# bus_arbiter_flat

bus_arbiter_flat/m1.png
Drawn at 4 px/um. Supply wires on this layer in gray.
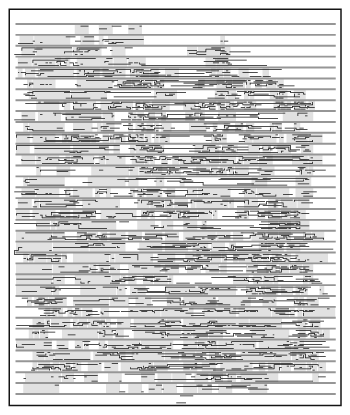

`src/rtl/bus_arbiter_if.sv`:
```
// bus_arbiter_if: request/handshake inputs and grant outputs between the masters and the arbiter
interface bus_arbiter_if #(parameter int NUM_MASTERS = 16);
  localparam int IW = NUM_MASTERS > 1 ? $clog2(NUM_MASTERS) : 1;
  logic [NUM_MASTERS-1:0] request;
  logic [NUM_MASTERS-1:0] grant;
  logic [IW-1:0] grant_id;
  logic a_fire;
  logic d_fire;
  logic busy;
  logic timeout;
  modport master(output request, a_fire, d_fire, input grant, grant_id, busy, timeout);
  modport slave(input request, a_fire, d_fire, output grant, grant_id, busy, timeout);
endinterface

```
`src/rtl/bus_arbiter.sv`:
```
// bus_arbiter: round-robin bus arbiter holding one grant per address/response transaction with a timeout
module bus_arbiter #(
  parameter int NUM_MASTERS = 16,
  parameter int TIMEOUT_CYCLES = 1024
) (
  input logic clk,
  input logic rst,
  bus_arbiter_if.slave bus
);
  localparam int IW = NUM_MASTERS > 1 ? $clog2(NUM_MASTERS) : 1;
  localparam int CW = $clog2(TIMEOUT_CYCLES) + 1;
  typedef enum logic [1:0] {IDLE, ADDR, RESP} state_t;
  state_t state, state_n;
  logic [NUM_MASTERS-1:0] grant;
  logic [IW-1:0] grant_id, last_id, win, idx;
  logic [CW-1:0] cnt;
  logic found, expire, tmo;
  always_comb begin
    win = '0;
    idx = '0;
    found = 1'b0;
    for (int i = 1; i <= NUM_MASTERS; i++) begin
      idx = IW'((int'(last_id) + i) % NUM_MASTERS);
      if (!found && bus.request[idx]) begin
        win = idx;
        found = 1'b1;
      end
    end
  end
  assign expire = cnt == CW'(TIMEOUT_CYCLES - 1);
  // a timeout only fires when nothing else would already end the transaction
  always_comb begin
    state_n = state;
    tmo = 1'b0;
    case (state)
      IDLE: state_n = found ? ADDR : IDLE;
      ADDR: state_n = bus.a_fire ? (bus.d_fire ? IDLE : RESP) : (bus.request[grant_id] ? ADDR : IDLE);
      RESP: state_n = bus.d_fire ? IDLE : RESP;
      default: state_n = IDLE;
    endcase
    if (state != IDLE && state_n != IDLE && expire) begin
      tmo = 1'b1;
      state_n = IDLE;
    end
  end
  always_ff @(posedge clk or posedge rst) begin
    if (rst) begin
      state <= IDLE;
      grant <= '0;
      grant_id <= '0;
      last_id <= IW'(NUM_MASTERS - 1);
      cnt <= '0;
    end else begin
      state <= state_n;
      cnt <= (state == IDLE || state_n == IDLE || (state == ADDR && bus.a_fire)) ? '0 : cnt + 1'b1;
      grant <= state_n == IDLE ? '0 : (state == IDLE ? NUM_MASTERS'(1) << win : grant);
      if (state == IDLE && found) begin
        grant_id <= win;
        last_id <= win;
      end
    end
  end
  assign bus.grant = grant;
  assign bus.grant_id = grant_id;
  assign bus.busy = state != IDLE;
  assign bus.timeout = tmo;
endmodule

```
`src/flat_wrapper.sv`:
```
// flat-port wrapper written by rule: the top's interface ports become plain ports
module bus_arbiter_flat 
#(
  parameter int NUM_MASTERS = 16,
  parameter int TIMEOUT_CYCLES = 1024
)
  (clk, rst, bus_request, bus_a_fire, bus_d_fire, bus_grant, bus_grant_id, bus_busy, bus_timeout);
  bus_arbiter_if #(.NUM_MASTERS(NUM_MASTERS)) bus_i ();
  input logic clk;
  input logic rst;
  input wire logic [$bits(bus_i.request)-1:0] bus_request;
  input wire logic [$bits(bus_i.a_fire)-1:0] bus_a_fire;
  input wire logic [$bits(bus_i.d_fire)-1:0] bus_d_fire;
  output wire logic [$bits(bus_i.grant)-1:0] bus_grant;
  output wire logic [$bits(bus_i.grant_id)-1:0] bus_grant_id;
  output wire logic [$bits(bus_i.busy)-1:0] bus_busy;
  output wire logic [$bits(bus_i.timeout)-1:0] bus_timeout;
  assign bus_i.request = bus_request;
  assign bus_i.a_fire = bus_a_fire;
  assign bus_i.d_fire = bus_d_fire;
  assign bus_grant = bus_i.grant;
  assign bus_grant_id = bus_i.grant_id;
  assign bus_busy = bus_i.busy;
  assign bus_timeout = bus_i.timeout;
  bus_arbiter #(.NUM_MASTERS(NUM_MASTERS), .TIMEOUT_CYCLES(TIMEOUT_CYCLES)) u_core (.clk(clk), .rst(rst), .bus(bus_i));
endmodule
```
`config.mk`:
```
export PLATFORM = sky130hd
export DESIGN_NAME = bus_arbiter_flat
export DESIGN_NICKNAME = d
export VERILOG_FILES = /design/src/rtl/bus_arbiter_if.sv /design/src/rtl/bus_arbiter.sv /design/src/flat_wrapper.sv
export SDC_FILE = /design/constraint.sdc
export NUM_CORES = 1
export LEC_CHECK = 0
export CAP_MARGIN = 40
export CORE_ASPECT_RATIO = 1.2
export CORE_UTILIZATION = 56
export CTS_BUF_LIST = sky130_fd_sc_hd__clkbuf_8
export DETAILED_ROUTE_END_ITERATION = 6
export PLACE_DENSITY = 0.78
export SKIP_CTS_REPAIR_TIMING = 1
export SYNTH_ARGS = -nofsm -noshare
export SYNTH_HDL_FRONTEND = slang
export SYNTH_SLANG_ARGS = --single-unit
```
`constraint.sdc`:
```
create_clock -name clk -period 6.9 [get_ports clk]
set_input_delay 0.69 -clock clk [delete_from_list [all_inputs] [get_ports clk]]
set_output_delay 0.69 -clock clk [all_outputs]
set_load 0.02 [all_outputs]
```
# mx_rcvr

`src/rtl/mx_rcvr.sv`:
```
// Manchester receiver: hunts for the 55 55 D0 preamble/SFD, then decodes
// LSB-first bytes until the line goes quiet, flagging clean or broken frames.
module mx_rcvr #(
   parameter int CLK_FREQ = 100_000_000,
   parameter int BIT_RATE = 50_000
) (
   input  logic       clk,
   input  logic       rst,
   input  logic       rxd,
   output logic [7:0] data,
   output logic       valid,
   output logic       cardet,
   output logic       eof,
   output logic       err
);

   localparam int BIT_CLKS = CLK_FREQ / BIT_RATE;
   localparam int TW = $clog2(5 * BIT_CLKS / 4 + 1);
   localparam logic [TW-1:0] T_LO = TW'(3 * BIT_CLKS / 4);
   localparam logic [TW-1:0] T_HI = TW'(5 * BIT_CLKS / 4);
   localparam logic [7:0] SFD = 8'hD0;

   typedef enum logic {HUNT, RECV} state_t;

   state_t        state;
   logic          rxd_p0, rxd_p1, rxd_p2;
   logic          edge_p3, bit_p3;
   logic [TW-1:0] tmr;
   logic          armed;
   logic [15:0]   sr;
   logic [7:0]    byte_sr;
   logic [2:0]    bit_cnt;
   logic [7:0]    byte_cnt;

   logic          accept, timeout;
   logic [15:0]   sr_nxt;
   logic [7:0]    byte_nxt;

   // Synchronizer stages p0/p1 plus history p2; edge and bit registered into p3
   always_ff @(posedge clk) begin
      if (rst) begin
         rxd_p0  <= 1'b1;
         rxd_p1  <= 1'b1;
         rxd_p2  <= 1'b1;
         edge_p3 <= 1'b0;
         bit_p3  <= 1'b1;
      end else begin
         rxd_p0  <= rxd;
         rxd_p1  <= rxd_p0;
         rxd_p2  <= rxd_p1;
         edge_p3 <= rxd_p1 ^ rxd_p2;
         bit_p3  <= rxd_p1;
      end
   end

   // An armed (idle) timer takes any edge; otherwise only the mid-bit window counts
   assign accept   = edge_p3 && (armed || (tmr >= T_LO && tmr <= T_HI));
   assign timeout  = !armed && (tmr == T_HI) && !accept;
   assign sr_nxt   = {bit_p3, sr[15:1]};
   assign byte_nxt = {bit_p3, byte_sr[7:1]};

   // Decode stage: state machine and registered outputs
   always_ff @(posedge clk) begin
      if (rst) begin
         state    <= HUNT;
         armed    <= 1'b1;
         tmr      <= '0;
         sr       <= '0;
         byte_sr  <= '0;
         bit_cnt  <= '0;
         byte_cnt <= '0;
         data     <= '0;
         valid    <= 1'b0;
         cardet   <= 1'b0;
         eof      <= 1'b0;
         err      <= 1'b0;
      end else begin
         valid <= 1'b0;
         eof   <= 1'b0;
         err   <= 1'b0;
         if (accept) begin
            tmr   <= '0;
            armed <= 1'b0;
            case (state)
               HUNT: begin
                  sr <= sr_nxt;
                  if (sr_nxt == {SFD, 8'h55}) begin
                     state    <= RECV;
                     cardet   <= 1'b1;
                     bit_cnt  <= '0;
                     byte_cnt <= '0;
                  end
               end
               RECV: begin
                  byte_sr <= byte_nxt;
                  bit_cnt <= bit_cnt + 3'd1;
                  if (bit_cnt == 3'd7) begin
                     data  <= byte_nxt;
                     valid <= 1'b1;
                     if (byte_cnt != 8'hFF)
                        byte_cnt <= byte_cnt + 8'd1;
                  end
               end
               default: state <= HUNT;
            endcase
         end else if (timeout) begin
            armed <= 1'b1;
            tmr   <= '0;
            sr    <= '0;
            if (state == RECV) begin
               state  <= HUNT;
               cardet <= 1'b0;
               if (bit_cnt == 3'd0 && byte_cnt != 8'd0)
                  eof <= 1'b1;
               else
                  err <= 1'b1;
            end
         end else if (!armed) begin
            tmr <= tmr + 1'b1;
         end
      end
   end

endmodule

```
`config.mk`:
```
export PLATFORM = sky130hd
export DESIGN_NAME = mx_rcvr
export DESIGN_NICKNAME = d
export VERILOG_FILES = /design/src/rtl/mx_rcvr.sv
export SDC_FILE = /design/constraint.sdc
export NUM_CORES = 1
export LEC_CHECK = 0
export CAP_MARGIN = 20
export CORE_UTILIZATION = 59
export CTS_BUF_LIST = sky130_fd_sc_hd__clkbuf_16
export DETAILED_ROUTE_END_ITERATION = 12
export PLACE_DENSITY = 0.79
export SLEW_MARGIN = 25
export SYNTH_ARGS = -nofsm -noshare
export SYNTH_HDL_FRONTEND = slang
export SYNTH_SLANG_ARGS = --single-unit
```
`constraint.sdc`:
```
create_clock -name clk -period 3.72 [get_ports clk]
set_clock_uncertainty 0.2 [all_clocks]
set_input_delay 0.372 -clock clk [delete_from_list [all_inputs] [get_ports clk]]
set_output_delay 0.372 -clock clk [all_outputs]
set_load 0.01 [all_outputs]
```
# temporizador_mmss

[src/rtl/microondas_pkg.sv]
// Shared types and constants for the microwave controller.
// BCD digit type plus the wrap values used by the MM:SS countdown.
package microondas_pkg;
   typedef logic [3:0] bcd_t;
   localparam bcd_t BCD_MAX      = 4'd9;
   localparam bcd_t SEC_TENS_MAX = 4'd5;
endpackage

[src/rtl/bcd_down_digit.sv]
// One BCD digit of the countdown: clear, decrement-with-wrap, or shift-load.
// borrow_out is combinational so a whole MM:SS borrow ripples in one cycle.
module bcd_down_digit
   import microondas_pkg::*;
(
   input  logic clk,
   input  logic rst,
   input  logic clr,
   input  logic load_en,
   input  bcd_t load_val,
   input  logic dec_en,
   input  bcd_t wrap_val,
   output bcd_t q,
   output logic borrow_out
);

   assign borrow_out = dec_en && (q == 4'd0);

   always_ff @(posedge clk) begin
      if (rst)
         q <= '0;
      else if (clr)
         q <= '0;
      else if (dec_en)
         q <= (q == 4'd0) ? wrap_val : q - 4'd1;
      else if (load_en)
         q <= load_val;
   end

endmodule

[src/rtl/temporizador_mmss.sv]
// MM:SS countdown timer: keypad shift-entry while idle, 1 Hz countdown while
// the magnetron is on, and a zero flag for the on/off control.
module temporizador_mmss
   import microondas_pkg::*;
#(
   parameter int TICK_DIV = 100
) (
   input  logic       clk,
   input  logic       rst,
   input  logic       clearn,
   input  logic       mag_on,
   input  logic       digit_valid,
   input  logic [3:0] digit,
   output logic [3:0] min_tens,
   output logic [3:0] min_units,
   output logic [3:0] sec_tens,
   output logic [3:0] sec_units,
   output logic       timer_done
);

   localparam int PW = (TICK_DIV > 2) ? $clog2(TICK_DIV) : 1;
   localparam logic [PW-1:0] P_LAST = PW'(TICK_DIV - 1);

   logic [PW-1:0] presc;
   bcd_t          q_arr [4];   // [0]=sec_units .. [3]=min_tens
   logic [4:0]    dec;
   logic          zero, run, tick, load_en;

   assign zero       = (q_arr[0] == 4'd0) && (q_arr[1] == 4'd0) &&
                       (q_arr[2] == 4'd0) && (q_arr[3] == 4'd0);
   assign timer_done = zero;
   assign run        = clearn && mag_on && !zero;
   assign tick       = run && (presc == P_LAST);
   assign load_en    = digit_valid && !mag_on && clearn && (digit <= BCD_MAX);
   assign dec[0]     = tick;

   // Holding on mag_on=0 keeps the partial second across pause/resume.
   always_ff @(posedge clk) begin
      if (rst)
         presc <= '0;
      else if (!clearn)
         presc <= '0;
      else if (run)
         presc <= tick ? '0 : presc + 1'b1;
      else if (zero)
         presc <= '0;
   end

   // Borrow out of min_tens cannot occur: the tick is gated off at 00:00.
   for (genvar i = 0; i < 4; i++) begin : g_dig
      bcd_down_digit u_dig (
         .clk        (clk),
         .rst        (rst),
         .clr        (!clearn),
         .load_en    (load_en),
         .load_val   ((i == 0) ? bcd_t'(digit) : q_arr[(i == 0) ? 0 : i-1]),
         .dec_en     (dec[i]),
         .wrap_val   ((i == 1) ? SEC_TENS_MAX : BCD_MAX),
         .q          (q_arr[i]),
         .borrow_out (dec[i+1])
      );
   end

   assign sec_units = q_arr[0];
   assign sec_tens  = q_arr[1];
   assign min_units = q_arr[2];
   assign min_tens  = q_arr[3];

endmodule
[config.mk]
export PLATFORM = sky130hd
export DESIGN_NAME = temporizador_mmss
export DESIGN_NICKNAME = d
export VERILOG_FILES = /design/src/rtl/microondas_pkg.sv /design/src/rtl/bcd_down_digit.sv /design/src/rtl/temporizador_mmss.sv
export SDC_FILE = /design/constraint.sdc
export NUM_CORES = 1
export LEC_CHECK = 0
export CAP_MARGIN = 20
export CORE_MARGIN = 3
export CORE_UTILIZATION = 30
export CTS_CLUSTER_DIAMETER = 100
export CTS_CLUSTER_SIZE = 20
export DETAILED_ROUTE_END_ITERATION = 10
export MAX_ROUTING_LAYER = met4
export SLEW_MARGIN = 20
export SYNTH_ARGS = -nofsm -noshare
export SYNTH_HDL_FRONTEND = slang
export SYNTH_HIERARCHICAL = 1
export SYNTH_SLANG_ARGS = --single-unit
[constraint.sdc]
create_clock -name clk -period 3.61 [get_ports clk]
set_clock_uncertainty 0.15 [all_clocks]
set_input_delay 0.722 -clock clk [delete_from_list [all_inputs] [get_ports clk]]
set_output_delay 0.722 -clock clk [all_outputs]
set_load 0.005 [all_outputs]
# ps2_kbd_decoder

File: src/rtl/ps2_kbd_pkg.sv
// Shared types, scan-code constants and the set-2 to ASCII translation
// for the PS/2 keyboard decoder.
package ps2_kbd_pkg;

  typedef enum logic [2:0] {
    ST_IDLE,
    ST_EXT,
    ST_BRK,
    ST_EXTBRK,
    ST_PAUSE
  } kbd_state_t;

  // 'release' is a language keyword, so the break flag is named rel
  typedef struct packed {
    logic [7:0] code;
    logic       ext;
    logic       rel;
    logic [7:0] ascii;
    logic [3:0] mods;
  } kbd_event_t;

  localparam logic [7:0] SC_E0     = 8'hE0;
  localparam logic [7:0] SC_F0     = 8'hF0;
  localparam logic [7:0] SC_E1     = 8'hE1;
  localparam logic [7:0] SC_BAT    = 8'hAA;
  localparam logic [7:0] SC_ACK    = 8'hFA;
  localparam logic [7:0] SC_ECHO   = 8'hEE;
  localparam logic [7:0] SC_RESEND = 8'hFE;
  localparam logic [7:0] SC_ERR0   = 8'h00;
  localparam logic [7:0] SC_ERR1   = 8'hFF;
  localparam logic [7:0] SC_LSHIFT = 8'h12;
  localparam logic [7:0] SC_RSHIFT = 8'h59;
  localparam logic [7:0] SC_CTRL   = 8'h14;
  localparam logic [7:0] SC_ALT    = 8'h11;
  localparam logic [7:0] SC_CAPS   = 8'h58;
  localparam logic [7:0] SC_PAUSE  = 8'h77;
  localparam logic [2:0] PAUSE_SKIP = 3'd7;

  function automatic logic [7:0] scan_to_ascii(input logic [7:0] code,
                                               input logic shift,
                                               input logic caps,
                                               input logic ctrl);
    logic [4:0] letter;
    logic [7:0] res;
    letter = 5'd0;
    res    = 8'h00;
    case (code)
      8'h1C: letter = 5'd1;  8'h32: letter = 5'd2;  8'h21: letter = 5'd3;
      8'h23: letter = 5'd4;  8'h24: letter = 5'd5;  8'h2B: letter = 5'd6;
      8'h34: letter = 5'd7;  8'h33: letter = 5'd8;  8'h43: letter = 5'd9;
      8'h3B: letter = 5'd10; 8'h42: letter = 5'd11; 8'h4B: letter = 5'd12;
      8'h3A: letter = 5'd13; 8'h31: letter = 5'd14; 8'h44: letter = 5'd15;
      8'h4D: letter = 5'd16; 8'h15: letter = 5'd17; 8'h2D: letter = 5'd18;
      8'h1B: letter = 5'd19; 8'h2C: letter = 5'd20; 8'h3C: letter = 5'd21;
      8'h2A: letter = 5'd22; 8'h1D: letter = 5'd23; 8'h22: letter = 5'd24;
      8'h35: letter = 5'd25; 8'h1A: letter = 5'd26;
      default: letter = 5'd0;
    endcase
    if (letter != 5'd0) begin
      if (ctrl)               res = {3'b000, letter};
      else if (shift ^ caps)  res = 8'h40 | {3'b000, letter};
      else                    res = 8'h60 | {3'b000, letter};
    end else begin
      case (code)
        8'h16: res = shift ? 8'h21 : 8'h31;
        8'h1E: res = shift ? 8'h40 : 8'h32;
        8'h26: res = shift ? 8'h23 : 8'h33;
        8'h25: res = shift ? 8'h24 : 8'h34;
        8'h2E: res = shift ? 8'h25 : 8'h35;
        8'h36: res = shift ? 8'h5E : 8'h36;
        8'h3D: res = shift ? 8'h26 : 8'h37;
        8'h3E: res = shift ? 8'h2A : 8'h38;
        8'h46: res = shift ? 8'h28 : 8'h39;
        8'h45: res = shift ? 8'h29 : 8'h30;
        8'h29: res = 8'h20;
        8'h5A: res = 8'h0D;
        8'h66: res = 8'h08;
        8'h0D: res = 8'h09;
        8'h76: res = 8'h1B;
        default: res = 8'h00;
      endcase
    end
    return res;
  endfunction

endpackage

File: src/rtl/ps2_kbd_decoder_fifo.sv
// Synchronous event FIFO; a push while full is accepted only when the
// head is popped in the same cycle, otherwise it is reported as dropped.
module kbd_event_fifo
  import ps2_kbd_pkg::*;
#(
  parameter int DEPTH = 4
) (
  input  logic       clk,
  input  logic       rst,
  input  logic       push,
  input  kbd_event_t din,
  input  logic       ready,
  output logic       valid,
  output kbd_event_t dout,
  output logic       drop
);
  localparam int PW = $clog2(DEPTH);

  kbd_event_t    mem_q [DEPTH];
  kbd_event_t    mem_d [DEPTH];
  logic [PW-1:0] wr_q, wr_d, rd_q, rd_d;
  logic [PW:0]   cnt_q, cnt_d;
  logic          full, pop, accept;

  assign full   = (cnt_q == (PW+1)'(DEPTH));
  assign valid  = (cnt_q != '0);
  assign pop    = valid && ready;
  assign accept = push && (!full || pop);
  assign drop   = push && full && !pop;
  assign dout   = mem_q[rd_q];

  always_comb begin
    mem_d = mem_q;
    wr_d  = wr_q;
    rd_d  = rd_q;
    cnt_d = cnt_q;
    if (accept) begin
      mem_d[wr_q] = din;
      wr_d        = wr_q + PW'(1);
    end
    if (pop) rd_d = rd_q + PW'(1);
    if (accept && !pop)      cnt_d = cnt_q + (PW+1)'(1);
    else if (pop && !accept) cnt_d = cnt_q - (PW+1)'(1);
  end

  always_ff @(posedge clk) begin
    if (rst) begin
      for (int i = 0; i < DEPTH; i++) mem_q[i] <= '0;
      wr_q  <= '0;
      rd_q  <= '0;
      cnt_q <= '0;
    end else begin
      mem_q <= mem_d;
      wr_q  <= wr_d;
      rd_q  <= rd_d;
      cnt_q <= cnt_d;
    end
  end

endmodule

File: src/rtl/ps2_kbd_decoder.sv
// PS/2 set-2 prefix parser with modifier/Caps tracking and ASCII translation;
// decoded key events are queued in kbd_event_fifo.
module ps2_kbd_decoder
  import ps2_kbd_pkg::*;
#(
  parameter int FIFO_DEPTH = 4
) (
  input  logic       clk,
  input  logic       rst,
  input  logic       rx_done_tick,
  input  logic [7:0] rx_data,
  output logic       ev_valid,
  input  logic       ev_ready,
  output logic [7:0] ev_code,
  output logic       ev_ext,
  output logic       ev_release,
  output logic [7:0] ev_ascii,
  output logic [3:0] ev_mods,
  output logic [3:0] mods,
  output logic       overflow
);
  kbd_state_t state_q, state_d;
  logic [2:0] skip_q, skip_d;
  // held flags: {ralt, lalt, rctrl, lctrl, rshift, lshift}
  logic [5:0] held_q, held_d;
  logic       caps_q, caps_d, caps_held_q, caps_held_d;
  logic       overflow_q, overflow_d;
  logic       emit, em_ext, em_rel, drop;
  logic [7:0] em_code;
  logic [3:0] mods_d;
  kbd_event_t ev_in, ev_head;

  always_comb begin
    state_d = state_q;
    skip_d  = skip_q;
    emit    = 1'b0;
    em_code = rx_data;
    em_ext  = 1'b0;
    em_rel  = 1'b0;
    if (rx_done_tick) begin
      case (state_q)
        ST_IDLE: begin
          case (rx_data)
            SC_E0: state_d = ST_EXT;
            SC_F0: state_d = ST_BRK;
            SC_E1: begin
              state_d = ST_PAUSE;
              skip_d  = PAUSE_SKIP;
            end
            SC_BAT, SC_ACK, SC_ECHO, SC_RESEND, SC_ERR0, SC_ERR1: ;
            default: emit = 1'b1;
          endcase
        end
        ST_EXT: begin
          if (rx_data == SC_F0) state_d = ST_EXTBRK;
          else if (rx_data != SC_E0) begin
            state_d = ST_IDLE;
            emit    = (rx_data != SC_LSHIFT) && (rx_data != SC_RSHIFT);
            em_ext  = 1'b1;
          end
        end
        ST_BRK: begin
          state_d = ST_IDLE;
          emit    = 1'b1;
          em_rel  = 1'b1;
        end
        ST_EXTBRK: begin
          state_d = ST_IDLE;
          emit    = (rx_data != SC_LSHIFT) && (rx_data != SC_RSHIFT);
          em_ext  = 1'b1;
          em_rel  = 1'b1;
        end
        ST_PAUSE: begin
          skip_d = skip_q - 3'd1;
          if (skip_q <= 3'd1) begin
            state_d = ST_IDLE;
            emit    = (skip_q == 3'd1);
            em_code = SC_PAUSE;
            em_ext  = 1'b1;
          end
        end
        default: state_d = ST_IDLE;
      endcase
    end
  end

  // Modifier state is updated by the event itself so its ASCII sees it
  always_comb begin
    held_d      = held_q;
    caps_d      = caps_q;
    caps_held_d = caps_held_q;
    if (emit) begin
      if (!em_ext) begin
        case (em_code)
          SC_LSHIFT: held_d[0] = !em_rel;
          SC_RSHIFT: held_d[1] = !em_rel;
          SC_CTRL:   held_d[2] = !em_rel;
          SC_ALT:    held_d[4] = !em_rel;
          SC_CAPS: begin
            if (!em_rel && !caps_held_q) caps_d = !caps_q;
            caps_held_d = !em_rel;
          end
          default: ;
        endcase
      end else begin
        case (em_code)
          SC_CTRL: held_d[3] = !em_rel;
          SC_ALT:  held_d[5] = !em_rel;
          default: ;
        endcase
      end
    end
    mods_d = {caps_d, held_d[5] | held_d[4], held_d[3] | held_d[2],
              held_d[1] | held_d[0]};
    ev_in.code  = em_code;
    ev_in.ext   = em_ext;
    ev_in.rel   = em_rel;
    ev_in.ascii = (em_rel || em_ext) ? 8'h00
                : scan_to_ascii(em_code, mods_d[0], mods_d[3], mods_d[1]);
    ev_in.mods  = mods_d;
    overflow_d  = overflow_q | drop;
  end

  always_ff @(posedge clk) begin
    if (rst) begin
      state_q     <= ST_IDLE;
      skip_q      <= 3'd0;
      held_q      <= 6'd0;
      caps_q      <= 1'b0;
      caps_held_q <= 1'b0;
      overflow_q  <= 1'b0;
    end else begin
      state_q     <= state_d;
      skip_q      <= skip_d;
      held_q      <= held_d;
      caps_q      <= caps_d;
      caps_held_q <= caps_held_d;
      overflow_q  <= overflow_d;
    end
  end

  kbd_event_fifo #(.DEPTH(FIFO_DEPTH)) u_fifo (
    .clk   (clk),
    .rst   (rst),
    .push  (emit),
    .din   (ev_in),
    .ready (ev_ready),
    .valid (ev_valid),
    .dout  (ev_head),
    .drop  (drop)
  );

  assign ev_code    = ev_head.code;
  assign ev_ext     = ev_head.ext;
  assign ev_release = ev_head.rel;
  assign ev_ascii   = ev_head.ascii;
  assign ev_mods    = ev_head.mods;
  assign mods       = {caps_q, held_q[5] | held_q[4], held_q[3] | held_q[2],
                       held_q[1] | held_q[0]};
  assign overflow   = overflow_q;

endmodule

File: config.mk
export PLATFORM = sky130hd
export DESIGN_NAME = ps2_kbd_decoder
export DESIGN_NICKNAME = d
export VERILOG_FILES = /design/src/rtl/ps2_kbd_pkg.sv /design/src/rtl/ps2_kbd_decoder_fifo.sv /design/src/rtl/ps2_kbd_decoder.sv
export SDC_FILE = /design/constraint.sdc
export NUM_CORES = 1
export LEC_CHECK = 0
export CORE_AREA = 2 2 120 122
export CTS_BUF_LIST = sky130_fd_sc_hd__clkbuf_4 sky130_fd_sc_hd__clkbuf_8
export DETAILED_ROUTE_END_ITERATION = 10
export DIE_AREA = 0 0 122 124
export DONT_BUFFER_PORTS = 1
export PLACE_DENSITY = 0.69
export SYNTH_ARGS = -nofsm -noshare
export SYNTH_HDL_FRONTEND = slang
export SYNTH_SLANG_ARGS = --single-unit
File: constraint.sdc
create_clock -name clk -period 3.9 [get_ports clk]
set_input_delay 0.78 -clock clk [delete_from_list [all_inputs] [get_ports clk]]
set_output_delay 0.78 -clock clk [all_outputs]
set_load 0.005 [all_outputs]
# port_uart_tx

File: src/rtl/port_uart_tx.sv
// Serial monitor for the slug CPU output port: each new port_out value goes out as 8 uppercase
// hex digits plus a line terminator, 8N1. Define PORT_UART_CRLF_EN for a CR+LF terminator instead of LF.
module port_uart_tx #(
    parameter int CLK_HZ = 25_000_000,
    parameter int BAUD   = 115_200
) (
    input  logic        pclk,
    input  logic        rst,
    input  logic [31:0] port_out,
    output logic        tx,
    output logic        busy
);

    localparam int DIV = CLK_HZ / BAUD;
    localparam int CW  = (DIV > 2) ? $clog2(DIV) : 1;
    localparam logic [CW-1:0] BAUD_LAST = CW'(DIV - 1);

`ifdef PORT_UART_CRLF_EN
    localparam int NBYTES = 10;
`else
    localparam int NBYTES = 9;
`endif

    localparam logic [3:0] BYTE_LAST = 4'(NBYTES - 1);
    localparam logic [3:0] BIT_STOP  = 4'd9;
    localparam logic [3:0] BIT_LAST_DATA = 4'd8;

    generate
        if (DIV < 2) begin : g_div_check
            $error("port_uart_tx: CLK_HZ / BAUD must be at least 2");
        end
    endgenerate

    typedef enum logic {
        S_IDLE = 1'b0,
        S_SEND = 1'b1
    } state_t;

    state_t         state_q;
    logic [31:0]    shadow_q;
    logic [31:0]    frame_q;
    logic [3:0]     byte_idx_q;
    logic [3:0]     bit_idx_q;
    logic [CW-1:0]  baud_q;
    logic           tx_q;
    logic           busy_q;

    logic [7:0]     byte_tbl [NBYTES];
    logic [7:0]     cur_byte;

    // ASCII image of the captured frame, most significant nibble first.
    generate
        for (genvar gi = 0; gi < 8; gi++) begin : g_nib
            logic [3:0] nib;
            assign nib = frame_q[4*(7-gi) +: 4];
            assign byte_tbl[gi] = (nib < 4'd10) ? (8'h30 + {4'h0, nib})
                                                : (8'h37 + {4'h0, nib});
        end
    endgenerate

`ifdef PORT_UART_CRLF_EN
    assign byte_tbl[8] = 8'h0D;
    assign byte_tbl[9] = 8'h0A;
`else
    assign byte_tbl[8] = 8'h0A;
`endif

    always_comb begin
        cur_byte = 8'h0A;
        for (int i = 0; i < NBYTES; i++) begin
            if (byte_idx_q == 4'(i)) begin
                cur_byte = byte_tbl[i];
            end
        end
    end

    // tx is registered; each bit boundary loads the level of the bit that follows.
    always_ff @(posedge pclk) begin
        if (rst) begin
            state_q    <= S_IDLE;
            shadow_q   <= '0;
            frame_q    <= '0;
            byte_idx_q <= '0;
            bit_idx_q  <= '0;
            baud_q     <= '0;
            tx_q       <= 1'b1;
            busy_q     <= 1'b0;
        end else begin
            case (state_q)
                S_IDLE: begin
                    if (port_out != shadow_q) begin
                        shadow_q   <= port_out;
                        frame_q    <= port_out;
                        byte_idx_q <= '0;
                        bit_idx_q  <= '0;
                        baud_q     <= '0;
                        tx_q       <= 1'b0;
                        busy_q     <= 1'b1;
                        state_q    <= S_SEND;
                    end
                end
                S_SEND: begin
                    if (baud_q != BAUD_LAST) begin
                        baud_q <= baud_q + 1'b1;
                    end else begin
                        baud_q <= '0;
                        if (bit_idx_q != BIT_STOP) begin
                            bit_idx_q <= bit_idx_q + 1'b1;
                            tx_q      <= (bit_idx_q == BIT_LAST_DATA) ? 1'b1
                                                                      : cur_byte[bit_idx_q[2:0]];
                        end else if (byte_idx_q != BYTE_LAST) begin
                            byte_idx_q <= byte_idx_q + 1'b1;
                            bit_idx_q  <= '0;
                            tx_q       <= 1'b0;
                        end else begin
                            byte_idx_q <= '0;
                            bit_idx_q  <= '0;
                            tx_q       <= 1'b1;
                            busy_q     <= 1'b0;
                            state_q    <= S_IDLE;
                        end
                    end
                end
                default: state_q <= S_IDLE;
            endcase
        end
    end

    assign tx   = tx_q;
    assign busy = busy_q;

endmodule

File: config.mk
export PLATFORM = sky130hd
export DESIGN_NAME = port_uart_tx
export DESIGN_NICKNAME = d
export VERILOG_FILES = /design/src/rtl/port_uart_tx.sv
export SDC_FILE = /design/constraint.sdc
export NUM_CORES = 1
export LEC_CHECK = 0
export CAP_MARGIN = 20
export CORE_MARGIN = 2
export CORE_UTILIZATION = 53
export DETAILED_ROUTE_END_ITERATION = 8
export PLACE_DENSITY = 0.89
export SLEW_MARGIN = 20
export SYNTH_ARGS = -nofsm -noshare
export SYNTH_HDL_FRONTEND = slang
export SYNTH_SLANG_ARGS = --single-unit
File: constraint.sdc
create_clock -name pclk -period 2.3 [get_ports pclk]
set_input_delay 0.69 -clock pclk [delete_from_list [all_inputs] [get_ports pclk]]
set_output_delay 0.69 -clock pclk [all_outputs]
set_load 0.02 [all_outputs]

==> notes/layouts.md <==
Pictures saved along the way, in no particular order.

Placed standard cells.
picture 1
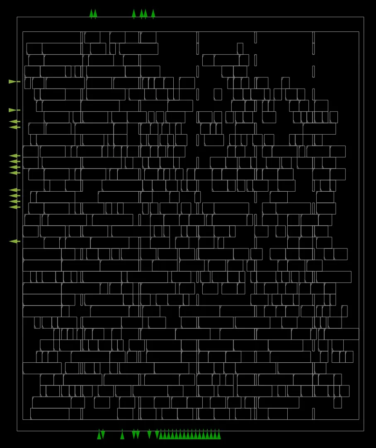
picture 2
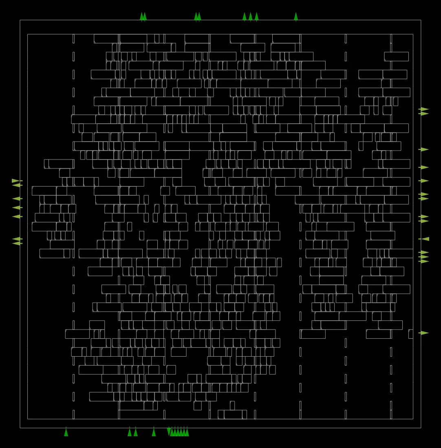
picture 3
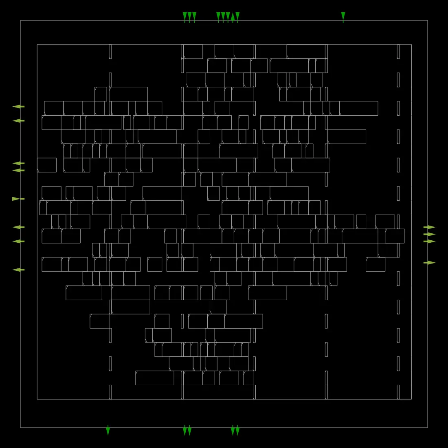
picture 4
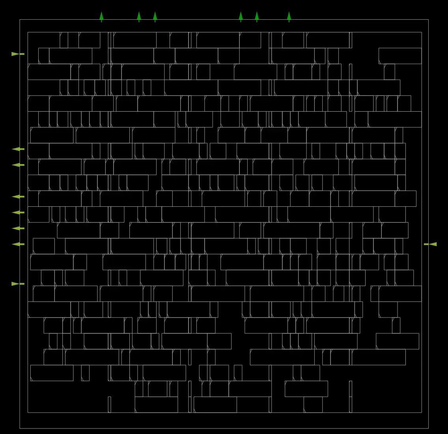
picture 5
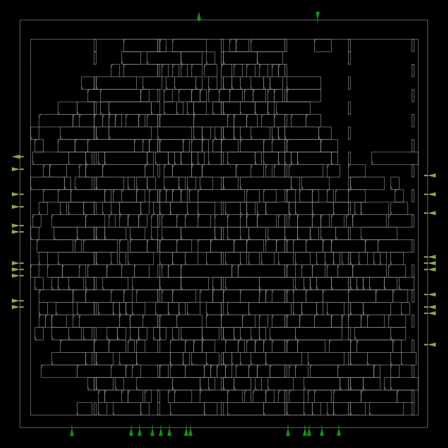
bus_arbiter_flat -> picture 1
port_uart_tx -> picture 5
ps2_kbd_decoder -> picture 2
mx_rcvr -> picture 4
temporizador_mmss -> picture 3
Of these, fewest cells: picture 3

temporizador_mmss/util_map.png
Drawn at 4 px/um. The die is cut into 8 by 8 equal tiles; dark blue is low, red is high, 0 to 100% covered.
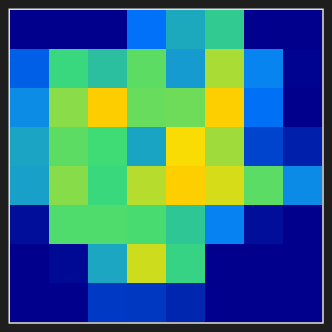
- mean over tiles: 31%
- fullest tile: 77%
- tiles over 75% full: 4.7%
- nearly empty tiles: 28%
Util after Layout: 0.402
floorplan core density: 0.319
Core ar.: 4880 sq um

==> flow_summary.ini, temporizador_mmss <==
; implementation run metrics
[timing]
fin_crit_ns = 2.79
max_freq_mhz = 358
whs_ns = 0.330

[clock_network]
ctsResizeCount = 0
root_buffer = clkbuf_8
clk_pin_slew_ns = 0.08
cts_tree = yes

[cells_and_area]
drive_above_1_share = 0.0814
signal_buffers = 25

[routing]
ant_nets = 0
drc = 0
wl_met1_mm = 1.80

[job]
warnings = 26

[global_route]
grt_pass1_wl_mm = 5.80
grt_pass1_vias = 1224

[run_status]
status = completed

[setup_path]
critical_path_required_ns = 3.64
cp_num_buf_inv = 1
r2r_start = presc[0]

[place]
place_area_sq_um = 1910
gp_congestion = 0.767

[floorplan]
nWellTaps = 67
temporizador_mmss: registers in the layout, indices dropped and copies added, names as in the netlist:
signal,flops
presc,7
g_dig.u_dig/q,16
temporizador_mmss: routing by layer:
metal | vias to the layer above | global-route usage
li1 | 736 | -
met1 | 627 | 0.164
met2 | 20 | 0.177
met3 | 2 | 0.0138
met4 | 0 | 0.0315
met5 | - | -
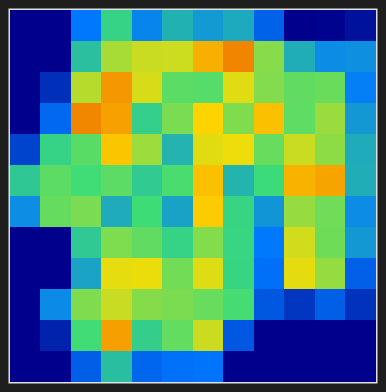
ps2_kbd_decoder/util_map.png
Drawn at 3 px/um. The die is cut into 12 by 12 equal tiles; dark blue is low, red is high, 0 to 100% covered.
- mean over tiles: 41%
- nearly empty tiles: 17%
- fullest tile: 85%

ps2_kbd_decoder/class_map.png
Drawn at 3 px/um.
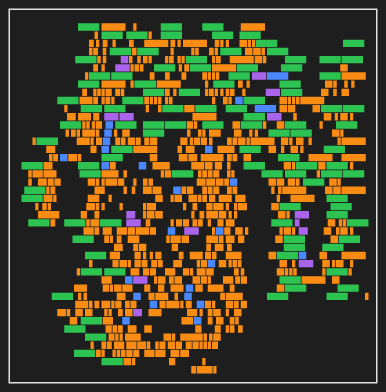
- registers: green (cells 106; share of their area 34%)
- clock drivers and dummy loads: purple (cells 16; share of their area 3.1%)
- remaining logic cells: orange (cells 549; share of their area 59%)
- remaining buffers and delay cells: blue (cells 25; share of their area 3.4%)

==> flow_summary.ini, ps2_kbd_decoder <==
; implementation run metrics
[timing]
max_freq_mhz = 279
finalClockPeriodUsage = 0.918
hold_viol = 0
fin_crit_ns = 3.58
slew_viol_final = 0

[place]
dp_cells = 859
portBuffers = 0
gp_congestion = 0.988

[clock_network]
numClockSinks = 106
cts_hold_buf = 0

[cells_and_area]
design_area_sq_um = 6410
final_cell_count_no_fill = 876

[run_status]
status = completed

[floorplan]
rows = 43
nWellTaps = 180
fp_util = 0.441

[synthesis]
synth-seq-cells = 106

[routing]
post_drt_wl_per_cell_um = 18.9
maxUsedRoutingLayer = met4
met3_length_mm = 1.30

[setup_path]
reg2reg_slack_ns = 0.32
-- ps2_kbd_decoder: worst max-delay path, stage by stage (launching register included) --
cell and delay [ns]:
dfxtp_1 0.37, inv_1 0.07, ha_1 0.19, o21bai_1 0.20, and3_2 0.29, nor2_4 0.16, ha_1 0.19, nand2b_1 0.09
or3_1 0.37, a211oi_1 0.24, o2111a_1 0.24, o21a_1 0.29, buf_4 0.20, a21boi_1 0.22, a21boi_2 0.11, a211oi_1 0.27
-- ps2_kbd_decoder: routing by layer --
metal	global-route usage	vias to the layer above
li1	-	2543
met1	0.283	2567
met2	0.376	239
met3	0.0462	32
met4	0.103	0
met5	0	-
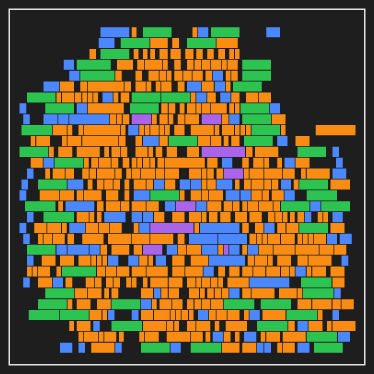
port_uart_tx/class_map.png
Drawn at 4 px/um.
- registers: green (cells 51; share of their area 21%)
- remaining logic cells: orange (cells 404; share of their area 58%)
- clock drivers and dummy loads: purple (cells 8; share of their area 2.7%)
- remaining buffers and delay cells: blue (cells 102; share of their area 18%)

==> flow_summary.ini, port_uart_tx <==
; implementation run metrics
[run_status]
status = finished with violations
failed_checks = setup timing

[synthesis]
postSynthAreaPerCell_sq_um = 7.62
topCombFamilyByArea = simple AND/OR/NAND/NOR gates
yosys.area.top_type = dfxtp_1
ff_type = dfxtp_1
simple_gate_share = 0.227

[clock_network]
post_cts_buffers = 15
ctsResizeCount = 90

[worst_hold_path]
min-delay-path-class = flip-flop to flip-flop

[setup_path]
cp-start-kind = flip-flop
critical_path_required_ns = 2.54
path_common_cell = nor4_1
cp_num_buf_inv = 0

[timing]
max_slew.worst_pin.slew_ns = 0.584
finalSetupViolCount = 2
worst_slack_ns = -0.229
hold_viol = 0

[cells_and_area]
reg_top3 = frame_q (32), baud_q (8)

[global_route]
grt.total_usage = 0.313

[floorplan]
die_y_um = 88.5

[job]
warnings = 32
port_uart_tx: cell type report:
cell class	instances	area, sq um	area share
Multi-Input combinational cell	377	2780	0.547
Sequential cell	51	1050	0.207
Timing Repair Buffer	102	897	0.177
Tap cell	96	120	0.0236
Inverter	27	101	0.0199
Clock buffer	6	72.6	0.0143
Clock inverter	2	60.1	0.0118
port_uart_tx: routing by layer:
layer / routed length, um / track usage
met1: 4990 / 0.398
met4: 565 / 0.107
met3: 1010 / 0.0420
met5: 0 / 0
met2: 6110 / 0.546
mx_rcvr/util_map.png
Drawn at 6 px/um. The die is cut into 7 by 7 equal tiles; dark blue is low, red is high, 0 to 100% covered.
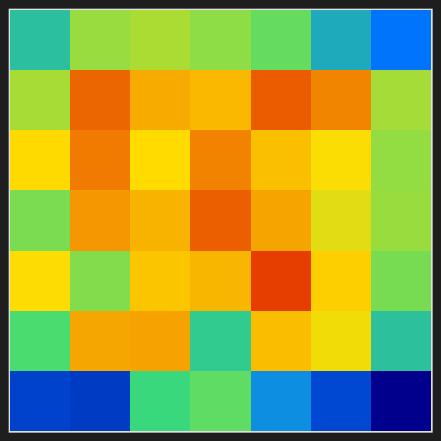
- tiles over 75% full: 43%
- mean over tiles: 63%
- nearly empty tiles: 2.0%
- densest ninth of the die: center
- emptiest ninth of the die: lower right
- fullest tile: 93%
Util after Layout: 0.722
Core ar.: 4410 sq um
floorplan core density: 0.621

==> flow_summary.ini, mx_rcvr <==
; implementation run metrics
[cells_and_area]
bufAreaShareNonClock = 0.0487
non_clock_inverter_count = 21
final_nets = 329

[synthesis]
ys_area_sq_um = 2740
ys_cells = 305
ys_seq_share = 0.460
yosys.area.top_type = dfxtp_1

[timing]
max_slew.worst_pin.slew_ns = 0.664
slew_viol_final = 0
fin_crit_ns = 3.02

[floorplan]
chipArea_sq_um = 4930
io_pins = 15
fp.dieW_um = 70.2

[job]
warnings = 29

[worst_hold_path]
hold_end = rxd_p1

[run_status]
status = completed

[routing]
ant_nets = 0
maxUsedRoutingLayer = met4
via_per_inst = 5.73

[clock_network]
ctsHtreeMaxLevel = 3

[setup_path]
max_stage_delay_ns = 0.54
slowest_stage = nor4_1
r2r_end = data[1]
critPathLaunch = tmr[4]

[place]
place_area_sq_um = 2910
-- mx_rcvr: kinds of logic (layout without fill, tap and decap cells) --
| group | count (synthesis) | after routing | share of synthesized area |
|---|---|---|---|
| muxes | 10 | 10 | 0.0370 |
| DFF | 63 | 63 | 0.460 |
| buffers and inverters | 35 | 51 | 0.0484 |
| adders and majority gates | 8 | 8 | 0.0365 |
| AOI/OAI and AO/OA | 44 | 44 | 0.125 |
| and+or+nand+nor | 130 | 130 | 0.245 |
| xor gates and xnor gates | 15 | 15 | 0.0479 |
bus_arbiter_flat/port_trees.png
Drawn at 3 px/um.
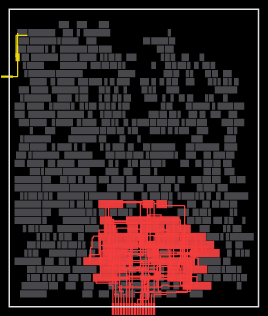
- rst: yellow (direction input; end cells 1; buffers 1; wire 27.5 um)
- bus_request: red (direction input; end cells 33; buffers 16; wire 1,410 um)
PortBufs: 41
Top Ports: 42

About bus_arbiter_flat/m1.png:
- wire length on this layer: 4,800 um
- main direction: horizontal
- longest straight run: 32.7 um

==> flow_summary.ini, bus_arbiter_flat <==
; implementation run metrics
[cells_and_area]
num-clock-buffers = 5
largest_reg_flops = 16
non_clock_inverter_count = 16
drive_above_1_share = 0.210

[floorplan]
nWellTaps = 90
chipArea_sq_um = 8150
fp.dieW_um = 82.6
rows = 34

[clock_network]
root_buffer = clkbuf_8

[synthesis]
synth_cell_types = 79
ys_seq_share = 0.213
ys_cells = 447
synth_warnings = 0

[global_route]
grt_max_degree = 38

[routing]
ant_nets = 0

[setup_path]
cp_num_buf_inv = 2
critical_path_required_ns = 7.13
r2r_end = u_core.bus.grant_id[3]

[timing]
worst_slack_ns = 1.48

[run_status]
status = completed

[worst_hold_path]
min_from = u_core.bus.grant[0]

[place]
dp_hpwl_mm = 9.33
## bus_arbiter_flat: worst max path at each step
stage,to,slack [ns],cells past startpoint
floorplan,u_core.bus.grant[0],2.50,13
global placement,u_core.bus.grant[1],1.63,11
detailed placement,u_core.bus.grant_id[0],1.49,9
CTS,u_core.bus.grant_id[0],1.49,9
global route,u_core.last_id[3],1.15,11
finish,u_core.bus.grant_id[3],1.48,11
## bus_arbiter_flat: worst min-delay path: cells and delay by family (launching register included)
kind	cells	cell delay, ns
compound gates	1	0.04
flops	1	0.35
simple gates	1	0.06

# lsu_unit_flat

lsu_unit_flat/class_map.png
Drawn at 3 px/um.
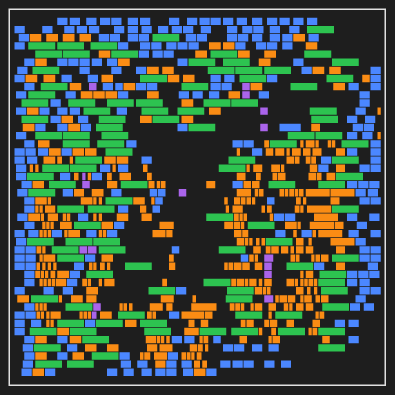

--- config.mk ---
export PLATFORM = sky130hd
export DESIGN_NAME = lsu_unit_flat
export DESIGN_NICKNAME = d
export VERILOG_FILES = /design/src/rtl/lsu_pkg.sv /design/src/rtl/lsu_unit_if.sv /design/src/rtl/lsu_load_align.sv /design/src/rtl/lsu_unit.sv /design/src/flat_wrapper.sv
export SDC_FILE = /design/constraint.sdc
export NUM_CORES = 1
export LEC_CHECK = 0
export CAP_MARGIN = 10
export CORE_UTILIZATION = 39
export CTS_BUF_LIST = sky130_fd_sc_hd__clkbuf_4
export CTS_CLUSTER_DIAMETER = 150
export CTS_CLUSTER_SIZE = 25
export DETAILED_ROUTE_END_ITERATION = 10
export MAX_ROUTING_LAYER = met4
export PLACE_DENSITY = 0.74
export SLEW_MARGIN = 20
export SYNTH_ARGS = -nofsm -noshare
export SYNTH_HDL_FRONTEND = slang
export SYNTH_SLANG_ARGS = --single-unit
--- constraint.sdc ---
create_clock -name clk -period 3.5 [get_ports clk]
set_clock_uncertainty 0.05 [all_clocks]
set_input_delay 0.7 -clock clk [delete_from_list [all_inputs] [get_ports clk]]
set_output_delay 0.7 -clock clk [all_outputs]
set_load 0.01 [all_outputs]
--- src/rtl/lsu_pkg.sv ---
// Shared state, access-size types and funct3 encodings for the load/store unit.
package lsu_pkg;

   typedef enum logic [1:0] {
      ST_IDLE     = 2'd0,
      ST_REQ      = 2'd1,
      ST_WAIT_RSP = 2'd2,
      ST_DONE     = 2'd3
   } lsu_state_e;

   typedef enum logic [1:0] {
      SZ_BYTE = 2'd0,
      SZ_HALF = 2'd1,
      SZ_WORD = 2'd2
   } lsu_size_e;

   localparam logic [2:0] LB  = 3'b000;
   localparam logic [2:0] LH  = 3'b001;
   localparam logic [2:0] LW  = 3'b010;
   localparam logic [2:0] LBU = 3'b100;
   localparam logic [2:0] LHU = 3'b101;
   localparam logic [2:0] SB  = 3'b000;
   localparam logic [2:0] SH  = 3'b001;
   localparam logic [2:0] SW  = 3'b010;

   // Unsupported funct3 codes fall back to a full-word access.
   function automatic lsu_size_e access_size(input logic [2:0] op, input logic is_store);
      lsu_size_e sz;
      sz = SZ_WORD;
      if (is_store) begin
         case (op)
            SB:      sz = SZ_BYTE;
            SH:      sz = SZ_HALF;
            SW:      sz = SZ_WORD;
            default: sz = SZ_WORD;
         endcase
      end else begin
         case (op)
            LB, LBU: sz = SZ_BYTE;
            LH, LHU: sz = SZ_HALF;
            LW:      sz = SZ_WORD;
            default: sz = SZ_WORD;
         endcase
      end
      return sz;
   endfunction

   function automatic logic is_misaligned(input lsu_size_e sz, input logic [1:0] addr);
      logic mis;
      case (sz)
         SZ_HALF: mis = addr[0];
         SZ_WORD: mis = |addr;
         default: mis = 1'b0;
      endcase
      return mis;
   endfunction

endpackage

--- src/rtl/lsu_unit_if.sv ---
// Data-memory request/response bus between the LSU (master) and memory (slave).
interface lsu_unit_if;

   logic        mem_req_valid;
   logic        mem_req_ready;
   logic        mem_req_we;
   logic [31:0] mem_req_addr;
   logic [31:0] mem_req_wdata;
   logic [3:0]  mem_req_wmask;
   logic        mem_rsp_valid;
   logic [31:0] mem_rsp_rdata;
   logic        mem_rsp_err;

   modport master (
      output mem_req_valid, mem_req_we, mem_req_addr, mem_req_wdata, mem_req_wmask,
      input  mem_req_ready, mem_rsp_valid, mem_rsp_rdata, mem_rsp_err
   );

   modport slave (
      input  mem_req_valid, mem_req_we, mem_req_addr, mem_req_wdata, mem_req_wmask,
      output mem_req_ready, mem_rsp_valid, mem_rsp_rdata, mem_rsp_err
   );

endinterface

--- src/rtl/lsu_load_align.sv ---
// Extracts the addressed byte/halfword/word from a read beat and sign/zero-extends it.
module lsu_load_align
   import lsu_pkg::*;
(
   input  logic [31:0] rdata,
   input  logic [1:0]  addr,
   input  logic [2:0]  mem_op,
   output logic [31:0] result
);

   logic [1:0]  lane;
   logic [31:0] shifted;

   // NOTE: every output of a combinational block gets a default first so no latch is inferred.
   always_comb begin
      lane   = 2'b00;
      result = '0;
      // Low address bits below the natural alignment are dropped (force-aligned).
      case (mem_op)
         LB, LBU: lane = addr;
         LH, LHU: lane = {addr[1], 1'b0};
         default: lane = 2'b00;
      endcase
      shifted = rdata >> {lane, 3'b000};
      case (mem_op)
         LB:                         result = {{24{shifted[7]}}, shifted[7:0]};
         LBU:                        result = {24'b0, shifted[7:0]};
         LH:                         result = {{16{shifted[15]}}, shifted[15:0]};
         LHU:                        result = {16'b0, shifted[15:0]};
         LW, 3'b011, 3'b110, 3'b111: result = shifted;
      endcase
   end

endmodule

--- src/rtl/lsu_unit.sv ---
// Multi-cycle load/store stage between EXU and write-back.
// Optional: define LSU_MISALIGN_TRAP_EN to fault misaligned half/word accesses instead of force-aligning.
module lsu_unit
   import lsu_pkg::*;
#(
   parameter int WIDTH = 32
) (
   input  logic             clk,
   input  logic             rst,
   input  logic             exu_valid,
   output logic             lsu_ready,
   input  logic             mem_ren,
   input  logic             mem_wen,
   input  logic [2:0]       mem_op,
   input  logic [WIDTH-1:0] alu_result,
   input  logic [WIDTH-1:0] store_data,
   input  logic             rd_wen_i,
   input  logic [4:0]       rd_addr_i,
   input  logic [1:0]       rd_sel_i,
   output logic             rd_wen,
   output logic [4:0]       rd_addr,
   output logic [1:0]       rd_input_sel,
   output logic [WIDTH-1:0] alu_result_o,
   output logic             lsu_valid,
   output logic [WIDTH-1:0] lsu_data,
   output logic             lsu_fault,
   lsu_unit_if.master       mem
);

   lsu_state_e       state_q, state_d;
   logic             store_q, store_d;
   logic [2:0]       op_q, op_d;
   logic [WIDTH-1:0] store_data_q, store_data_d;
   logic [WIDTH-1:0] alu_result_q, alu_result_d;
   logic             rd_wen_q, rd_wen_d;
   logic [4:0]       rd_addr_q, rd_addr_d;
   logic [1:0]       rd_sel_q, rd_sel_d;
   logic [WIDTH-1:0] lsu_data_q, lsu_data_d;
   logic             lsu_fault_q, lsu_fault_d;

   logic [31:0]      load_word;
   logic [31:0]      req_wdata;
   logic [3:0]       req_wmask;
   logic             misalign_trap;

`ifdef LSU_MISALIGN_TRAP_EN
   assign misalign_trap = is_misaligned(access_size(mem_op, mem_wen & ~mem_ren), alu_result[1:0]);
`else
   assign misalign_trap = 1'b0;
`endif

   lsu_load_align u_load_align (
      .rdata  (mem.mem_rsp_rdata),
      .addr   (alu_result_q[1:0]),
      .mem_op (op_q),
      .result (load_word)
   );

   always_comb begin
      state_d      = state_q;
      store_d      = store_q;
      op_d         = op_q;
      store_data_d = store_data_q;
      alu_result_d = alu_result_q;
      rd_wen_d     = rd_wen_q;
      rd_addr_d    = rd_addr_q;
      rd_sel_d     = rd_sel_q;
      lsu_data_d   = lsu_data_q;
      lsu_fault_d  = lsu_fault_q;

      case (state_q)
         ST_IDLE: begin
            if (exu_valid) begin
               // Load wins when both enables are set.
               store_d      = mem_wen & ~mem_ren;
               op_d         = mem_op;
               store_data_d = store_data;
               alu_result_d = alu_result;
               rd_wen_d     = rd_wen_i;
               rd_addr_d    = rd_addr_i;
               rd_sel_d     = rd_sel_i;
               lsu_data_d   = '0;
               lsu_fault_d  = 1'b0;
               if ((mem_ren | mem_wen) && misalign_trap) begin
                  lsu_fault_d = 1'b1;
                  state_d     = ST_DONE;
               end else if (mem_ren | mem_wen) begin
                  state_d = ST_REQ;
               end else begin
                  state_d = ST_DONE;
               end
            end
         end
         ST_REQ: begin
            if (mem.mem_req_ready) state_d = ST_WAIT_RSP;
         end
         ST_WAIT_RSP: begin
            if (mem.mem_rsp_valid) begin
               lsu_data_d  = (mem.mem_rsp_err || store_q) ? '0 : load_word;
               lsu_fault_d = mem.mem_rsp_err;
               state_d     = ST_DONE;
            end
         end
         ST_DONE: state_d = ST_IDLE;
         default: state_d = ST_IDLE;
      endcase
   end

   // NOTE: sequential state uses non-blocking assignments so every flop samples pre-edge values.
   always_ff @(posedge clk or posedge rst) begin
      if (rst) begin
         state_q      <= ST_IDLE;
         store_q      <= 1'b0;
         op_q         <= '0;
         store_data_q <= '0;
         alu_result_q <= '0;
         rd_wen_q     <= 1'b0;
         rd_addr_q    <= '0;
         rd_sel_q     <= '0;
         lsu_data_q   <= '0;
         lsu_fault_q  <= 1'b0;
      end else begin
         state_q      <= state_d;
         store_q      <= store_d;
         op_q         <= op_d;
         store_data_q <= store_data_d;
         alu_result_q <= alu_result_d;
         rd_wen_q     <= rd_wen_d;
         rd_addr_q    <= rd_addr_d;
         rd_sel_q     <= rd_sel_d;
         lsu_data_q   <= lsu_data_d;
         lsu_fault_q  <= lsu_fault_d;
      end
   end

   // Lanes derive from captured state only, so they stay stable while REQ waits for ready.
   always_comb begin
      req_wdata = store_data_q;
      req_wmask = 4'b1111;
      case (access_size(op_q, 1'b1))
         SZ_BYTE: begin
            req_wdata = {4{store_data_q[7:0]}};
            req_wmask = 4'b0001 << alu_result_q[1:0];
         end
         SZ_HALF: begin
            req_wdata = {2{store_data_q[15:0]}};
            req_wmask = 4'b0011 << {alu_result_q[1], 1'b0};
         end
         default: begin
            req_wdata = store_data_q;
            req_wmask = 4'b1111;
         end
      endcase
   end

   assign lsu_ready         = (state_q == ST_IDLE);
   assign lsu_valid         = (state_q == ST_DONE);
   assign lsu_data          = lsu_data_q;
   assign lsu_fault         = lsu_fault_q;
   assign alu_result_o      = alu_result_q;
   assign rd_wen            = rd_wen_q;
   assign rd_addr           = rd_addr_q;
   assign rd_input_sel      = rd_sel_q;

   assign mem.mem_req_valid = (state_q == ST_REQ);
   assign mem.mem_req_we    = store_q;
   assign mem.mem_req_addr  = {alu_result_q[31:2], 2'b00};
   assign mem.mem_req_wdata = req_wdata;
   assign mem.mem_req_wmask = store_q ? req_wmask : 4'b0000;

endmodule

--- src/flat_wrapper.sv ---
// flat-port wrapper written by rule: the top's interface ports become plain ports
module lsu_unit_flat import lsu_pkg::*;
#(
   parameter int WIDTH = 32
)
  (clk, rst, exu_valid, lsu_ready, mem_ren, mem_wen, mem_op, alu_result, store_data, rd_wen_i, rd_addr_i, rd_sel_i, rd_wen, rd_addr, rd_input_sel, alu_result_o, lsu_valid, lsu_data, lsu_fault, mem_mem_req_valid, mem_mem_req_we, mem_mem_req_addr, mem_mem_req_wdata, mem_mem_req_wmask, mem_mem_req_ready, mem_mem_rsp_valid, mem_mem_rsp_rdata, mem_mem_rsp_err);
  lsu_unit_if mem_i ();
  input  logic clk;
  input  logic rst;
  input  logic exu_valid;
  output logic lsu_ready;
  input  logic mem_ren;
  input  logic mem_wen;
  input  logic [2:0] mem_op;
  input  logic [WIDTH-1:0] alu_result;
  input  logic [WIDTH-1:0] store_data;
  input  logic rd_wen_i;
  input  logic [4:0] rd_addr_i;
  input  logic [1:0] rd_sel_i;
  output logic rd_wen;
  output logic [4:0] rd_addr;
  output logic [1:0] rd_input_sel;
  output logic [WIDTH-1:0] alu_result_o;
  output logic lsu_valid;
  output logic [WIDTH-1:0] lsu_data;
  output logic lsu_fault;
  output wire logic [$bits(mem_i.mem_req_valid)-1:0] mem_mem_req_valid;
  output wire logic [$bits(mem_i.mem_req_we)-1:0] mem_mem_req_we;
  output wire logic [$bits(mem_i.mem_req_addr)-1:0] mem_mem_req_addr;
  output wire logic [$bits(mem_i.mem_req_wdata)-1:0] mem_mem_req_wdata;
  output wire logic [$bits(mem_i.mem_req_wmask)-1:0] mem_mem_req_wmask;
  input wire logic [$bits(mem_i.mem_req_ready)-1:0] mem_mem_req_ready;
  input wire logic [$bits(mem_i.mem_rsp_valid)-1:0] mem_mem_rsp_valid;
  input wire logic [$bits(mem_i.mem_rsp_rdata)-1:0] mem_mem_rsp_rdata;
  input wire logic [$bits(mem_i.mem_rsp_err)-1:0] mem_mem_rsp_err;
  assign mem_mem_req_valid = mem_i.mem_req_valid;
  assign mem_mem_req_we = mem_i.mem_req_we;
  assign mem_mem_req_addr = mem_i.mem_req_addr;
  assign mem_mem_req_wdata = mem_i.mem_req_wdata;
  assign mem_mem_req_wmask = mem_i.mem_req_wmask;
  assign mem_i.mem_req_ready = mem_mem_req_ready;
  assign mem_i.mem_rsp_valid = mem_mem_rsp_valid;
  assign mem_i.mem_rsp_rdata = mem_mem_rsp_rdata;
  assign mem_i.mem_rsp_err = mem_mem_rsp_err;
  lsu_unit #(.WIDTH(WIDTH)) u_core (.clk(clk), .rst(rst), .exu_valid(exu_valid), .lsu_ready(lsu_ready), .mem_ren(mem_ren), .mem_wen(mem_wen), .mem_op(mem_op), .alu_result(alu_result), .store_data(store_data), .rd_wen_i(rd_wen_i), .rd_addr_i(rd_addr_i), .rd_sel_i(rd_sel_i), .rd_wen(rd_wen), .rd_addr(rd_addr), .rd_input_sel(rd_input_sel), .alu_result_o(alu_result_o), .lsu_valid(lsu_valid), .lsu_data(lsu_data), .lsu_fault(lsu_fault), .mem(mem_i));
endmodule
# fft_p2s_out_flat

<file path="src/rtl/fft_pkg.sv">
// Shared FFT constants and the complex-sample type used by FFT_top and its output serializer.
package fft_pkg;
    localparam int DW    = 16;
    localparam int NPTS  = 8;
    localparam int LOG2N = 3;

    localparam logic [LOG2N-1:0] LAST_IDX = LOG2N'(NPTS - 1);

    typedef struct packed {
        logic [DW-1:0] re;
        logic [DW-1:0] im;
    } cplx_t;

    typedef cplx_t [NPTS-1:0] frame_t;
endpackage

</file>
<file path="src/rtl/fft_p2s_out_if.sv">
// Streaming bin interface: one complex bin per beat over valid/ready.
interface fft_p2s_out_if;
    import fft_pkg::*;

    logic             m_valid;
    logic             m_ready;
    logic [DW-1:0]    m_re;
    logic [DW-1:0]    m_im;
    logic [LOG2N-1:0] m_idx;
    logic             m_last;

    modport master (output m_valid, m_re, m_im, m_idx, m_last, input m_ready);
    modport slave  (input m_valid, m_re, m_im, m_idx, m_last, output m_ready);
endinterface

</file>
<file path="src/rtl/fft_frame_bank.sv">
// One frame of complex bins: parallel write-all, read-by-index. Cleared on reset.
module fft_frame_bank
    import fft_pkg::*;
(
    input  logic             clk,
    input  logic             reset_n,
    input  logic             we_i,
    input  frame_t           wdata_i,
    input  logic [LOG2N-1:0] raddr_i,
    output cplx_t            rdata_o
);
    frame_t mem_q;

    always_ff @(posedge clk or negedge reset_n) begin
        if (!reset_n)  mem_q <= '0;
        else if (we_i) mem_q <= wdata_i;
    end

    assign rdata_o = mem_q[raddr_i];
endmodule

</file>
<file path="src/rtl/fft_p2s_out.sv">
// FFT output serializer: ping-pong capture of 8 bins, streamed in natural order.
module fft_p2s_out
    import fft_pkg::*;
(
    input  logic                clk,
    input  logic                reset_n,
    input  logic                frame_valid,
    input  logic [DW-1:0]       X_0_re,
    input  logic [DW-1:0]       X_0_im,
    input  logic [DW-1:0]       X_1_re,
    input  logic [DW-1:0]       X_1_im,
    input  logic [DW-1:0]       X_2_re,
    input  logic [DW-1:0]       X_2_im,
    input  logic [DW-1:0]       X_3_re,
    input  logic [DW-1:0]       X_3_im,
    input  logic [DW-1:0]       X_4_re,
    input  logic [DW-1:0]       X_4_im,
    input  logic [DW-1:0]       X_5_re,
    input  logic [DW-1:0]       X_5_im,
    input  logic [DW-1:0]       X_6_re,
    input  logic [DW-1:0]       X_6_im,
    input  logic [DW-1:0]       X_7_re,
    input  logic [DW-1:0]       X_7_im,
    input  logic                clr_ovf,
    fft_p2s_out_if.master       m,
    output logic                overflow,
    output logic [7:0]          frame_cnt
);
    frame_t wdata;
    assign wdata[0] = '{re: X_0_re, im: X_0_im};
    assign wdata[1] = '{re: X_1_re, im: X_1_im};
    assign wdata[2] = '{re: X_2_re, im: X_2_im};
    assign wdata[3] = '{re: X_3_re, im: X_3_im};
    assign wdata[4] = '{re: X_4_re, im: X_4_im};
    assign wdata[5] = '{re: X_5_re, im: X_5_im};
    assign wdata[6] = '{re: X_6_re, im: X_6_im};
    assign wdata[7] = '{re: X_7_re, im: X_7_im};

    logic [1:0]       count_q, count_d;
    logic             wr_ptr_q, wr_ptr_d;
    logic             rd_ptr_q, rd_ptr_d;
    logic [LOG2N-1:0] idx_q, idx_d;
    logic             ovf_q, ovf_d;
    logic [7:0]       fcnt_q, fcnt_d;

    logic  vld, xfer, rel, cap, drop;
    cplx_t rd0, rd1, rd_sel;

    assign vld  = (count_q != 2'd0);
    assign xfer = vld && m.m_ready;
    assign rel  = xfer && (idx_q == LAST_IDX);
    // Releasing the last beat frees a bank in the same cycle, so a full buffer can still capture.
    assign cap  = frame_valid && ((count_q != 2'd2) || rel);
    assign drop = frame_valid && !cap;

    fft_frame_bank B0 (
        .clk     (clk),
        .reset_n (reset_n),
        .we_i    (cap && !wr_ptr_q),
        .wdata_i (wdata),
        .raddr_i (idx_q),
        .rdata_o (rd0)
    );

    fft_frame_bank B1 (
        .clk     (clk),
        .reset_n (reset_n),
        .we_i    (cap && wr_ptr_q),
        .wdata_i (wdata),
        .raddr_i (idx_q),
        .rdata_o (rd1)
    );

    always_comb begin
        count_d  = count_q;
        wr_ptr_d = wr_ptr_q;
        rd_ptr_d = rd_ptr_q;
        idx_d    = idx_q;
        ovf_d    = ovf_q;
        fcnt_d   = fcnt_q;
        case ({cap, rel})
            2'b10:   count_d = count_q + 2'd1;
            2'b01:   count_d = count_q - 2'd1;
            default: count_d = count_q;
        endcase
        if (cap) begin
            wr_ptr_d = ~wr_ptr_q;
            fcnt_d   = fcnt_q + 8'd1;
        end
        // idx wraps 7->0 naturally on the releasing beat.
        if (xfer) idx_d    = idx_q + 1'b1;
        if (rel)  rd_ptr_d = ~rd_ptr_q;
        if (drop)         ovf_d = 1'b1;
        else if (clr_ovf) ovf_d = 1'b0;
    end

    always_ff @(posedge clk or negedge reset_n) begin
        if (!reset_n) begin
            count_q  <= 2'd0;
            wr_ptr_q <= 1'b0;
            rd_ptr_q <= 1'b0;
            idx_q    <= '0;
            ovf_q    <= 1'b0;
            fcnt_q   <= 8'd0;
        end else begin
            count_q  <= count_d;
            wr_ptr_q <= wr_ptr_d;
            rd_ptr_q <= rd_ptr_d;
            idx_q    <= idx_d;
            ovf_q    <= ovf_d;
            fcnt_q   <= fcnt_d;
        end
    end

    assign rd_sel    = rd_ptr_q ? rd1 : rd0;
    assign m.m_valid = vld;
    assign m.m_re    = rd_sel.re;
    assign m.m_im    = rd_sel.im;
    assign m.m_idx   = idx_q;
    assign m.m_last  = vld && (idx_q == LAST_IDX);
    assign overflow  = ovf_q;
    assign frame_cnt = fcnt_q;
endmodule
</file>
<file path="src/flat_wrapper.sv">
// flat-port wrapper written by rule: the top's interface ports become plain ports
module fft_p2s_out_flat import fft_pkg::*;
  (clk, reset_n, frame_valid, X_0_re, X_0_im, X_1_re, X_1_im, X_2_re, X_2_im, X_3_re, X_3_im, X_4_re, X_4_im, X_5_re, X_5_im, X_6_re, X_6_im, X_7_re, X_7_im, clr_ovf, overflow, frame_cnt, m_m_valid, m_m_re, m_m_im, m_m_idx, m_m_last, m_m_ready);
  fft_p2s_out_if m_i ();
  input  logic clk;
  input  logic reset_n;
  input  logic frame_valid;
  input  logic [DW-1:0] X_0_re;
  input  logic [DW-1:0] X_0_im;
  input  logic [DW-1:0] X_1_re;
  input  logic [DW-1:0] X_1_im;
  input  logic [DW-1:0] X_2_re;
  input  logic [DW-1:0] X_2_im;
  input  logic [DW-1:0] X_3_re;
  input  logic [DW-1:0] X_3_im;
  input  logic [DW-1:0] X_4_re;
  input  logic [DW-1:0] X_4_im;
  input  logic [DW-1:0] X_5_re;
  input  logic [DW-1:0] X_5_im;
  input  logic [DW-1:0] X_6_re;
  input  logic [DW-1:0] X_6_im;
  input  logic [DW-1:0] X_7_re;
  input  logic [DW-1:0] X_7_im;
  input  logic clr_ovf;
  output logic overflow;
  output logic [7:0] frame_cnt;
  output wire logic [$bits(m_i.m_valid)-1:0] m_m_valid;
  output wire logic [$bits(m_i.m_re)-1:0] m_m_re;
  output wire logic [$bits(m_i.m_im)-1:0] m_m_im;
  output wire logic [$bits(m_i.m_idx)-1:0] m_m_idx;
  output wire logic [$bits(m_i.m_last)-1:0] m_m_last;
  input wire logic [$bits(m_i.m_ready)-1:0] m_m_ready;
  assign m_m_valid = m_i.m_valid;
  assign m_m_re = m_i.m_re;
  assign m_m_im = m_i.m_im;
  assign m_m_idx = m_i.m_idx;
  assign m_m_last = m_i.m_last;
  assign m_i.m_ready = m_m_ready;
  fft_p2s_out u_core (.clk(clk), .reset_n(reset_n), .frame_valid(frame_valid), .X_0_re(X_0_re), .X_0_im(X_0_im), .X_1_re(X_1_re), .X_1_im(X_1_im), .X_2_re(X_2_re), .X_2_im(X_2_im), .X_3_re(X_3_re), .X_3_im(X_3_im), .X_4_re(X_4_re), .X_4_im(X_4_im), .X_5_re(X_5_re), .X_5_im(X_5_im), .X_6_re(X_6_re), .X_6_im(X_6_im), .X_7_re(X_7_re), .X_7_im(X_7_im), .clr_ovf(clr_ovf), .m(m_i), .overflow(overflow), .frame_cnt(frame_cnt));
endmodule
</file>
<file path="config.mk">
export PLATFORM = sky130hd
export DESIGN_NAME = fft_p2s_out_flat
export DESIGN_NICKNAME = d
export VERILOG_FILES = /design/src/rtl/fft_pkg.sv /design/src/rtl/fft_p2s_out_if.sv /design/src/rtl/fft_frame_bank.sv /design/src/rtl/fft_p2s_out.sv /design/src/flat_wrapper.sv
export SDC_FILE = /design/constraint.sdc
export NUM_CORES = 1
export LEC_CHECK = 0
export CAP_MARGIN = 20
export CORE_MARGIN = 2
export CORE_UTILIZATION = 60
export CTS_CLUSTER_DIAMETER = 80
export DETAILED_ROUTE_END_ITERATION = 8
export PLACE_DENSITY = 0.86
export SETUP_SLACK_MARGIN = 0.3
export SYNTH_ARGS = -nofsm -noshare
export SYNTH_HDL_FRONTEND = slang
export SYNTH_SLANG_ARGS = --single-unit
export TNS_END_PERCENT = 10
</file>
<file path="constraint.sdc">
create_clock -name clk -period 3.3 [get_ports clk]
set_input_delay 0.33 -clock clk [delete_from_list [all_inputs] [get_ports clk]]
set_output_delay 0.33 -clock clk [all_outputs]
set_load 0.05 [all_outputs]
</file>
# key_debounce

===== src/rtl/key_debounce.sv =====
// Push-button conditioner: two-flop synchronizer, four-state debounce FSM,
// registered level/press/release/long-press outputs and a wrapping press counter.
module key_debounce #(
  parameter int DEBOUNCE_CYCLES = 1000000,
  parameter int LONG_CYCLES     = 50000000,
  parameter int KEY_ACTIVE_LOW  = 1
) (
  input  logic       clk,
  input  logic       rst,
  input  logic       key_in,
  output logic       key_state,
  output logic       key_press,
  output logic       key_release,
  output logic       key_long,
  output logic [7:0] press_count
);

  localparam int DB_W   = (DEBOUNCE_CYCLES > 1) ? $clog2(DEBOUNCE_CYCLES) : 1;
  localparam int HOLD_W = (LONG_CYCLES > 1) ? $clog2(LONG_CYCLES) : 1;
  localparam logic [DB_W-1:0]   DB_MAX        = DB_W'(DEBOUNCE_CYCLES - 1);
  localparam logic [HOLD_W-1:0] HOLD_MAX      = HOLD_W'(LONG_CYCLES - 1);
  localparam logic              P_IDLE_PIN    = (KEY_ACTIVE_LOW != 0);
  localparam logic              LONG_AT_ENTRY = (LONG_CYCLES == 1);

  typedef enum logic [1:0] {
    S_IDLE,
    S_PRESS_DB,
    S_PRESSED,
    S_REL_DB
  } state_t;

  state_t            r_state;
  logic              r_sync1;
  logic              r_sync2;
  logic [DB_W-1:0]   r_cnt;
  logic [HOLD_W-1:0] r_hold;
  logic              r_long_fired;
  logic              r_press_evt;
  logic              r_release_evt;
  logic              r_long_evt;
  logic              r_key_state;
  logic              r_key_press;
  logic              r_key_release;
  logic              r_key_long;
  logic [7:0]        r_press_count;

  logic              w_ks;
  logic [HOLD_W-1:0] w_hold_inc;

  // Sync flops reset to the idle pin level so leaving reset with the key up is silent.
  // NOTE: every flop uses <= so all registers update together from pre-edge values.
  always_ff @(posedge clk or posedge rst) begin
    if (rst) begin
      r_sync1 <= P_IDLE_PIN;
      r_sync2 <= P_IDLE_PIN;
    end else begin
      r_sync1 <= key_in;
      r_sync2 <= r_sync1;
    end
  end

  assign w_ks       = r_sync2 ^ P_IDLE_PIN;
  assign w_hold_inc = r_hold + HOLD_W'(1);

  // Events are raised on the state-transition edge and surface one edge later,
  // together with the matching key_state and press_count update.
  always_ff @(posedge clk or posedge rst) begin
    if (rst) begin
      r_state       <= S_IDLE;
      r_cnt         <= '0;
      r_hold        <= '0;
      r_long_fired  <= 1'b0;
      r_press_evt   <= 1'b0;
      r_release_evt <= 1'b0;
      r_long_evt    <= 1'b0;
      r_key_state   <= 1'b0;
      r_key_press   <= 1'b0;
      r_key_release <= 1'b0;
      r_key_long    <= 1'b0;
      r_press_count <= '0;
    end else begin
      r_press_evt   <= 1'b0;
      r_release_evt <= 1'b0;
      r_long_evt    <= 1'b0;
      r_key_press   <= r_press_evt;
      r_key_release <= r_release_evt;
      r_key_long    <= r_long_evt;
      if (r_press_evt) begin
        r_key_state   <= 1'b1;
        r_press_count <= r_press_count + 8'd1;
      end
      if (r_release_evt) begin
        r_key_state <= 1'b0;
      end

      case (r_state)
        S_IDLE: begin
          if (w_ks) begin
            r_state <= S_PRESS_DB;
            r_cnt   <= '0;
          end
        end
        S_PRESS_DB: begin
          if (!w_ks) begin
            r_state <= S_IDLE;
            r_cnt   <= '0;
          end else if (r_cnt == DB_MAX) begin
            r_state     <= S_PRESSED;
            r_cnt       <= '0;
            r_press_evt <= 1'b1;
            if (LONG_AT_ENTRY) begin
              r_long_evt   <= 1'b1;
              r_long_fired <= 1'b1;
            end
          end else begin
            r_cnt <= r_cnt + DB_W'(1);
          end
        end
        S_PRESSED: begin
          if (r_hold != HOLD_MAX) begin
            r_hold <= w_hold_inc;
            if (w_hold_inc == HOLD_MAX && !r_long_fired) begin
              r_long_evt   <= 1'b1;
              r_long_fired <= 1'b1;
            end
          end
          if (!w_ks) begin
            r_state <= S_REL_DB;
            r_cnt   <= '0;
          end
        end
        S_REL_DB: begin
          // Hold counter and long flag survive a release bounce so key_long never re-arms.
          if (w_ks) begin
            r_state <= S_PRESSED;
          end else if (r_cnt == DB_MAX) begin
            r_state       <= S_IDLE;
            r_cnt         <= '0;
            r_hold        <= '0;
            r_long_fired  <= 1'b0;
            r_release_evt <= 1'b1;
          end else begin
            r_cnt <= r_cnt + DB_W'(1);
          end
        end
        default: r_state <= S_IDLE;
      endcase
    end
  end

  assign key_state   = r_key_state;
  assign key_press   = r_key_press;
  assign key_release = r_key_release;
  assign key_long    = r_key_long;
  assign press_count = r_press_count;

endmodule


===== config.mk =====
export PLATFORM = sky130hd
export DESIGN_NAME = key_debounce
export DESIGN_NICKNAME = d
export VERILOG_FILES = /design/src/rtl/key_debounce.sv
export SDC_FILE = /design/constraint.sdc
export NUM_CORES = 1
export LEC_CHECK = 0
export ABC_CLOCK_PERIOD_IN_PS = 3250
export CORE_UTILIZATION = 58
export CTS_CLUSTER_SIZE = 8
export DETAILED_ROUTE_END_ITERATION = 16
export PLACE_DENSITY = 0.77
export SETUP_SLACK_MARGIN = 0.05
export SLEW_MARGIN = 0
export SYNTH_ARGS = -nofsm -noshare
export SYNTH_HDL_FRONTEND = slang
export SYNTH_SLANG_ARGS = --single-unit

===== constraint.sdc =====
create_clock -name clk -period 3.25 [get_ports clk]
set_clock_uncertainty 0.1 [all_clocks]
set_input_delay 0.65 -clock clk [delete_from_list [all_inputs] [get_ports clk]]
set_output_delay 0.65 -clock clk [all_outputs]
set_load 0.01 [all_outputs]


==> gallery <==
Local utilization.
shot_01.png
Drawn at 3 px/um. The die is cut into 12 by 12 equal tiles; dark blue is low, red is high, 0 to 100% covered.
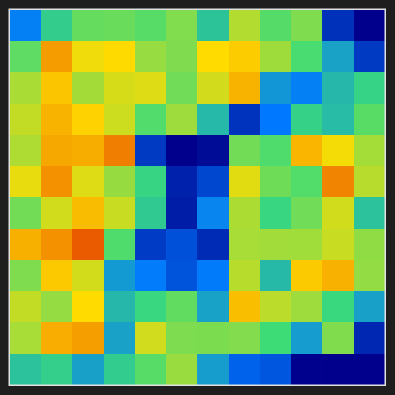
shot_02.png
Drawn at 4 px/um. The die is cut into 8 by 8 equal tiles; dark blue is low, red is high, 0 to 100% covered.
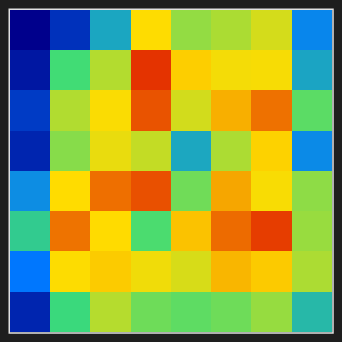
shot_03.png
Drawn at 2 px/um. The die is cut into 20 by 20 equal tiles; dark blue is low, red is high, 0 to 100% covered.
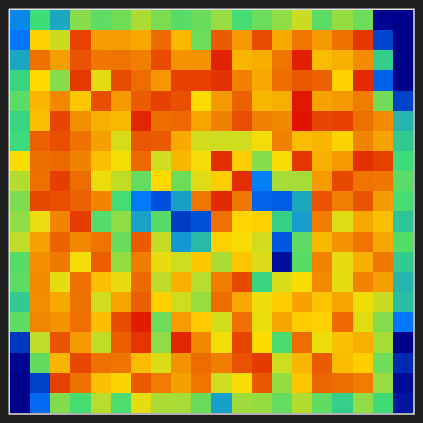
shot_01.png is lsu_unit_flat.
shot_03.png is fft_p2s_out_flat.
shot_02.png is key_debounce.
Of these, largest die: shot_03.png

key_debounce/class_map.png
Drawn at 4 px/um.
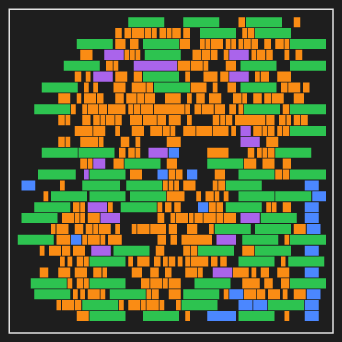
- registers: green (cells 66; share of their area 43%)
- clock drivers and dummy loads: purple (cells 16; share of their area 5.5%)
- remaining buffers and delay cells: blue (cells 20; share of their area 5.1%)
- remaining logic cells: orange (cells 298; share of their area 47%)
Rows: 28
Util after Layout: 0.673
post-layout instance area: 3980 sq um

==> flow_summary.ini, key_debounce <==
; implementation run metrics
[setup_path]
max_stage_delay_ns = 0.49
path_depth = 7
critical_path_required_ns = 3.39
r2r_cells = 7
cp_max_fo = 6

[pwr]
power.total_mw = 1.60
power_density_nw_per_um2 = 401
power_frac_comb = 0.027

[routing]
drt_iter0_markers = 180
wl_met1_mm = 3.51
ant_nets = 0
drc = 0
via_per_inst = 5.91
post_drt_wl_per_cell_um = 14.7
vias = 2807

[worst_hold_path]
min-delay-path-class = flip-flop to flip-flop
hold_end = key_long
min_from = r_long_evt

[clock_network]
cts_tree = yes
ctsResizeCount = 0

[run_status]
status = completed

[synthesis]
synth.most_common_cell = dfrtp_1
synth_warnings = 0

[global_route]
grt_use_met1 = 0.346

[timing]
finalClockPeriodUsage = 0.830

[floorplan]
core_sq_um = 5920

[cells_and_area]
mi_logic_area_sq_um = 1790

[place]
dp_hpwl_mm = 4.74
-- key_debounce: kinds of logic after synthesis --
logic type               after synthesis  share of synthesized area
AND-OR/OR-AND                         65                      0.111
buffers and inverters                 28                     0.0384
XOR/XNOR                              39                     0.0954
flip-flops                            66                      0.462
adder cells (fa/ha/maj)                4                     0.0140
multiplexers                           3                    0.00943
AND/OR/NAND/NOR                      178                      0.270
-- key_debounce: area by class of cell --
cell class,instances,share of cell area
Multi-Input combinational cell,289,0.449
Tap cell,75,0.0236
Sequential cell,66,0.415
Clock buffer,13,0.0424
Clock inverter,3,0.0116
Timing Repair Buffer,20,0.0496
Inverter,9,0.00848
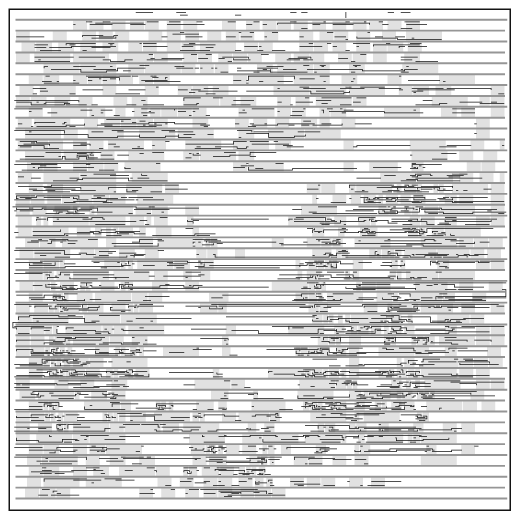
lsu_unit_flat/m1.png
Drawn at 4 px/um. Supply wires on this layer in gray.
- main direction: horizontal
- nets with wire on the layer: 727
- share of all routed wire: 40%
- wire length on this layer: 6,880 um
- longest straight run: 35.9 um

About lsu_unit_flat/class_map.png:
- clock drivers and dummy loads: purple (cells 16; share of their area 1.4%)
- registers: green (cells 111; share of their area 34%)
- remaining logic cells: orange (cells 358; share of their area 32%)
- remaining buffers and delay cells: blue (cells 267; share of their area 33%)

==> flow_summary.ini, lsu_unit_flat <==
; implementation run metrics
[run_status]
status = finished with violations
failed_checks = DRC

[pwr]
power.leakage_nw = 3.46
p_sw_frac = 0.401
power_density_nw_per_um2 = 929
ir_worst_vdd_mv = 0.581

[routing]
drc = 30
met3_length_mm = 1.56
maxUsedRoutingLayer = met4

[clock_network]
cts_hold_buf = 0
root_buffer = clkbuf_4
clk_pin_slew_ns = 0.15
ctsHtreeMaxLevel = 3

[synthesis]
syn_area_sq_um = 5890
edf_count = 0
synthArstFlopShare = 1.00
ys_area_sq_um = 5890

[timing]
max_slew_margin = 0.318
hold_viol = 0
rsz0062_at_grt = false
finalClockPeriodUsage = 0.945

[cells_and_area]
mostFrequentLayoutCells = clkdlybuf4s50_1, dfrtp_1, nand2_1
mi_logic_area_sq_um = 2560

[place]
dp_cells = 920
pre_cts_slack_ns = 0.693

[setup_path]
cp_num_buf_inv = 1

[global_route]
grt_pass1_vias = 5139
## lsu_unit_flat: final cells by class
type	instances	share of cell area
Timing Repair Buffer	267	0.317
Clock inverter	6	0.00508
Sequential cell	111	0.331
Inverter	9	0.00448
Clock buffer	10	0.00896
Multi-Input combinational cell	349	0.305
Tap cell	184	0.0275
## lsu_unit_flat: logic make-up after synthesis
kind of cell             Yosys count  synth area share
other                              1          0.000637
multiplexers                      94             0.191
flip-flops                       111             0.472
buffers and inverters             87            0.0952
AND-OR/OR-AND                    110             0.123
AND/OR/NAND/NOR                  139             0.109
adder cells (fa/ha/maj)            4           0.00850
fft_p2s_out_flat/m1.png
Drawn at 2 px/um. Supply wires on this layer in gray.
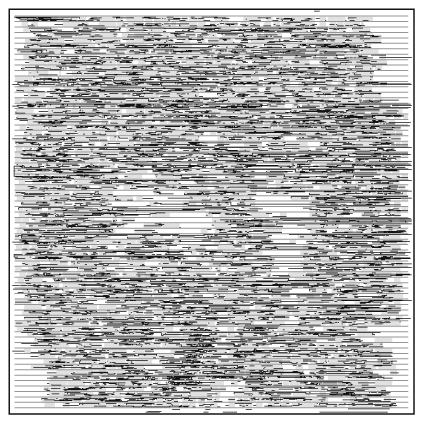
- longest straight run: 87.4 um
- share of all routed wire: 42%
- main direction: horizontal
vias post-DR: 14,133
met1 Use GR: 0.384
final WL: 58.2 mm

fft_p2s_out_flat/port_trees.png
Drawn at 1.5 px/um.
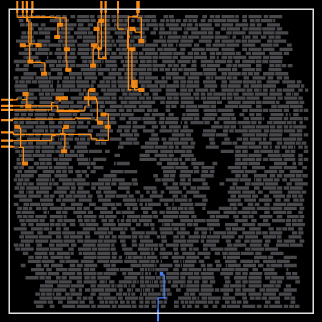
- X_2_im: orange (direction input; end cells 32; buffers 16; wire 864 um)
- m_m_last: blue (direction output; end cells 1; buffers 1; wire 31.0 um)

==> flow_summary.ini, fft_p2s_out_flat <==
; implementation run metrics
[setup_path]
r2r_cells = 8
endpoint = m_m_im[7]
path_delay_family = buffers and inverters
critPathLaunch = u_core.m.m_idx[0]

[pwr]
power_density_nw_per_um2 = 1150
ir_worst_vdd_mv = 1.13
p_seq_mw = 11.8

[floorplan]
chipArea_sq_um = 40700
fp_util = 0.608

[global_route]
grt_pass1_wl_mm = 88.7
top_usage_layer = met2

[cells_and_area]
comb_share = 0.333

[run_status]
status = completed

[timing]
fin_crit_ns = 3.01

[clock_network]
root_buffer = clkbuf_16

[synthesis]
common_cells = dfrtp_1, mux2_2, mux4_2
top_area_frac = 0.564

[place]
gp_congestion = 0.856

[routing]
post_drt_wl_per_cell_um = 25.1
ant_nets = 0
## fft_p2s_out_flat: metrics by stage
stage           util  setup WS [ns]  instance area, sq um
2_1_floorplan      -          0.634                 23400
3_3_place_gp   0.703          0.551                 27100
3_5_place_dp   0.703          0.499                 27100
4_1_cts        0.755          0.178                 29100
5_1_grt        0.763          0.213                 29400
6_report       0.764          0.286                 29400

# seq_divider

<file path="src/rtl/seq_divider.sv">
// Iterative restoring divider: one quotient bit per clock, signed or unsigned.
// Divide-by-zero skips the iterations and reports all-ones quotient.
module seq_divider #(
    parameter int N = 16
) (
    input  logic         clk,
    input  logic         rst_n,
    input  logic         start,
    input  logic         is_signed,
    input  logic [N-1:0] dividend,
    input  logic [N-1:0] divisor,
    output logic         busy,
    output logic         done,
    output logic [N-1:0] quotient,
    output logic [N-1:0] remainder,
    output logic         div_by_zero
);

    localparam int CW = $clog2(N + 1);

    typedef enum logic [1:0] {
        IDLE,
        CALC,
        FIN
    } state_t;

    state_t        state;
    logic [CW-1:0] count;
    logic [N-1:0]  prem;
    logic [N-1:0]  pquo;
    logic [N-1:0]  dvs;
    logic          q_neg;
    logic          r_neg;
    logic          dbz;

    logic [N-1:0]  shifted;
    logic [N:0]    trial;
    logic [N-1:0]  abs_dvd;
    logic [N-1:0]  abs_dvs;

    // prem never exceeds the dividend bits shifted in so far, so its MSB
    // is always clear before a shift and an N-bit register suffices.
    always_comb begin
        shifted = {prem[N-2:0], pquo[N-1]};
        trial   = {1'b0, shifted} + {1'b1, ~dvs} + {{N{1'b0}}, 1'b1};
        abs_dvd = (is_signed && dividend[N-1]) ? -dividend : dividend;
        abs_dvs = (is_signed && divisor[N-1])  ? -divisor  : divisor;
    end

    assign busy = (state != IDLE);

    always_ff @(posedge clk or negedge rst_n) begin
        if (!rst_n) begin
            state       <= IDLE;
            count       <= '0;
            prem        <= '0;
            pquo        <= '0;
            dvs         <= '0;
            q_neg       <= 1'b0;
            r_neg       <= 1'b0;
            dbz         <= 1'b0;
            done        <= 1'b0;
            quotient    <= '0;
            remainder   <= '0;
            div_by_zero <= 1'b0;
        end else begin
            done <= 1'b0;
            unique case (state)
                IDLE: begin
                    if (start) begin
                        if (divisor == '0) begin
                            pquo  <= dividend;
                            dbz   <= 1'b1;
                            state <= FIN;
                        end else begin
                            prem  <= '0;
                            pquo  <= abs_dvd;
                            dvs   <= abs_dvs;
                            q_neg <= is_signed & (dividend[N-1] ^ divisor[N-1]);
                            r_neg <= is_signed & dividend[N-1];
                            dbz   <= 1'b0;
                            count <= CW'(N);
                            state <= CALC;
                        end
                    end
                end
                CALC: begin
                    if (!trial[N]) begin
                        prem <= trial[N-1:0];
                        pquo <= {pquo[N-2:0], 1'b1};
                    end else begin
                        prem <= shifted;
                        pquo <= {pquo[N-2:0], 1'b0};
                    end
                    count <= count - CW'(1);
                    if (count == CW'(1))
                        state <= FIN;
                end
                FIN: begin
                    done <= 1'b1;
                    if (dbz) begin
                        quotient    <= '1;
                        remainder   <= pquo;
                        div_by_zero <= 1'b1;
                    end else begin
                        quotient    <= q_neg ? -pquo : pquo;
                        remainder   <= r_neg ? -prem : prem;
                        div_by_zero <= 1'b0;
                    end
                    state <= IDLE;
                end
                default: state <= IDLE;
            endcase
        end
    end

endmodule

</file>
<file path="config.mk">
export PLATFORM = sky130hd
export DESIGN_NAME = seq_divider
export DESIGN_NICKNAME = d
export VERILOG_FILES = /design/src/rtl/seq_divider.sv
export SDC_FILE = /design/constraint.sdc
export NUM_CORES = 1
export LEC_CHECK = 0
export CORE_MARGIN = 8
export CORE_UTILIZATION = 61
export DETAILED_ROUTE_END_ITERATION = 12
export PLACE_DENSITY = 0.92
export SYNTH_ARGS = -nofsm -noshare
export SYNTH_HDL_FRONTEND = slang
export SYNTH_SLANG_ARGS = --single-unit
</file>
<file path="constraint.sdc">
create_clock -name clk -period 3.8 [get_ports clk]
set_input_delay 0.95 -clock clk [delete_from_list [all_inputs] [get_ports clk]]
set_output_delay 0.95 -clock clk [all_outputs]
set_load 0.02 [all_outputs]
</file>
# store_ctrl_flat

`config.mk`:
```
export PLATFORM = sky130hd
export DESIGN_NAME = store_ctrl_flat
export DESIGN_NICKNAME = d
export VERILOG_FILES = /design/src/rtl/store_ctrl_if.sv /design/src/rtl/store_ctrl.sv /design/src/flat_wrapper.sv
export SDC_FILE = /design/constraint.sdc
export NUM_CORES = 1
export LEC_CHECK = 0
export CORE_ASPECT_RATIO = 0.8
export CORE_MARGIN = 2
export CORE_UTILIZATION = 40
export CTS_CLUSTER_DIAMETER = 100
export DETAILED_ROUTE_END_ITERATION = 12
export GPL_ROUTABILITY_DRIVEN = 0
export PLACE_DENSITY = 0.62
export SETUP_SLACK_MARGIN = 0.02
export SLEW_MARGIN = 30
export SYNTH_ARGS = -nofsm -noshare
export SYNTH_HDL_FRONTEND = slang
export SYNTH_SLANG_ARGS = --single-unit
```
`constraint.sdc`:
```
create_clock -name clk -period 6.8 [get_ports clk]
set_clock_uncertainty 0.1 [all_clocks]
set_input_delay 1.36 -clock clk [delete_from_list [all_inputs] [get_ports clk]]
set_output_delay 1.36 -clock clk [all_outputs]
set_load 0.01 [all_outputs]
```
`src/rtl/store_ctrl_if.sv`:
```
// Memory write-port bus between the store sequencer (master) and the data
// memory (slave): a req/ack handshake carrying one word-aligned beat.
`ifndef DataBusBits
`define DataBusBits 32
`endif

interface store_ctrl_if #(
  parameter int ADDR_W = 32
);
  logic                    req;
  logic                    ack;
  logic [ADDR_W-1:0]       addr;
  logic [`DataBusBits-1:0] wdata;
  logic [3:0]              be;

  modport master (output req, addr, wdata, be, input ack);
  modport slave  (input req, addr, wdata, be, output ack);
endinterface

```
`src/rtl/store_ctrl.sv`:
```
// Store sequencer: buffers SB/SH/SW requests from execute in a DEPTH-entry
// FIFO and drains them in order onto the word-addressed memory write bus.
// Build option STORE_SPLIT_EN: when defined, stores crossing a word boundary
// are issued as two beats; when undefined they are dropped with st_err.
`ifndef DataBusBits
`define DataBusBits 32
`endif

module store_ctrl #(
  parameter int DEPTH  = 4,
  parameter int ADDR_W = 32
) (
  input  logic                    clk,
  input  logic                    rst_n,
  input  logic                    st_valid,
  output logic                    st_ready,
  input  logic [2:0]              st_funct3,
  input  logic [ADDR_W-1:0]       st_addr,
  input  logic [`DataBusBits-1:0] st_data,
  output logic                    st_err,
  store_ctrl_if.master            mem,
  output logic                    sb_empty
);

`ifdef STORE_SPLIT_EN
  localparam bit SPLIT_EN = 1'b1;
`else
  localparam bit SPLIT_EN = 1'b0;
`endif

  localparam int PTR_W = $clog2(DEPTH);

  // size: 0 byte, 1 half, 2 word (funct3[1:0] of a legal store)
  typedef struct packed {
    logic [1:0]        size;
    logic [ADDR_W-1:0] addr;
    logic [31:0]       data;
  } entry_t;

  typedef enum logic [1:0] {IDLE, ISSUE, WAIT, BEAT2} state_t;

  entry_t           sb_mem [DEPTH];
  entry_t           new_entry;
  entry_t           head;
  logic [PTR_W-1:0] wr_ptr;
  logic [PTR_W-1:0] rd_ptr;
  logic [PTR_W:0]   count;
  logic [PTR_W:0]   count_next;
  state_t           state;

  logic             legal;
  logic             accept;
  logic             push;
  logic             pop;
  logic [3:0]       head_mask;
  logic [31:0]      head_rep;
  logic [63:0]      head_rot;
  logic [7:0]       head_be8;
  logic             second_beat;

  assign st_ready = (count != (PTR_W + 1)'(DEPTH));
  assign accept   = st_valid && st_ready;
  assign push     = accept && legal;
  assign sb_empty = (count == '0) && (state == IDLE);

  assign new_entry = '{size: st_funct3[1:0], addr: st_addr, data: st_data[31:0]};
  assign head      = sb_mem[rd_ptr];

  // Legality of the incoming request: funct3 code and, without splitting, alignment.
  // NOTE: every always_comb output gets a default first so no path can infer a latch.
  always_comb begin
    legal = 1'b0;
    case (st_funct3)
      3'b000:  legal = 1'b1;
      3'b001:  legal = SPLIT_EN || !st_addr[0];
      3'b010:  legal = SPLIT_EN || (st_addr[1:0] == 2'b00);
      default: legal = 1'b0;
    endcase
  end

  // Lane formation for the head entry: replicate to a word, rotate into the
  // byte lanes of the offset; bits 7:4 of head_be8 are the next word's lanes.
  always_comb begin
    head_mask = 4'b1111;
    head_rep  = head.data;
    case (head.size)
      2'd0: begin
        head_mask = 4'b0001;
        head_rep  = {4{head.data[7:0]}};
      end
      2'd1: begin
        head_mask = 4'b0011;
        head_rep  = {2{head.data[15:0]}};
      end
      default: begin
        head_mask = 4'b1111;
        head_rep  = head.data;
      end
    endcase
    head_be8    = {4'b0000, head_mask} << head.addr[1:0];
    head_rot    = {head_rep, head_rep} << {head.addr[1:0], 3'b000};
    second_beat = SPLIT_EN && (head_be8[7:4] != 4'b0000);
  end

  assign pop = ((state == WAIT) && mem.ack && !second_beat) ||
               ((state == BEAT2) && mem.ack);

  assign count_next = count + {{PTR_W{1'b0}}, push} - {{PTR_W{1'b0}}, pop};

  // FIFO pointers, occupancy and the one-cycle drop indication.
  // NOTE: sequential state uses non-blocking assignments so every flop samples pre-edge values.
  always_ff @(posedge clk or negedge rst_n) begin
    if (!rst_n) begin
      wr_ptr <= '0;
      rd_ptr <= '0;
      count  <= '0;
      st_err <= 1'b0;
    end else begin
      if (push) wr_ptr <= wr_ptr + 1'b1;
      if (pop)  rd_ptr <= rd_ptr + 1'b1;
      count  <= count_next;
      st_err <= accept && !legal;
    end
  end

  // Buffer storage write port.
  // NOTE: the storage array has no reset; occupancy is tracked by count, so stale contents are never read.
  always_ff @(posedge clk) begin
    if (push) sb_mem[wr_ptr] <= new_entry;
  end

  // Drain FSM with registered bus outputs; beats hold stable until acked.
  always_ff @(posedge clk or negedge rst_n) begin
    if (!rst_n) begin
      state     <= IDLE;
      mem.req   <= 1'b0;
      mem.addr  <= '0;
      mem.wdata <= '0;
      mem.be    <= 4'b0000;
    end else begin
      case (state)
        IDLE: begin
          // Counting a same-cycle push here gives req two cycles after accept.
          if (count_next != '0) state <= ISSUE;
        end
        ISSUE: begin
          mem.req   <= 1'b1;
          mem.addr  <= {head.addr[ADDR_W-1:2], 2'b00};
          mem.wdata <= head_rot[63:32];
          mem.be    <= head_be8[3:0];
          state     <= WAIT;
        end
        WAIT: begin
          if (mem.ack) begin
            if (second_beat) begin
              // Same rotated word; only the lane enables move to the next word.
              mem.addr <= mem.addr + ADDR_W'(4);
              mem.be   <= head_be8[7:4];
              state    <= BEAT2;
            end else begin
              mem.req <= 1'b0;
              state   <= (count_next != '0) ? ISSUE : IDLE;
            end
          end
        end
        BEAT2: begin
          if (mem.ack) begin
            mem.req <= 1'b0;
            state   <= (count_next != '0) ? ISSUE : IDLE;
          end
        end
        default: state <= IDLE;
      endcase
    end
  end

endmodule

```
`src/flat_wrapper.sv`:
```
// flat-port wrapper written by rule: the top's interface ports become plain ports
module store_ctrl_flat 
#(
  parameter int DEPTH  = 4,
  parameter int ADDR_W = 32
)
  (clk, rst_n, st_valid, st_ready, st_funct3, st_addr, st_data, st_err, sb_empty, mem_req, mem_addr, mem_wdata, mem_be, mem_ack);
  store_ctrl_if #(.ADDR_W(ADDR_W)) mem_i ();
  input  logic clk;
  input  logic rst_n;
  input  logic st_valid;
  output logic st_ready;
  input  logic [2:0] st_funct3;
  input  logic [ADDR_W-1:0] st_addr;
  input  logic [`DataBusBits-1:0] st_data;
  output logic st_err;
  output logic sb_empty;
  output wire logic [$bits(mem_i.req)-1:0] mem_req;
  output wire logic [$bits(mem_i.addr)-1:0] mem_addr;
  output wire logic [$bits(mem_i.wdata)-1:0] mem_wdata;
  output wire logic [$bits(mem_i.be)-1:0] mem_be;
  input wire logic [$bits(mem_i.ack)-1:0] mem_ack;
  assign mem_req = mem_i.req;
  assign mem_addr = mem_i.addr;
  assign mem_wdata = mem_i.wdata;
  assign mem_be = mem_i.be;
  assign mem_i.ack = mem_ack;
  store_ctrl #(.DEPTH(DEPTH), .ADDR_W(ADDR_W)) u_core (.clk(clk), .rst_n(rst_n), .st_valid(st_valid), .st_ready(st_ready), .st_funct3(st_funct3), .st_addr(st_addr), .st_data(st_data), .st_err(st_err), .mem(mem_i), .sb_empty(sb_empty));
endmodule
```
# lc3b_mem_arbiter_flat

**config.mk**
```make
export PLATFORM = sky130hd
export DESIGN_NAME = lc3b_mem_arbiter_flat
export DESIGN_NICKNAME = d
export VERILOG_FILES = /design/src/rtl/lc3b_mem_arbiter_if.sv /design/src/rtl/lc3b_mem_arbiter.sv /design/src/flat_wrapper.sv
export SDC_FILE = /design/constraint.sdc
export NUM_CORES = 1
export LEC_CHECK = 0
export CORE_MARGIN = 1.5
export CORE_UTILIZATION = 30
export CTS_CLUSTER_DIAMETER = 30
export DETAILED_ROUTE_END_ITERATION = 8
export HOLD_SLACK_MARGIN = 0.12
export PLACE_DENSITY = 0.77
export SETUP_SLACK_MARGIN = 0.05
export SLEW_MARGIN = 40
export SYNTH_ARGS = -nofsm -noshare
export SYNTH_HDL_FRONTEND = slang
export SYNTH_SLANG_ARGS = --single-unit
export TNS_END_PERCENT = 1
```
**constraint.sdc**
```tcl
create_clock -name clk -period 1.42 [get_ports clk]
set_input_delay 0.355 -clock clk [delete_from_list [all_inputs] [get_ports clk]]
set_output_delay 0.355 -clock clk [all_outputs]
set_load 0.005 [all_outputs]
```
**src/rtl/lc3b_mem_arbiter_if.sv**
```systemverilog
// Bundle of fetch-client, data-client and physical-memory signals around the LC-3b memory arbiter.
// The slave modport is the arbiter's view; the master modport is the clients' and memory's view.
interface lc3b_mem_arbiter_if #(
  parameter int unsigned ADDR_W = 16,
  parameter int unsigned DATA_W = 16
);
  logic              i_read;
  logic [ADDR_W-1:0] i_address;
  logic              i_resp;
  logic [DATA_W-1:0] i_rdata;

  logic              d_read;
  logic              d_write;
  logic [1:0]        d_byte_enable;
  logic [ADDR_W-1:0] d_address;
  logic [DATA_W-1:0] d_wdata;
  logic              d_resp;
  logic [DATA_W-1:0] d_rdata;

  logic              mem_read;
  logic              mem_write;
  logic [1:0]        mem_byte_enable;
  logic [ADDR_W-1:0] mem_address;
  logic [DATA_W-1:0] mem_wdata;
  logic              mem_resp;
  logic [DATA_W-1:0] mem_rdata;

  logic              arb_timeout;

  modport slave (
    input  i_read, i_address,
    input  d_read, d_write, d_byte_enable, d_address, d_wdata,
    input  mem_resp, mem_rdata,
    output i_resp, i_rdata, d_resp, d_rdata,
    output mem_read, mem_write, mem_byte_enable, mem_address, mem_wdata,
    output arb_timeout
  );

  modport master (
    output i_read, i_address,
    output d_read, d_write, d_byte_enable, d_address, d_wdata,
    output mem_resp, mem_rdata,
    input  i_resp, i_rdata, d_resp, d_rdata,
    input  mem_read, mem_write, mem_byte_enable, mem_address, mem_wdata,
    input  arb_timeout
  );
endinterface

```
**src/rtl/lc3b_mem_arbiter.sv**
```systemverilog
// Round-robin arbiter sharing one LC-3b memory port between fetch and data clients.
// Optional BUSY watchdog enabled by defining ARB_TIMEOUT_EN (TIMEOUT_CYCLES then sets the abort point).
module lc3b_mem_arbiter #(
  parameter int unsigned ADDR_W = 16,
  parameter int unsigned DATA_W = 16
`ifdef ARB_TIMEOUT_EN
  ,
  parameter int unsigned TIMEOUT_CYCLES = 64
`endif
) (
  input  logic                 clk,
  input  logic                 rst_n,
  lc3b_mem_arbiter_if.slave    bus
);

  typedef enum logic [1:0] {
    IDLE   = 2'd0,
    BUSY_I = 2'd1,
    BUSY_D = 2'd2
  } state_t;

  state_t state_q;
  state_t state_d;
  logic   last_grant_d;   // 1: data client won the previous grant
  logic   d_req;
  logic   grant_i;
  logic   grant_d;
  logic   timeout_hit;
  logic   done;

  assign d_req   = bus.d_read | bus.d_write;
  // On a tie the client that did not win last time is granted.
  assign grant_i = bus.i_read & (~d_req | last_grant_d);
  assign grant_d = d_req & (~bus.i_read | ~last_grant_d);

`ifdef ARB_TIMEOUT_EN
  localparam int unsigned CNT_W = $clog2(TIMEOUT_CYCLES);
  logic [CNT_W-1:0] cnt_q;

  always_ff @(posedge clk) begin
    if (!rst_n || state_q == IDLE) cnt_q <= '0;
    else                           cnt_q <= cnt_q + CNT_W'(1);
  end

  // A completion arriving in the final cycle takes priority over the abort.
  assign timeout_hit = (state_q != IDLE) & ~bus.mem_resp &
                       (cnt_q == CNT_W'(TIMEOUT_CYCLES - 1));
`else
  assign timeout_hit = 1'b0;
`endif

  assign done = bus.mem_resp | timeout_hit;

  always_ff @(posedge clk) begin
    if (!rst_n) state_q <= IDLE;
    else        state_q <= state_d;
  end

  always_comb begin
    state_d = state_q;
    case (state_q)
      IDLE: begin
        if (grant_i)      state_d = BUSY_I;
        else if (grant_d) state_d = BUSY_D;
      end
      BUSY_I, BUSY_D: begin
        if (done) state_d = IDLE;
      end
      default: state_d = IDLE;
    endcase
  end

  // Responses are combinational so the owner sees completion in the mem_resp cycle.
  always_comb begin
    bus.i_resp      = 1'b0;
    bus.i_rdata     = DATA_W'(0);
    bus.d_resp      = 1'b0;
    bus.d_rdata     = DATA_W'(0);
    bus.arb_timeout = 1'b0;
    if (rst_n) begin
      case (state_q)
        BUSY_I: begin
          bus.i_resp = done;
          if (bus.mem_resp) bus.i_rdata = bus.mem_rdata;
        end
        BUSY_D: begin
          bus.d_resp = done;
          if (bus.mem_resp) bus.d_rdata = bus.mem_rdata;
        end
        default: ;
      endcase
      bus.arb_timeout = timeout_hit;
    end
  end

  // Memory command is latched at grant and held until the transaction ends.
  always_ff @(posedge clk) begin
    if (!rst_n) begin
      bus.mem_read        <= 1'b0;
      bus.mem_write       <= 1'b0;
      bus.mem_byte_enable <= 2'b00;
      bus.mem_address     <= ADDR_W'(0);
      bus.mem_wdata       <= DATA_W'(0);
      last_grant_d        <= 1'b1;
    end else begin
      case (state_q)
        IDLE: begin
          if (grant_i) begin
            bus.mem_read        <= 1'b1;
            bus.mem_write       <= 1'b0;
            bus.mem_byte_enable <= 2'b11;
            bus.mem_address     <= bus.i_address;
            bus.mem_wdata       <= DATA_W'(0);
            last_grant_d        <= 1'b0;
          end else if (grant_d) begin
            bus.mem_read        <= ~bus.d_write;
            bus.mem_write       <= bus.d_write;
            bus.mem_byte_enable <= bus.d_write ? bus.d_byte_enable : 2'b11;
            bus.mem_address     <= bus.d_address;
            bus.mem_wdata       <= bus.d_wdata;
            last_grant_d        <= 1'b1;
          end else begin
            bus.mem_read  <= 1'b0;
            bus.mem_write <= 1'b0;
          end
        end
        default: begin
          if (done) begin
            bus.mem_read  <= 1'b0;
            bus.mem_write <= 1'b0;
          end
        end
      endcase
    end
  end

endmodule
```
**src/flat_wrapper.sv**
```systemverilog
// flat-port wrapper written by rule: the top's interface ports become plain ports
module lc3b_mem_arbiter_flat 
#(
  parameter int unsigned ADDR_W = 16,
  parameter int unsigned DATA_W = 16

)
  (clk, rst_n, bus_i_read, bus_i_address, bus_d_read, bus_d_write, bus_d_byte_enable, bus_d_address, bus_d_wdata, bus_mem_resp, bus_mem_rdata, bus_i_resp, bus_i_rdata, bus_d_resp, bus_d_rdata, bus_mem_read, bus_mem_write, bus_mem_byte_enable, bus_mem_address, bus_mem_wdata, bus_arb_timeout);
  lc3b_mem_arbiter_if #(.ADDR_W(ADDR_W), .DATA_W(DATA_W)) bus_i ();
  input  logic clk;
  input  logic rst_n;
  input wire logic [$bits(bus_i.i_read)-1:0] bus_i_read;
  input wire logic [$bits(bus_i.i_address)-1:0] bus_i_address;
  input wire logic [$bits(bus_i.d_read)-1:0] bus_d_read;
  input wire logic [$bits(bus_i.d_write)-1:0] bus_d_write;
  input wire logic [$bits(bus_i.d_byte_enable)-1:0] bus_d_byte_enable;
  input wire logic [$bits(bus_i.d_address)-1:0] bus_d_address;
  input wire logic [$bits(bus_i.d_wdata)-1:0] bus_d_wdata;
  input wire logic [$bits(bus_i.mem_resp)-1:0] bus_mem_resp;
  input wire logic [$bits(bus_i.mem_rdata)-1:0] bus_mem_rdata;
  output wire logic [$bits(bus_i.i_resp)-1:0] bus_i_resp;
  output wire logic [$bits(bus_i.i_rdata)-1:0] bus_i_rdata;
  output wire logic [$bits(bus_i.d_resp)-1:0] bus_d_resp;
  output wire logic [$bits(bus_i.d_rdata)-1:0] bus_d_rdata;
  output wire logic [$bits(bus_i.mem_read)-1:0] bus_mem_read;
  output wire logic [$bits(bus_i.mem_write)-1:0] bus_mem_write;
  output wire logic [$bits(bus_i.mem_byte_enable)-1:0] bus_mem_byte_enable;
  output wire logic [$bits(bus_i.mem_address)-1:0] bus_mem_address;
  output wire logic [$bits(bus_i.mem_wdata)-1:0] bus_mem_wdata;
  output wire logic [$bits(bus_i.arb_timeout)-1:0] bus_arb_timeout;
  assign bus_i.i_read = bus_i_read;
  assign bus_i.i_address = bus_i_address;
  assign bus_i.d_read = bus_d_read;
  assign bus_i.d_write = bus_d_write;
  assign bus_i.d_byte_enable = bus_d_byte_enable;
  assign bus_i.d_address = bus_d_address;
  assign bus_i.d_wdata = bus_d_wdata;
  assign bus_i.mem_resp = bus_mem_resp;
  assign bus_i.mem_rdata = bus_mem_rdata;
  assign bus_i_resp = bus_i.i_resp;
  assign bus_i_rdata = bus_i.i_rdata;
  assign bus_d_resp = bus_i.d_resp;
  assign bus_d_rdata = bus_i.d_rdata;
  assign bus_mem_read = bus_i.mem_read;
  assign bus_mem_write = bus_i.mem_write;
  assign bus_mem_byte_enable = bus_i.mem_byte_enable;
  assign bus_mem_address = bus_i.mem_address;
  assign bus_mem_wdata = bus_i.mem_wdata;
  assign bus_arb_timeout = bus_i.arb_timeout;
  lc3b_mem_arbiter #(.ADDR_W(ADDR_W), .DATA_W(DATA_W)) u_core (.clk(clk), .rst_n(rst_n), .bus(bus_i));
endmodule
```
lc3b_mem_arbiter_flat/placed.png
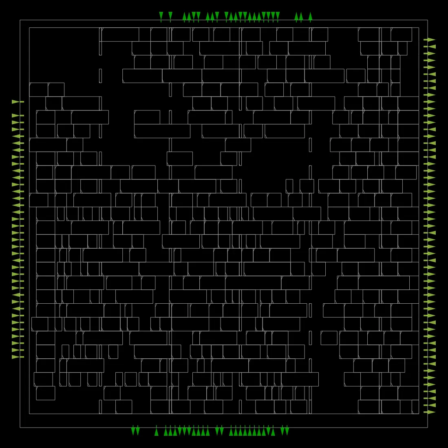
Util after Layout: 0.647
seq_cells: 39
Tap Count: 75
Final Non-Filler Cells: 446
Core ar.: 5850 sq um

==> flow_summary.ini, lc3b_mem_arbiter_flat <==
; implementation run metrics
[run_status]
status = finished with violations
failed_checks = setup timing

[synthesis]
simple_gate_share = 0.233
common_cells = dfxtp_1, nand2_1, and2_1
synth.most_common_cell = dfxtp_1
ys_seq_share = 0.435
adder_share = 0.0209

[routing]
post_drt_wl_per_cell_um = 13.7
dr.pass1.iters = 4

[clock_network]
clk_pin_slew_ns = 0.08
numClockSinks = 39

[timing]
worst_slack_ns = -0.414
fin_skew_ns = 0.00666
finalSetupViolCount = 60
finalClockPeriodUsage = 1.29

[pwr]
p_seq_mw = 1.36
p_clk_mw = 1.09

[job]
warnings = 31

[place]
gp_congestion = 0.720

[floorplan]
chipArea_sq_um = 6460

[worst_hold_path]
min_from = u_core.bus.mem_write

[cells_and_area]
signal_buffers = 172
dominant_cells = buffers
reg_top3 = u_core.bus.mem_address (16), u_core.bus.mem_wdata (16)
num-clock-buffers = 6

[setup_path]
crit_type = flip-flop to primary output
path_delay_family = buffers and inverters
-- lc3b_mem_arbiter_flat: worst paths after layout --
check / end / depth (start not counted) / slack [ns]
setup / recovery: bus_i_rdata[3] / 7 / -0.41
hold / removal: u_core.bus.mem_write / 2 / 0.45
setup reg to reg: u_core.bus.mem_wdata[1] / 9 / -0.11
hold reg to reg: u_core.bus.mem_write / 2 / 0.45
-- lc3b_mem_arbiter_flat: worst min-delay path: cells and delay by family (launching register included) --
| family | cells | cell delay (ns) |
|---|---|---|
| DFF | 1 | 0.32 |
| AOI/OAI and AO/OA | 1 | 0.05 |
| and+or+nand+nor | 1 | 0.05 |
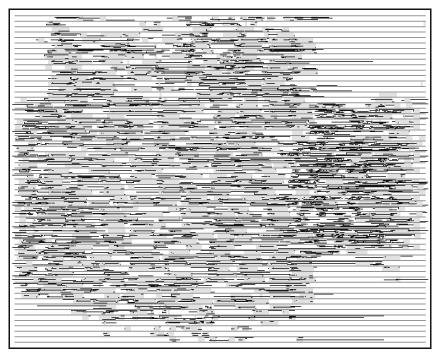
store_ctrl_flat/m1.png
Drawn at 2 px/um. Supply wires on this layer in gray.
- main direction: horizontal
- longest straight run: 85.6 um
- nets with wire on the layer: 945
- wire length on this layer: 13,500 um
- share of all routed wire: 46%
met1 Use GR: 0.246
final WL: 29.2 mm
vias post-DR: 7,346

==> flow_summary.ini, store_ctrl_flat <==
; implementation run metrics
[pwr]
power_density_nw_per_um2 = 438
p_sw_frac = 0.326
share_seq_of_total_power = 0.384

[timing]
tns_ns = 0

[clock_network]
post_cts_buffers = 0
cts_tree = yes

[setup_path]
cp-start-kind = input pin
r2r_start = u_core.rd_ptr[0]

[cells_and_area]
comb_share = 0.207
logic_gates = 400

[global_route]
use_met2 = 0.257

[job]
maxCapViolations = 0

[synthesis]
topCellsByArea = edfxtp_1, dfrtp_1, mux4_2, nand2_1, mux2i_1
synth_cell_types = 42

[worst_hold_path]
min_from = u_core.mem.wdata[24]

[floorplan]
nWellTaps = 434
chipArea_sq_um = 35400

[run_status]
status = completed

[place]
dp_cells = 1341

[routing]
drc = 0
## store_ctrl_flat: power by group through the flow
stage | sequential (mW) | combinational [mW] | clock (mW)
floorplan | 2.83 | 1.63 | 0
global route | 2.85 | 2.78 | 2.09
finish | 2.80 | 2.53 | 1.96
detailed placement | 2.85 | 2.55 | 0
global placement | 2.85 | 2.50 | 0
CTS | 2.81 | 2.56 | 2.01
## store_ctrl_flat: worst max-delay path: stages
cell and delay, ns:
clkdlybuf4s50_1 0.49, o21a_1 0.21, o22a_1 0.19, nor3_1 0.74, ha_1 0.31, fa_1 0.45, o32ai_1 0.30, a21oi_1 0.10
seq_divider/port_trees.png
Drawn at 2 px/um.
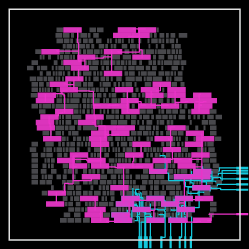
- rst_n: magenta (direction input; end cells 92; buffers 1; wire 621 um)
- quotient: cyan (direction output; end cells 16; buffers 16; wire 490 um)
Top Ports: 71
PortBufs: 70

==> flow_summary.ini, seq_divider <==
; implementation run metrics
[run_status]
status = completed

[floorplan]
fp.dieW_um = 115
fp_util = 0.619

[setup_path]
cp_num_buf_inv = 2

[synthesis]
syn_inst = 695
simple_gate_share = 0.172
ys_seq_share = 0.388
yosys.area.top_type = dfrtp_1

[timing]
max_freq_mhz = 307
rsz0062_at_grt = false

[cells_and_area]
final_common_cell = dfrtp_1
seq_share = 0.334

[job]
warnings = 28

[global_route]
grt_pass1_vias = 5221
top_usage_layer = met2

[pwr]
share_seq_of_total_power = 0.349
## seq_divider: state kept, by name, summed over array words and instances (netlist names)
name         cells
count            5
dbz              1
div_by_zero      1
done             1
dvs             16
pquo            16
prem            16
q_neg            1
quotient        16
r_neg            1
remainder       16
state            2
## seq_divider: worst paths after layout
path,startpoint,to,slack [ns],cells past startpoint
min,quotient[13],quotient[13],0.48,2
max reg2reg,pquo[15],prem[4],0.55,11
min reg2reg,quotient[13],quotient[13],0.48,2
min in group asynchronous,rst_n,done,0.78,1
max,pquo[15],prem[4],0.55,11
max in group asynchronous,rst_n,dvs[12],2.24,1

==> screenshots <==
Cells colored by class.
panel A
Drawn at 3 px/um.
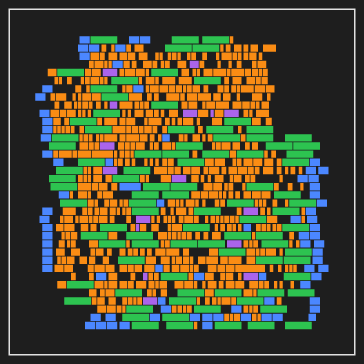
panel B
Drawn at 2 px/um.
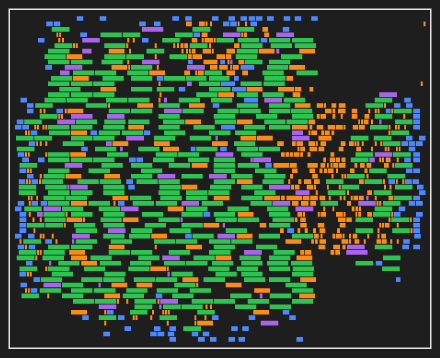
panel C
Drawn at 4 px/um.
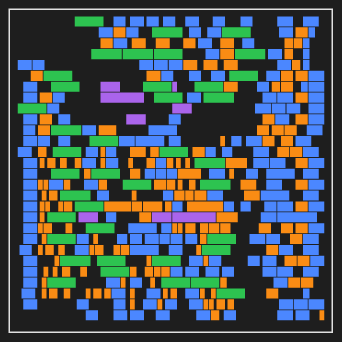
The one with the smallest die is panel C.
The one with the most sequential cells is panel B.
lc3b_mem_arbiter_flat -> panel C
store_ctrl_flat -> panel B
seq_divider -> panel A



## Gallery

M1 wires.
(a)
Drawn at 6 px/um. Supply wires on this layer in gray.
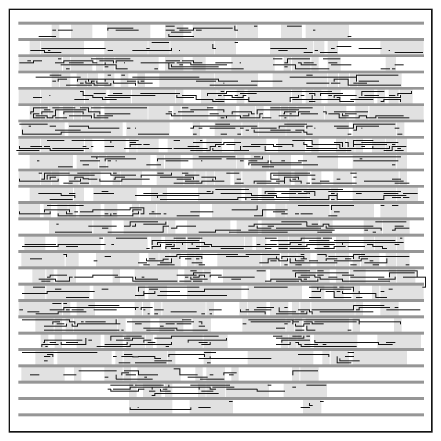
(b)
Drawn at 6 px/um. Supply wires on this layer in gray.
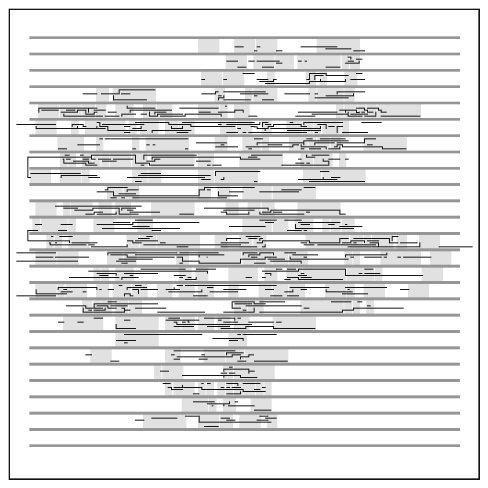
(c)
Drawn at 6 px/um. Supply wires on this layer in gray.
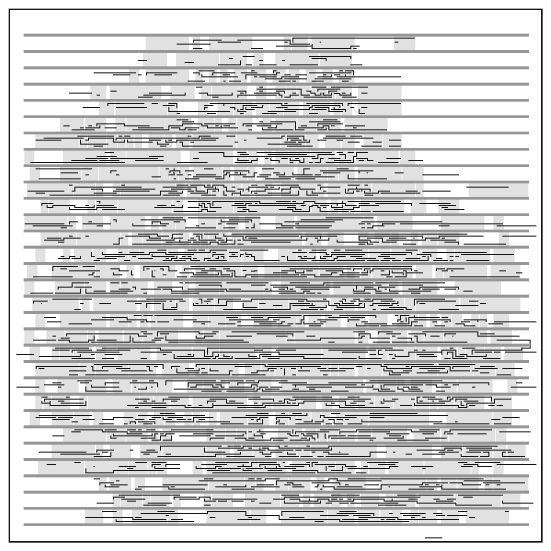
(d)
Drawn at 6 px/um. Supply wires on this layer in gray.
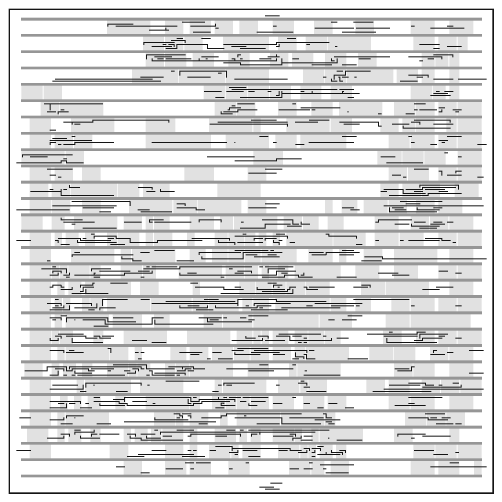
(e)
Drawn at 4 px/um. Supply wires on this layer in gray.
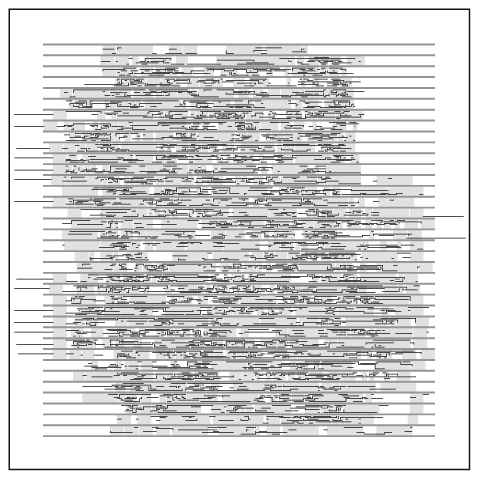
(f)
Drawn at 6 px/um. Supply wires on this layer in gray.
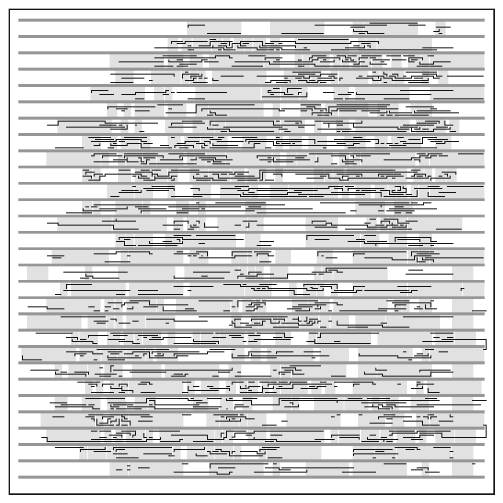
(c) is port_uart_tx.
(e) is seq_divider.
(d) is lc3b_mem_arbiter_flat.
(a) is mx_rcvr.
(b) is temporizador_mmss.
(f) is key_debounce.

Key to (f):
- wire length on this layer: 3,510 um
- nets with wire on the layer: 367
- share of all routed wire: 50%
- longest straight run: 31.7 um


==> gallery <==
Local utilization.
Plate I
Drawn at 4 px/um. The die is cut into 9 by 9 equal tiles; dark blue is low, red is high, 0 to 100% covered.
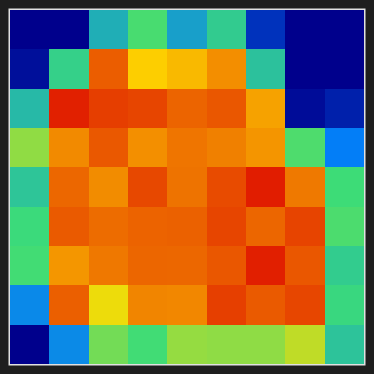
Plate II
Drawn at 4 px/um. The die is cut into 8 by 8 equal tiles; dark blue is low, red is high, 0 to 100% covered.
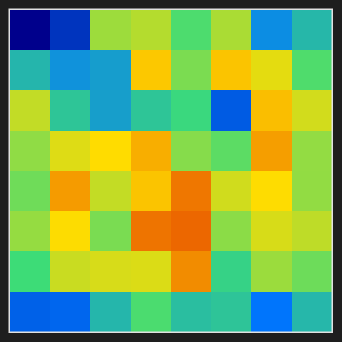
Plate III
Drawn at 4 px/um. The die is cut into 8 by 10 equal tiles; dark blue is low, red is high, 0 to 100% covered.
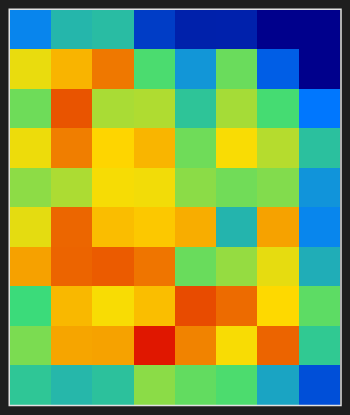
Plate IV
Drawn at 3 px/um. The die is cut into 11 by 11 equal tiles; dark blue is low, red is high, 0 to 100% covered.
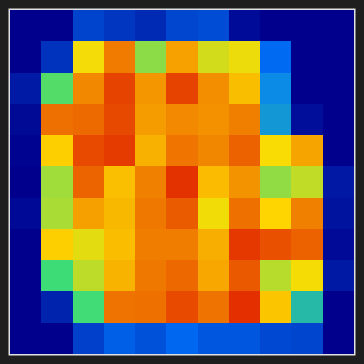
Plate V
Drawn at 2 px/um. The die is cut into 21 by 17 equal tiles; dark blue is low, red is high, 0 to 100% covered.
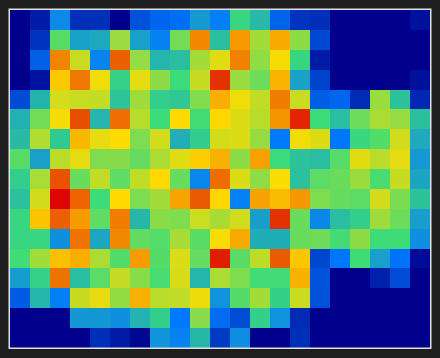
For lc3b_mem_arbiter_flat, see Plate II.
For bus_arbiter_flat, see Plate III.
For seq_divider, see Plate IV.
For port_uart_tx, see Plate I.
For store_ctrl_flat, see Plate V.
- smallest die: Plate II

Key to Plate V:
- mean over tiles: 45%
- nearly empty tiles: 15%
- tiles over 75% full: 14%
- fullest tile: 100%

Power figures rest on the tool's default switching activity, not on a simulated workload.
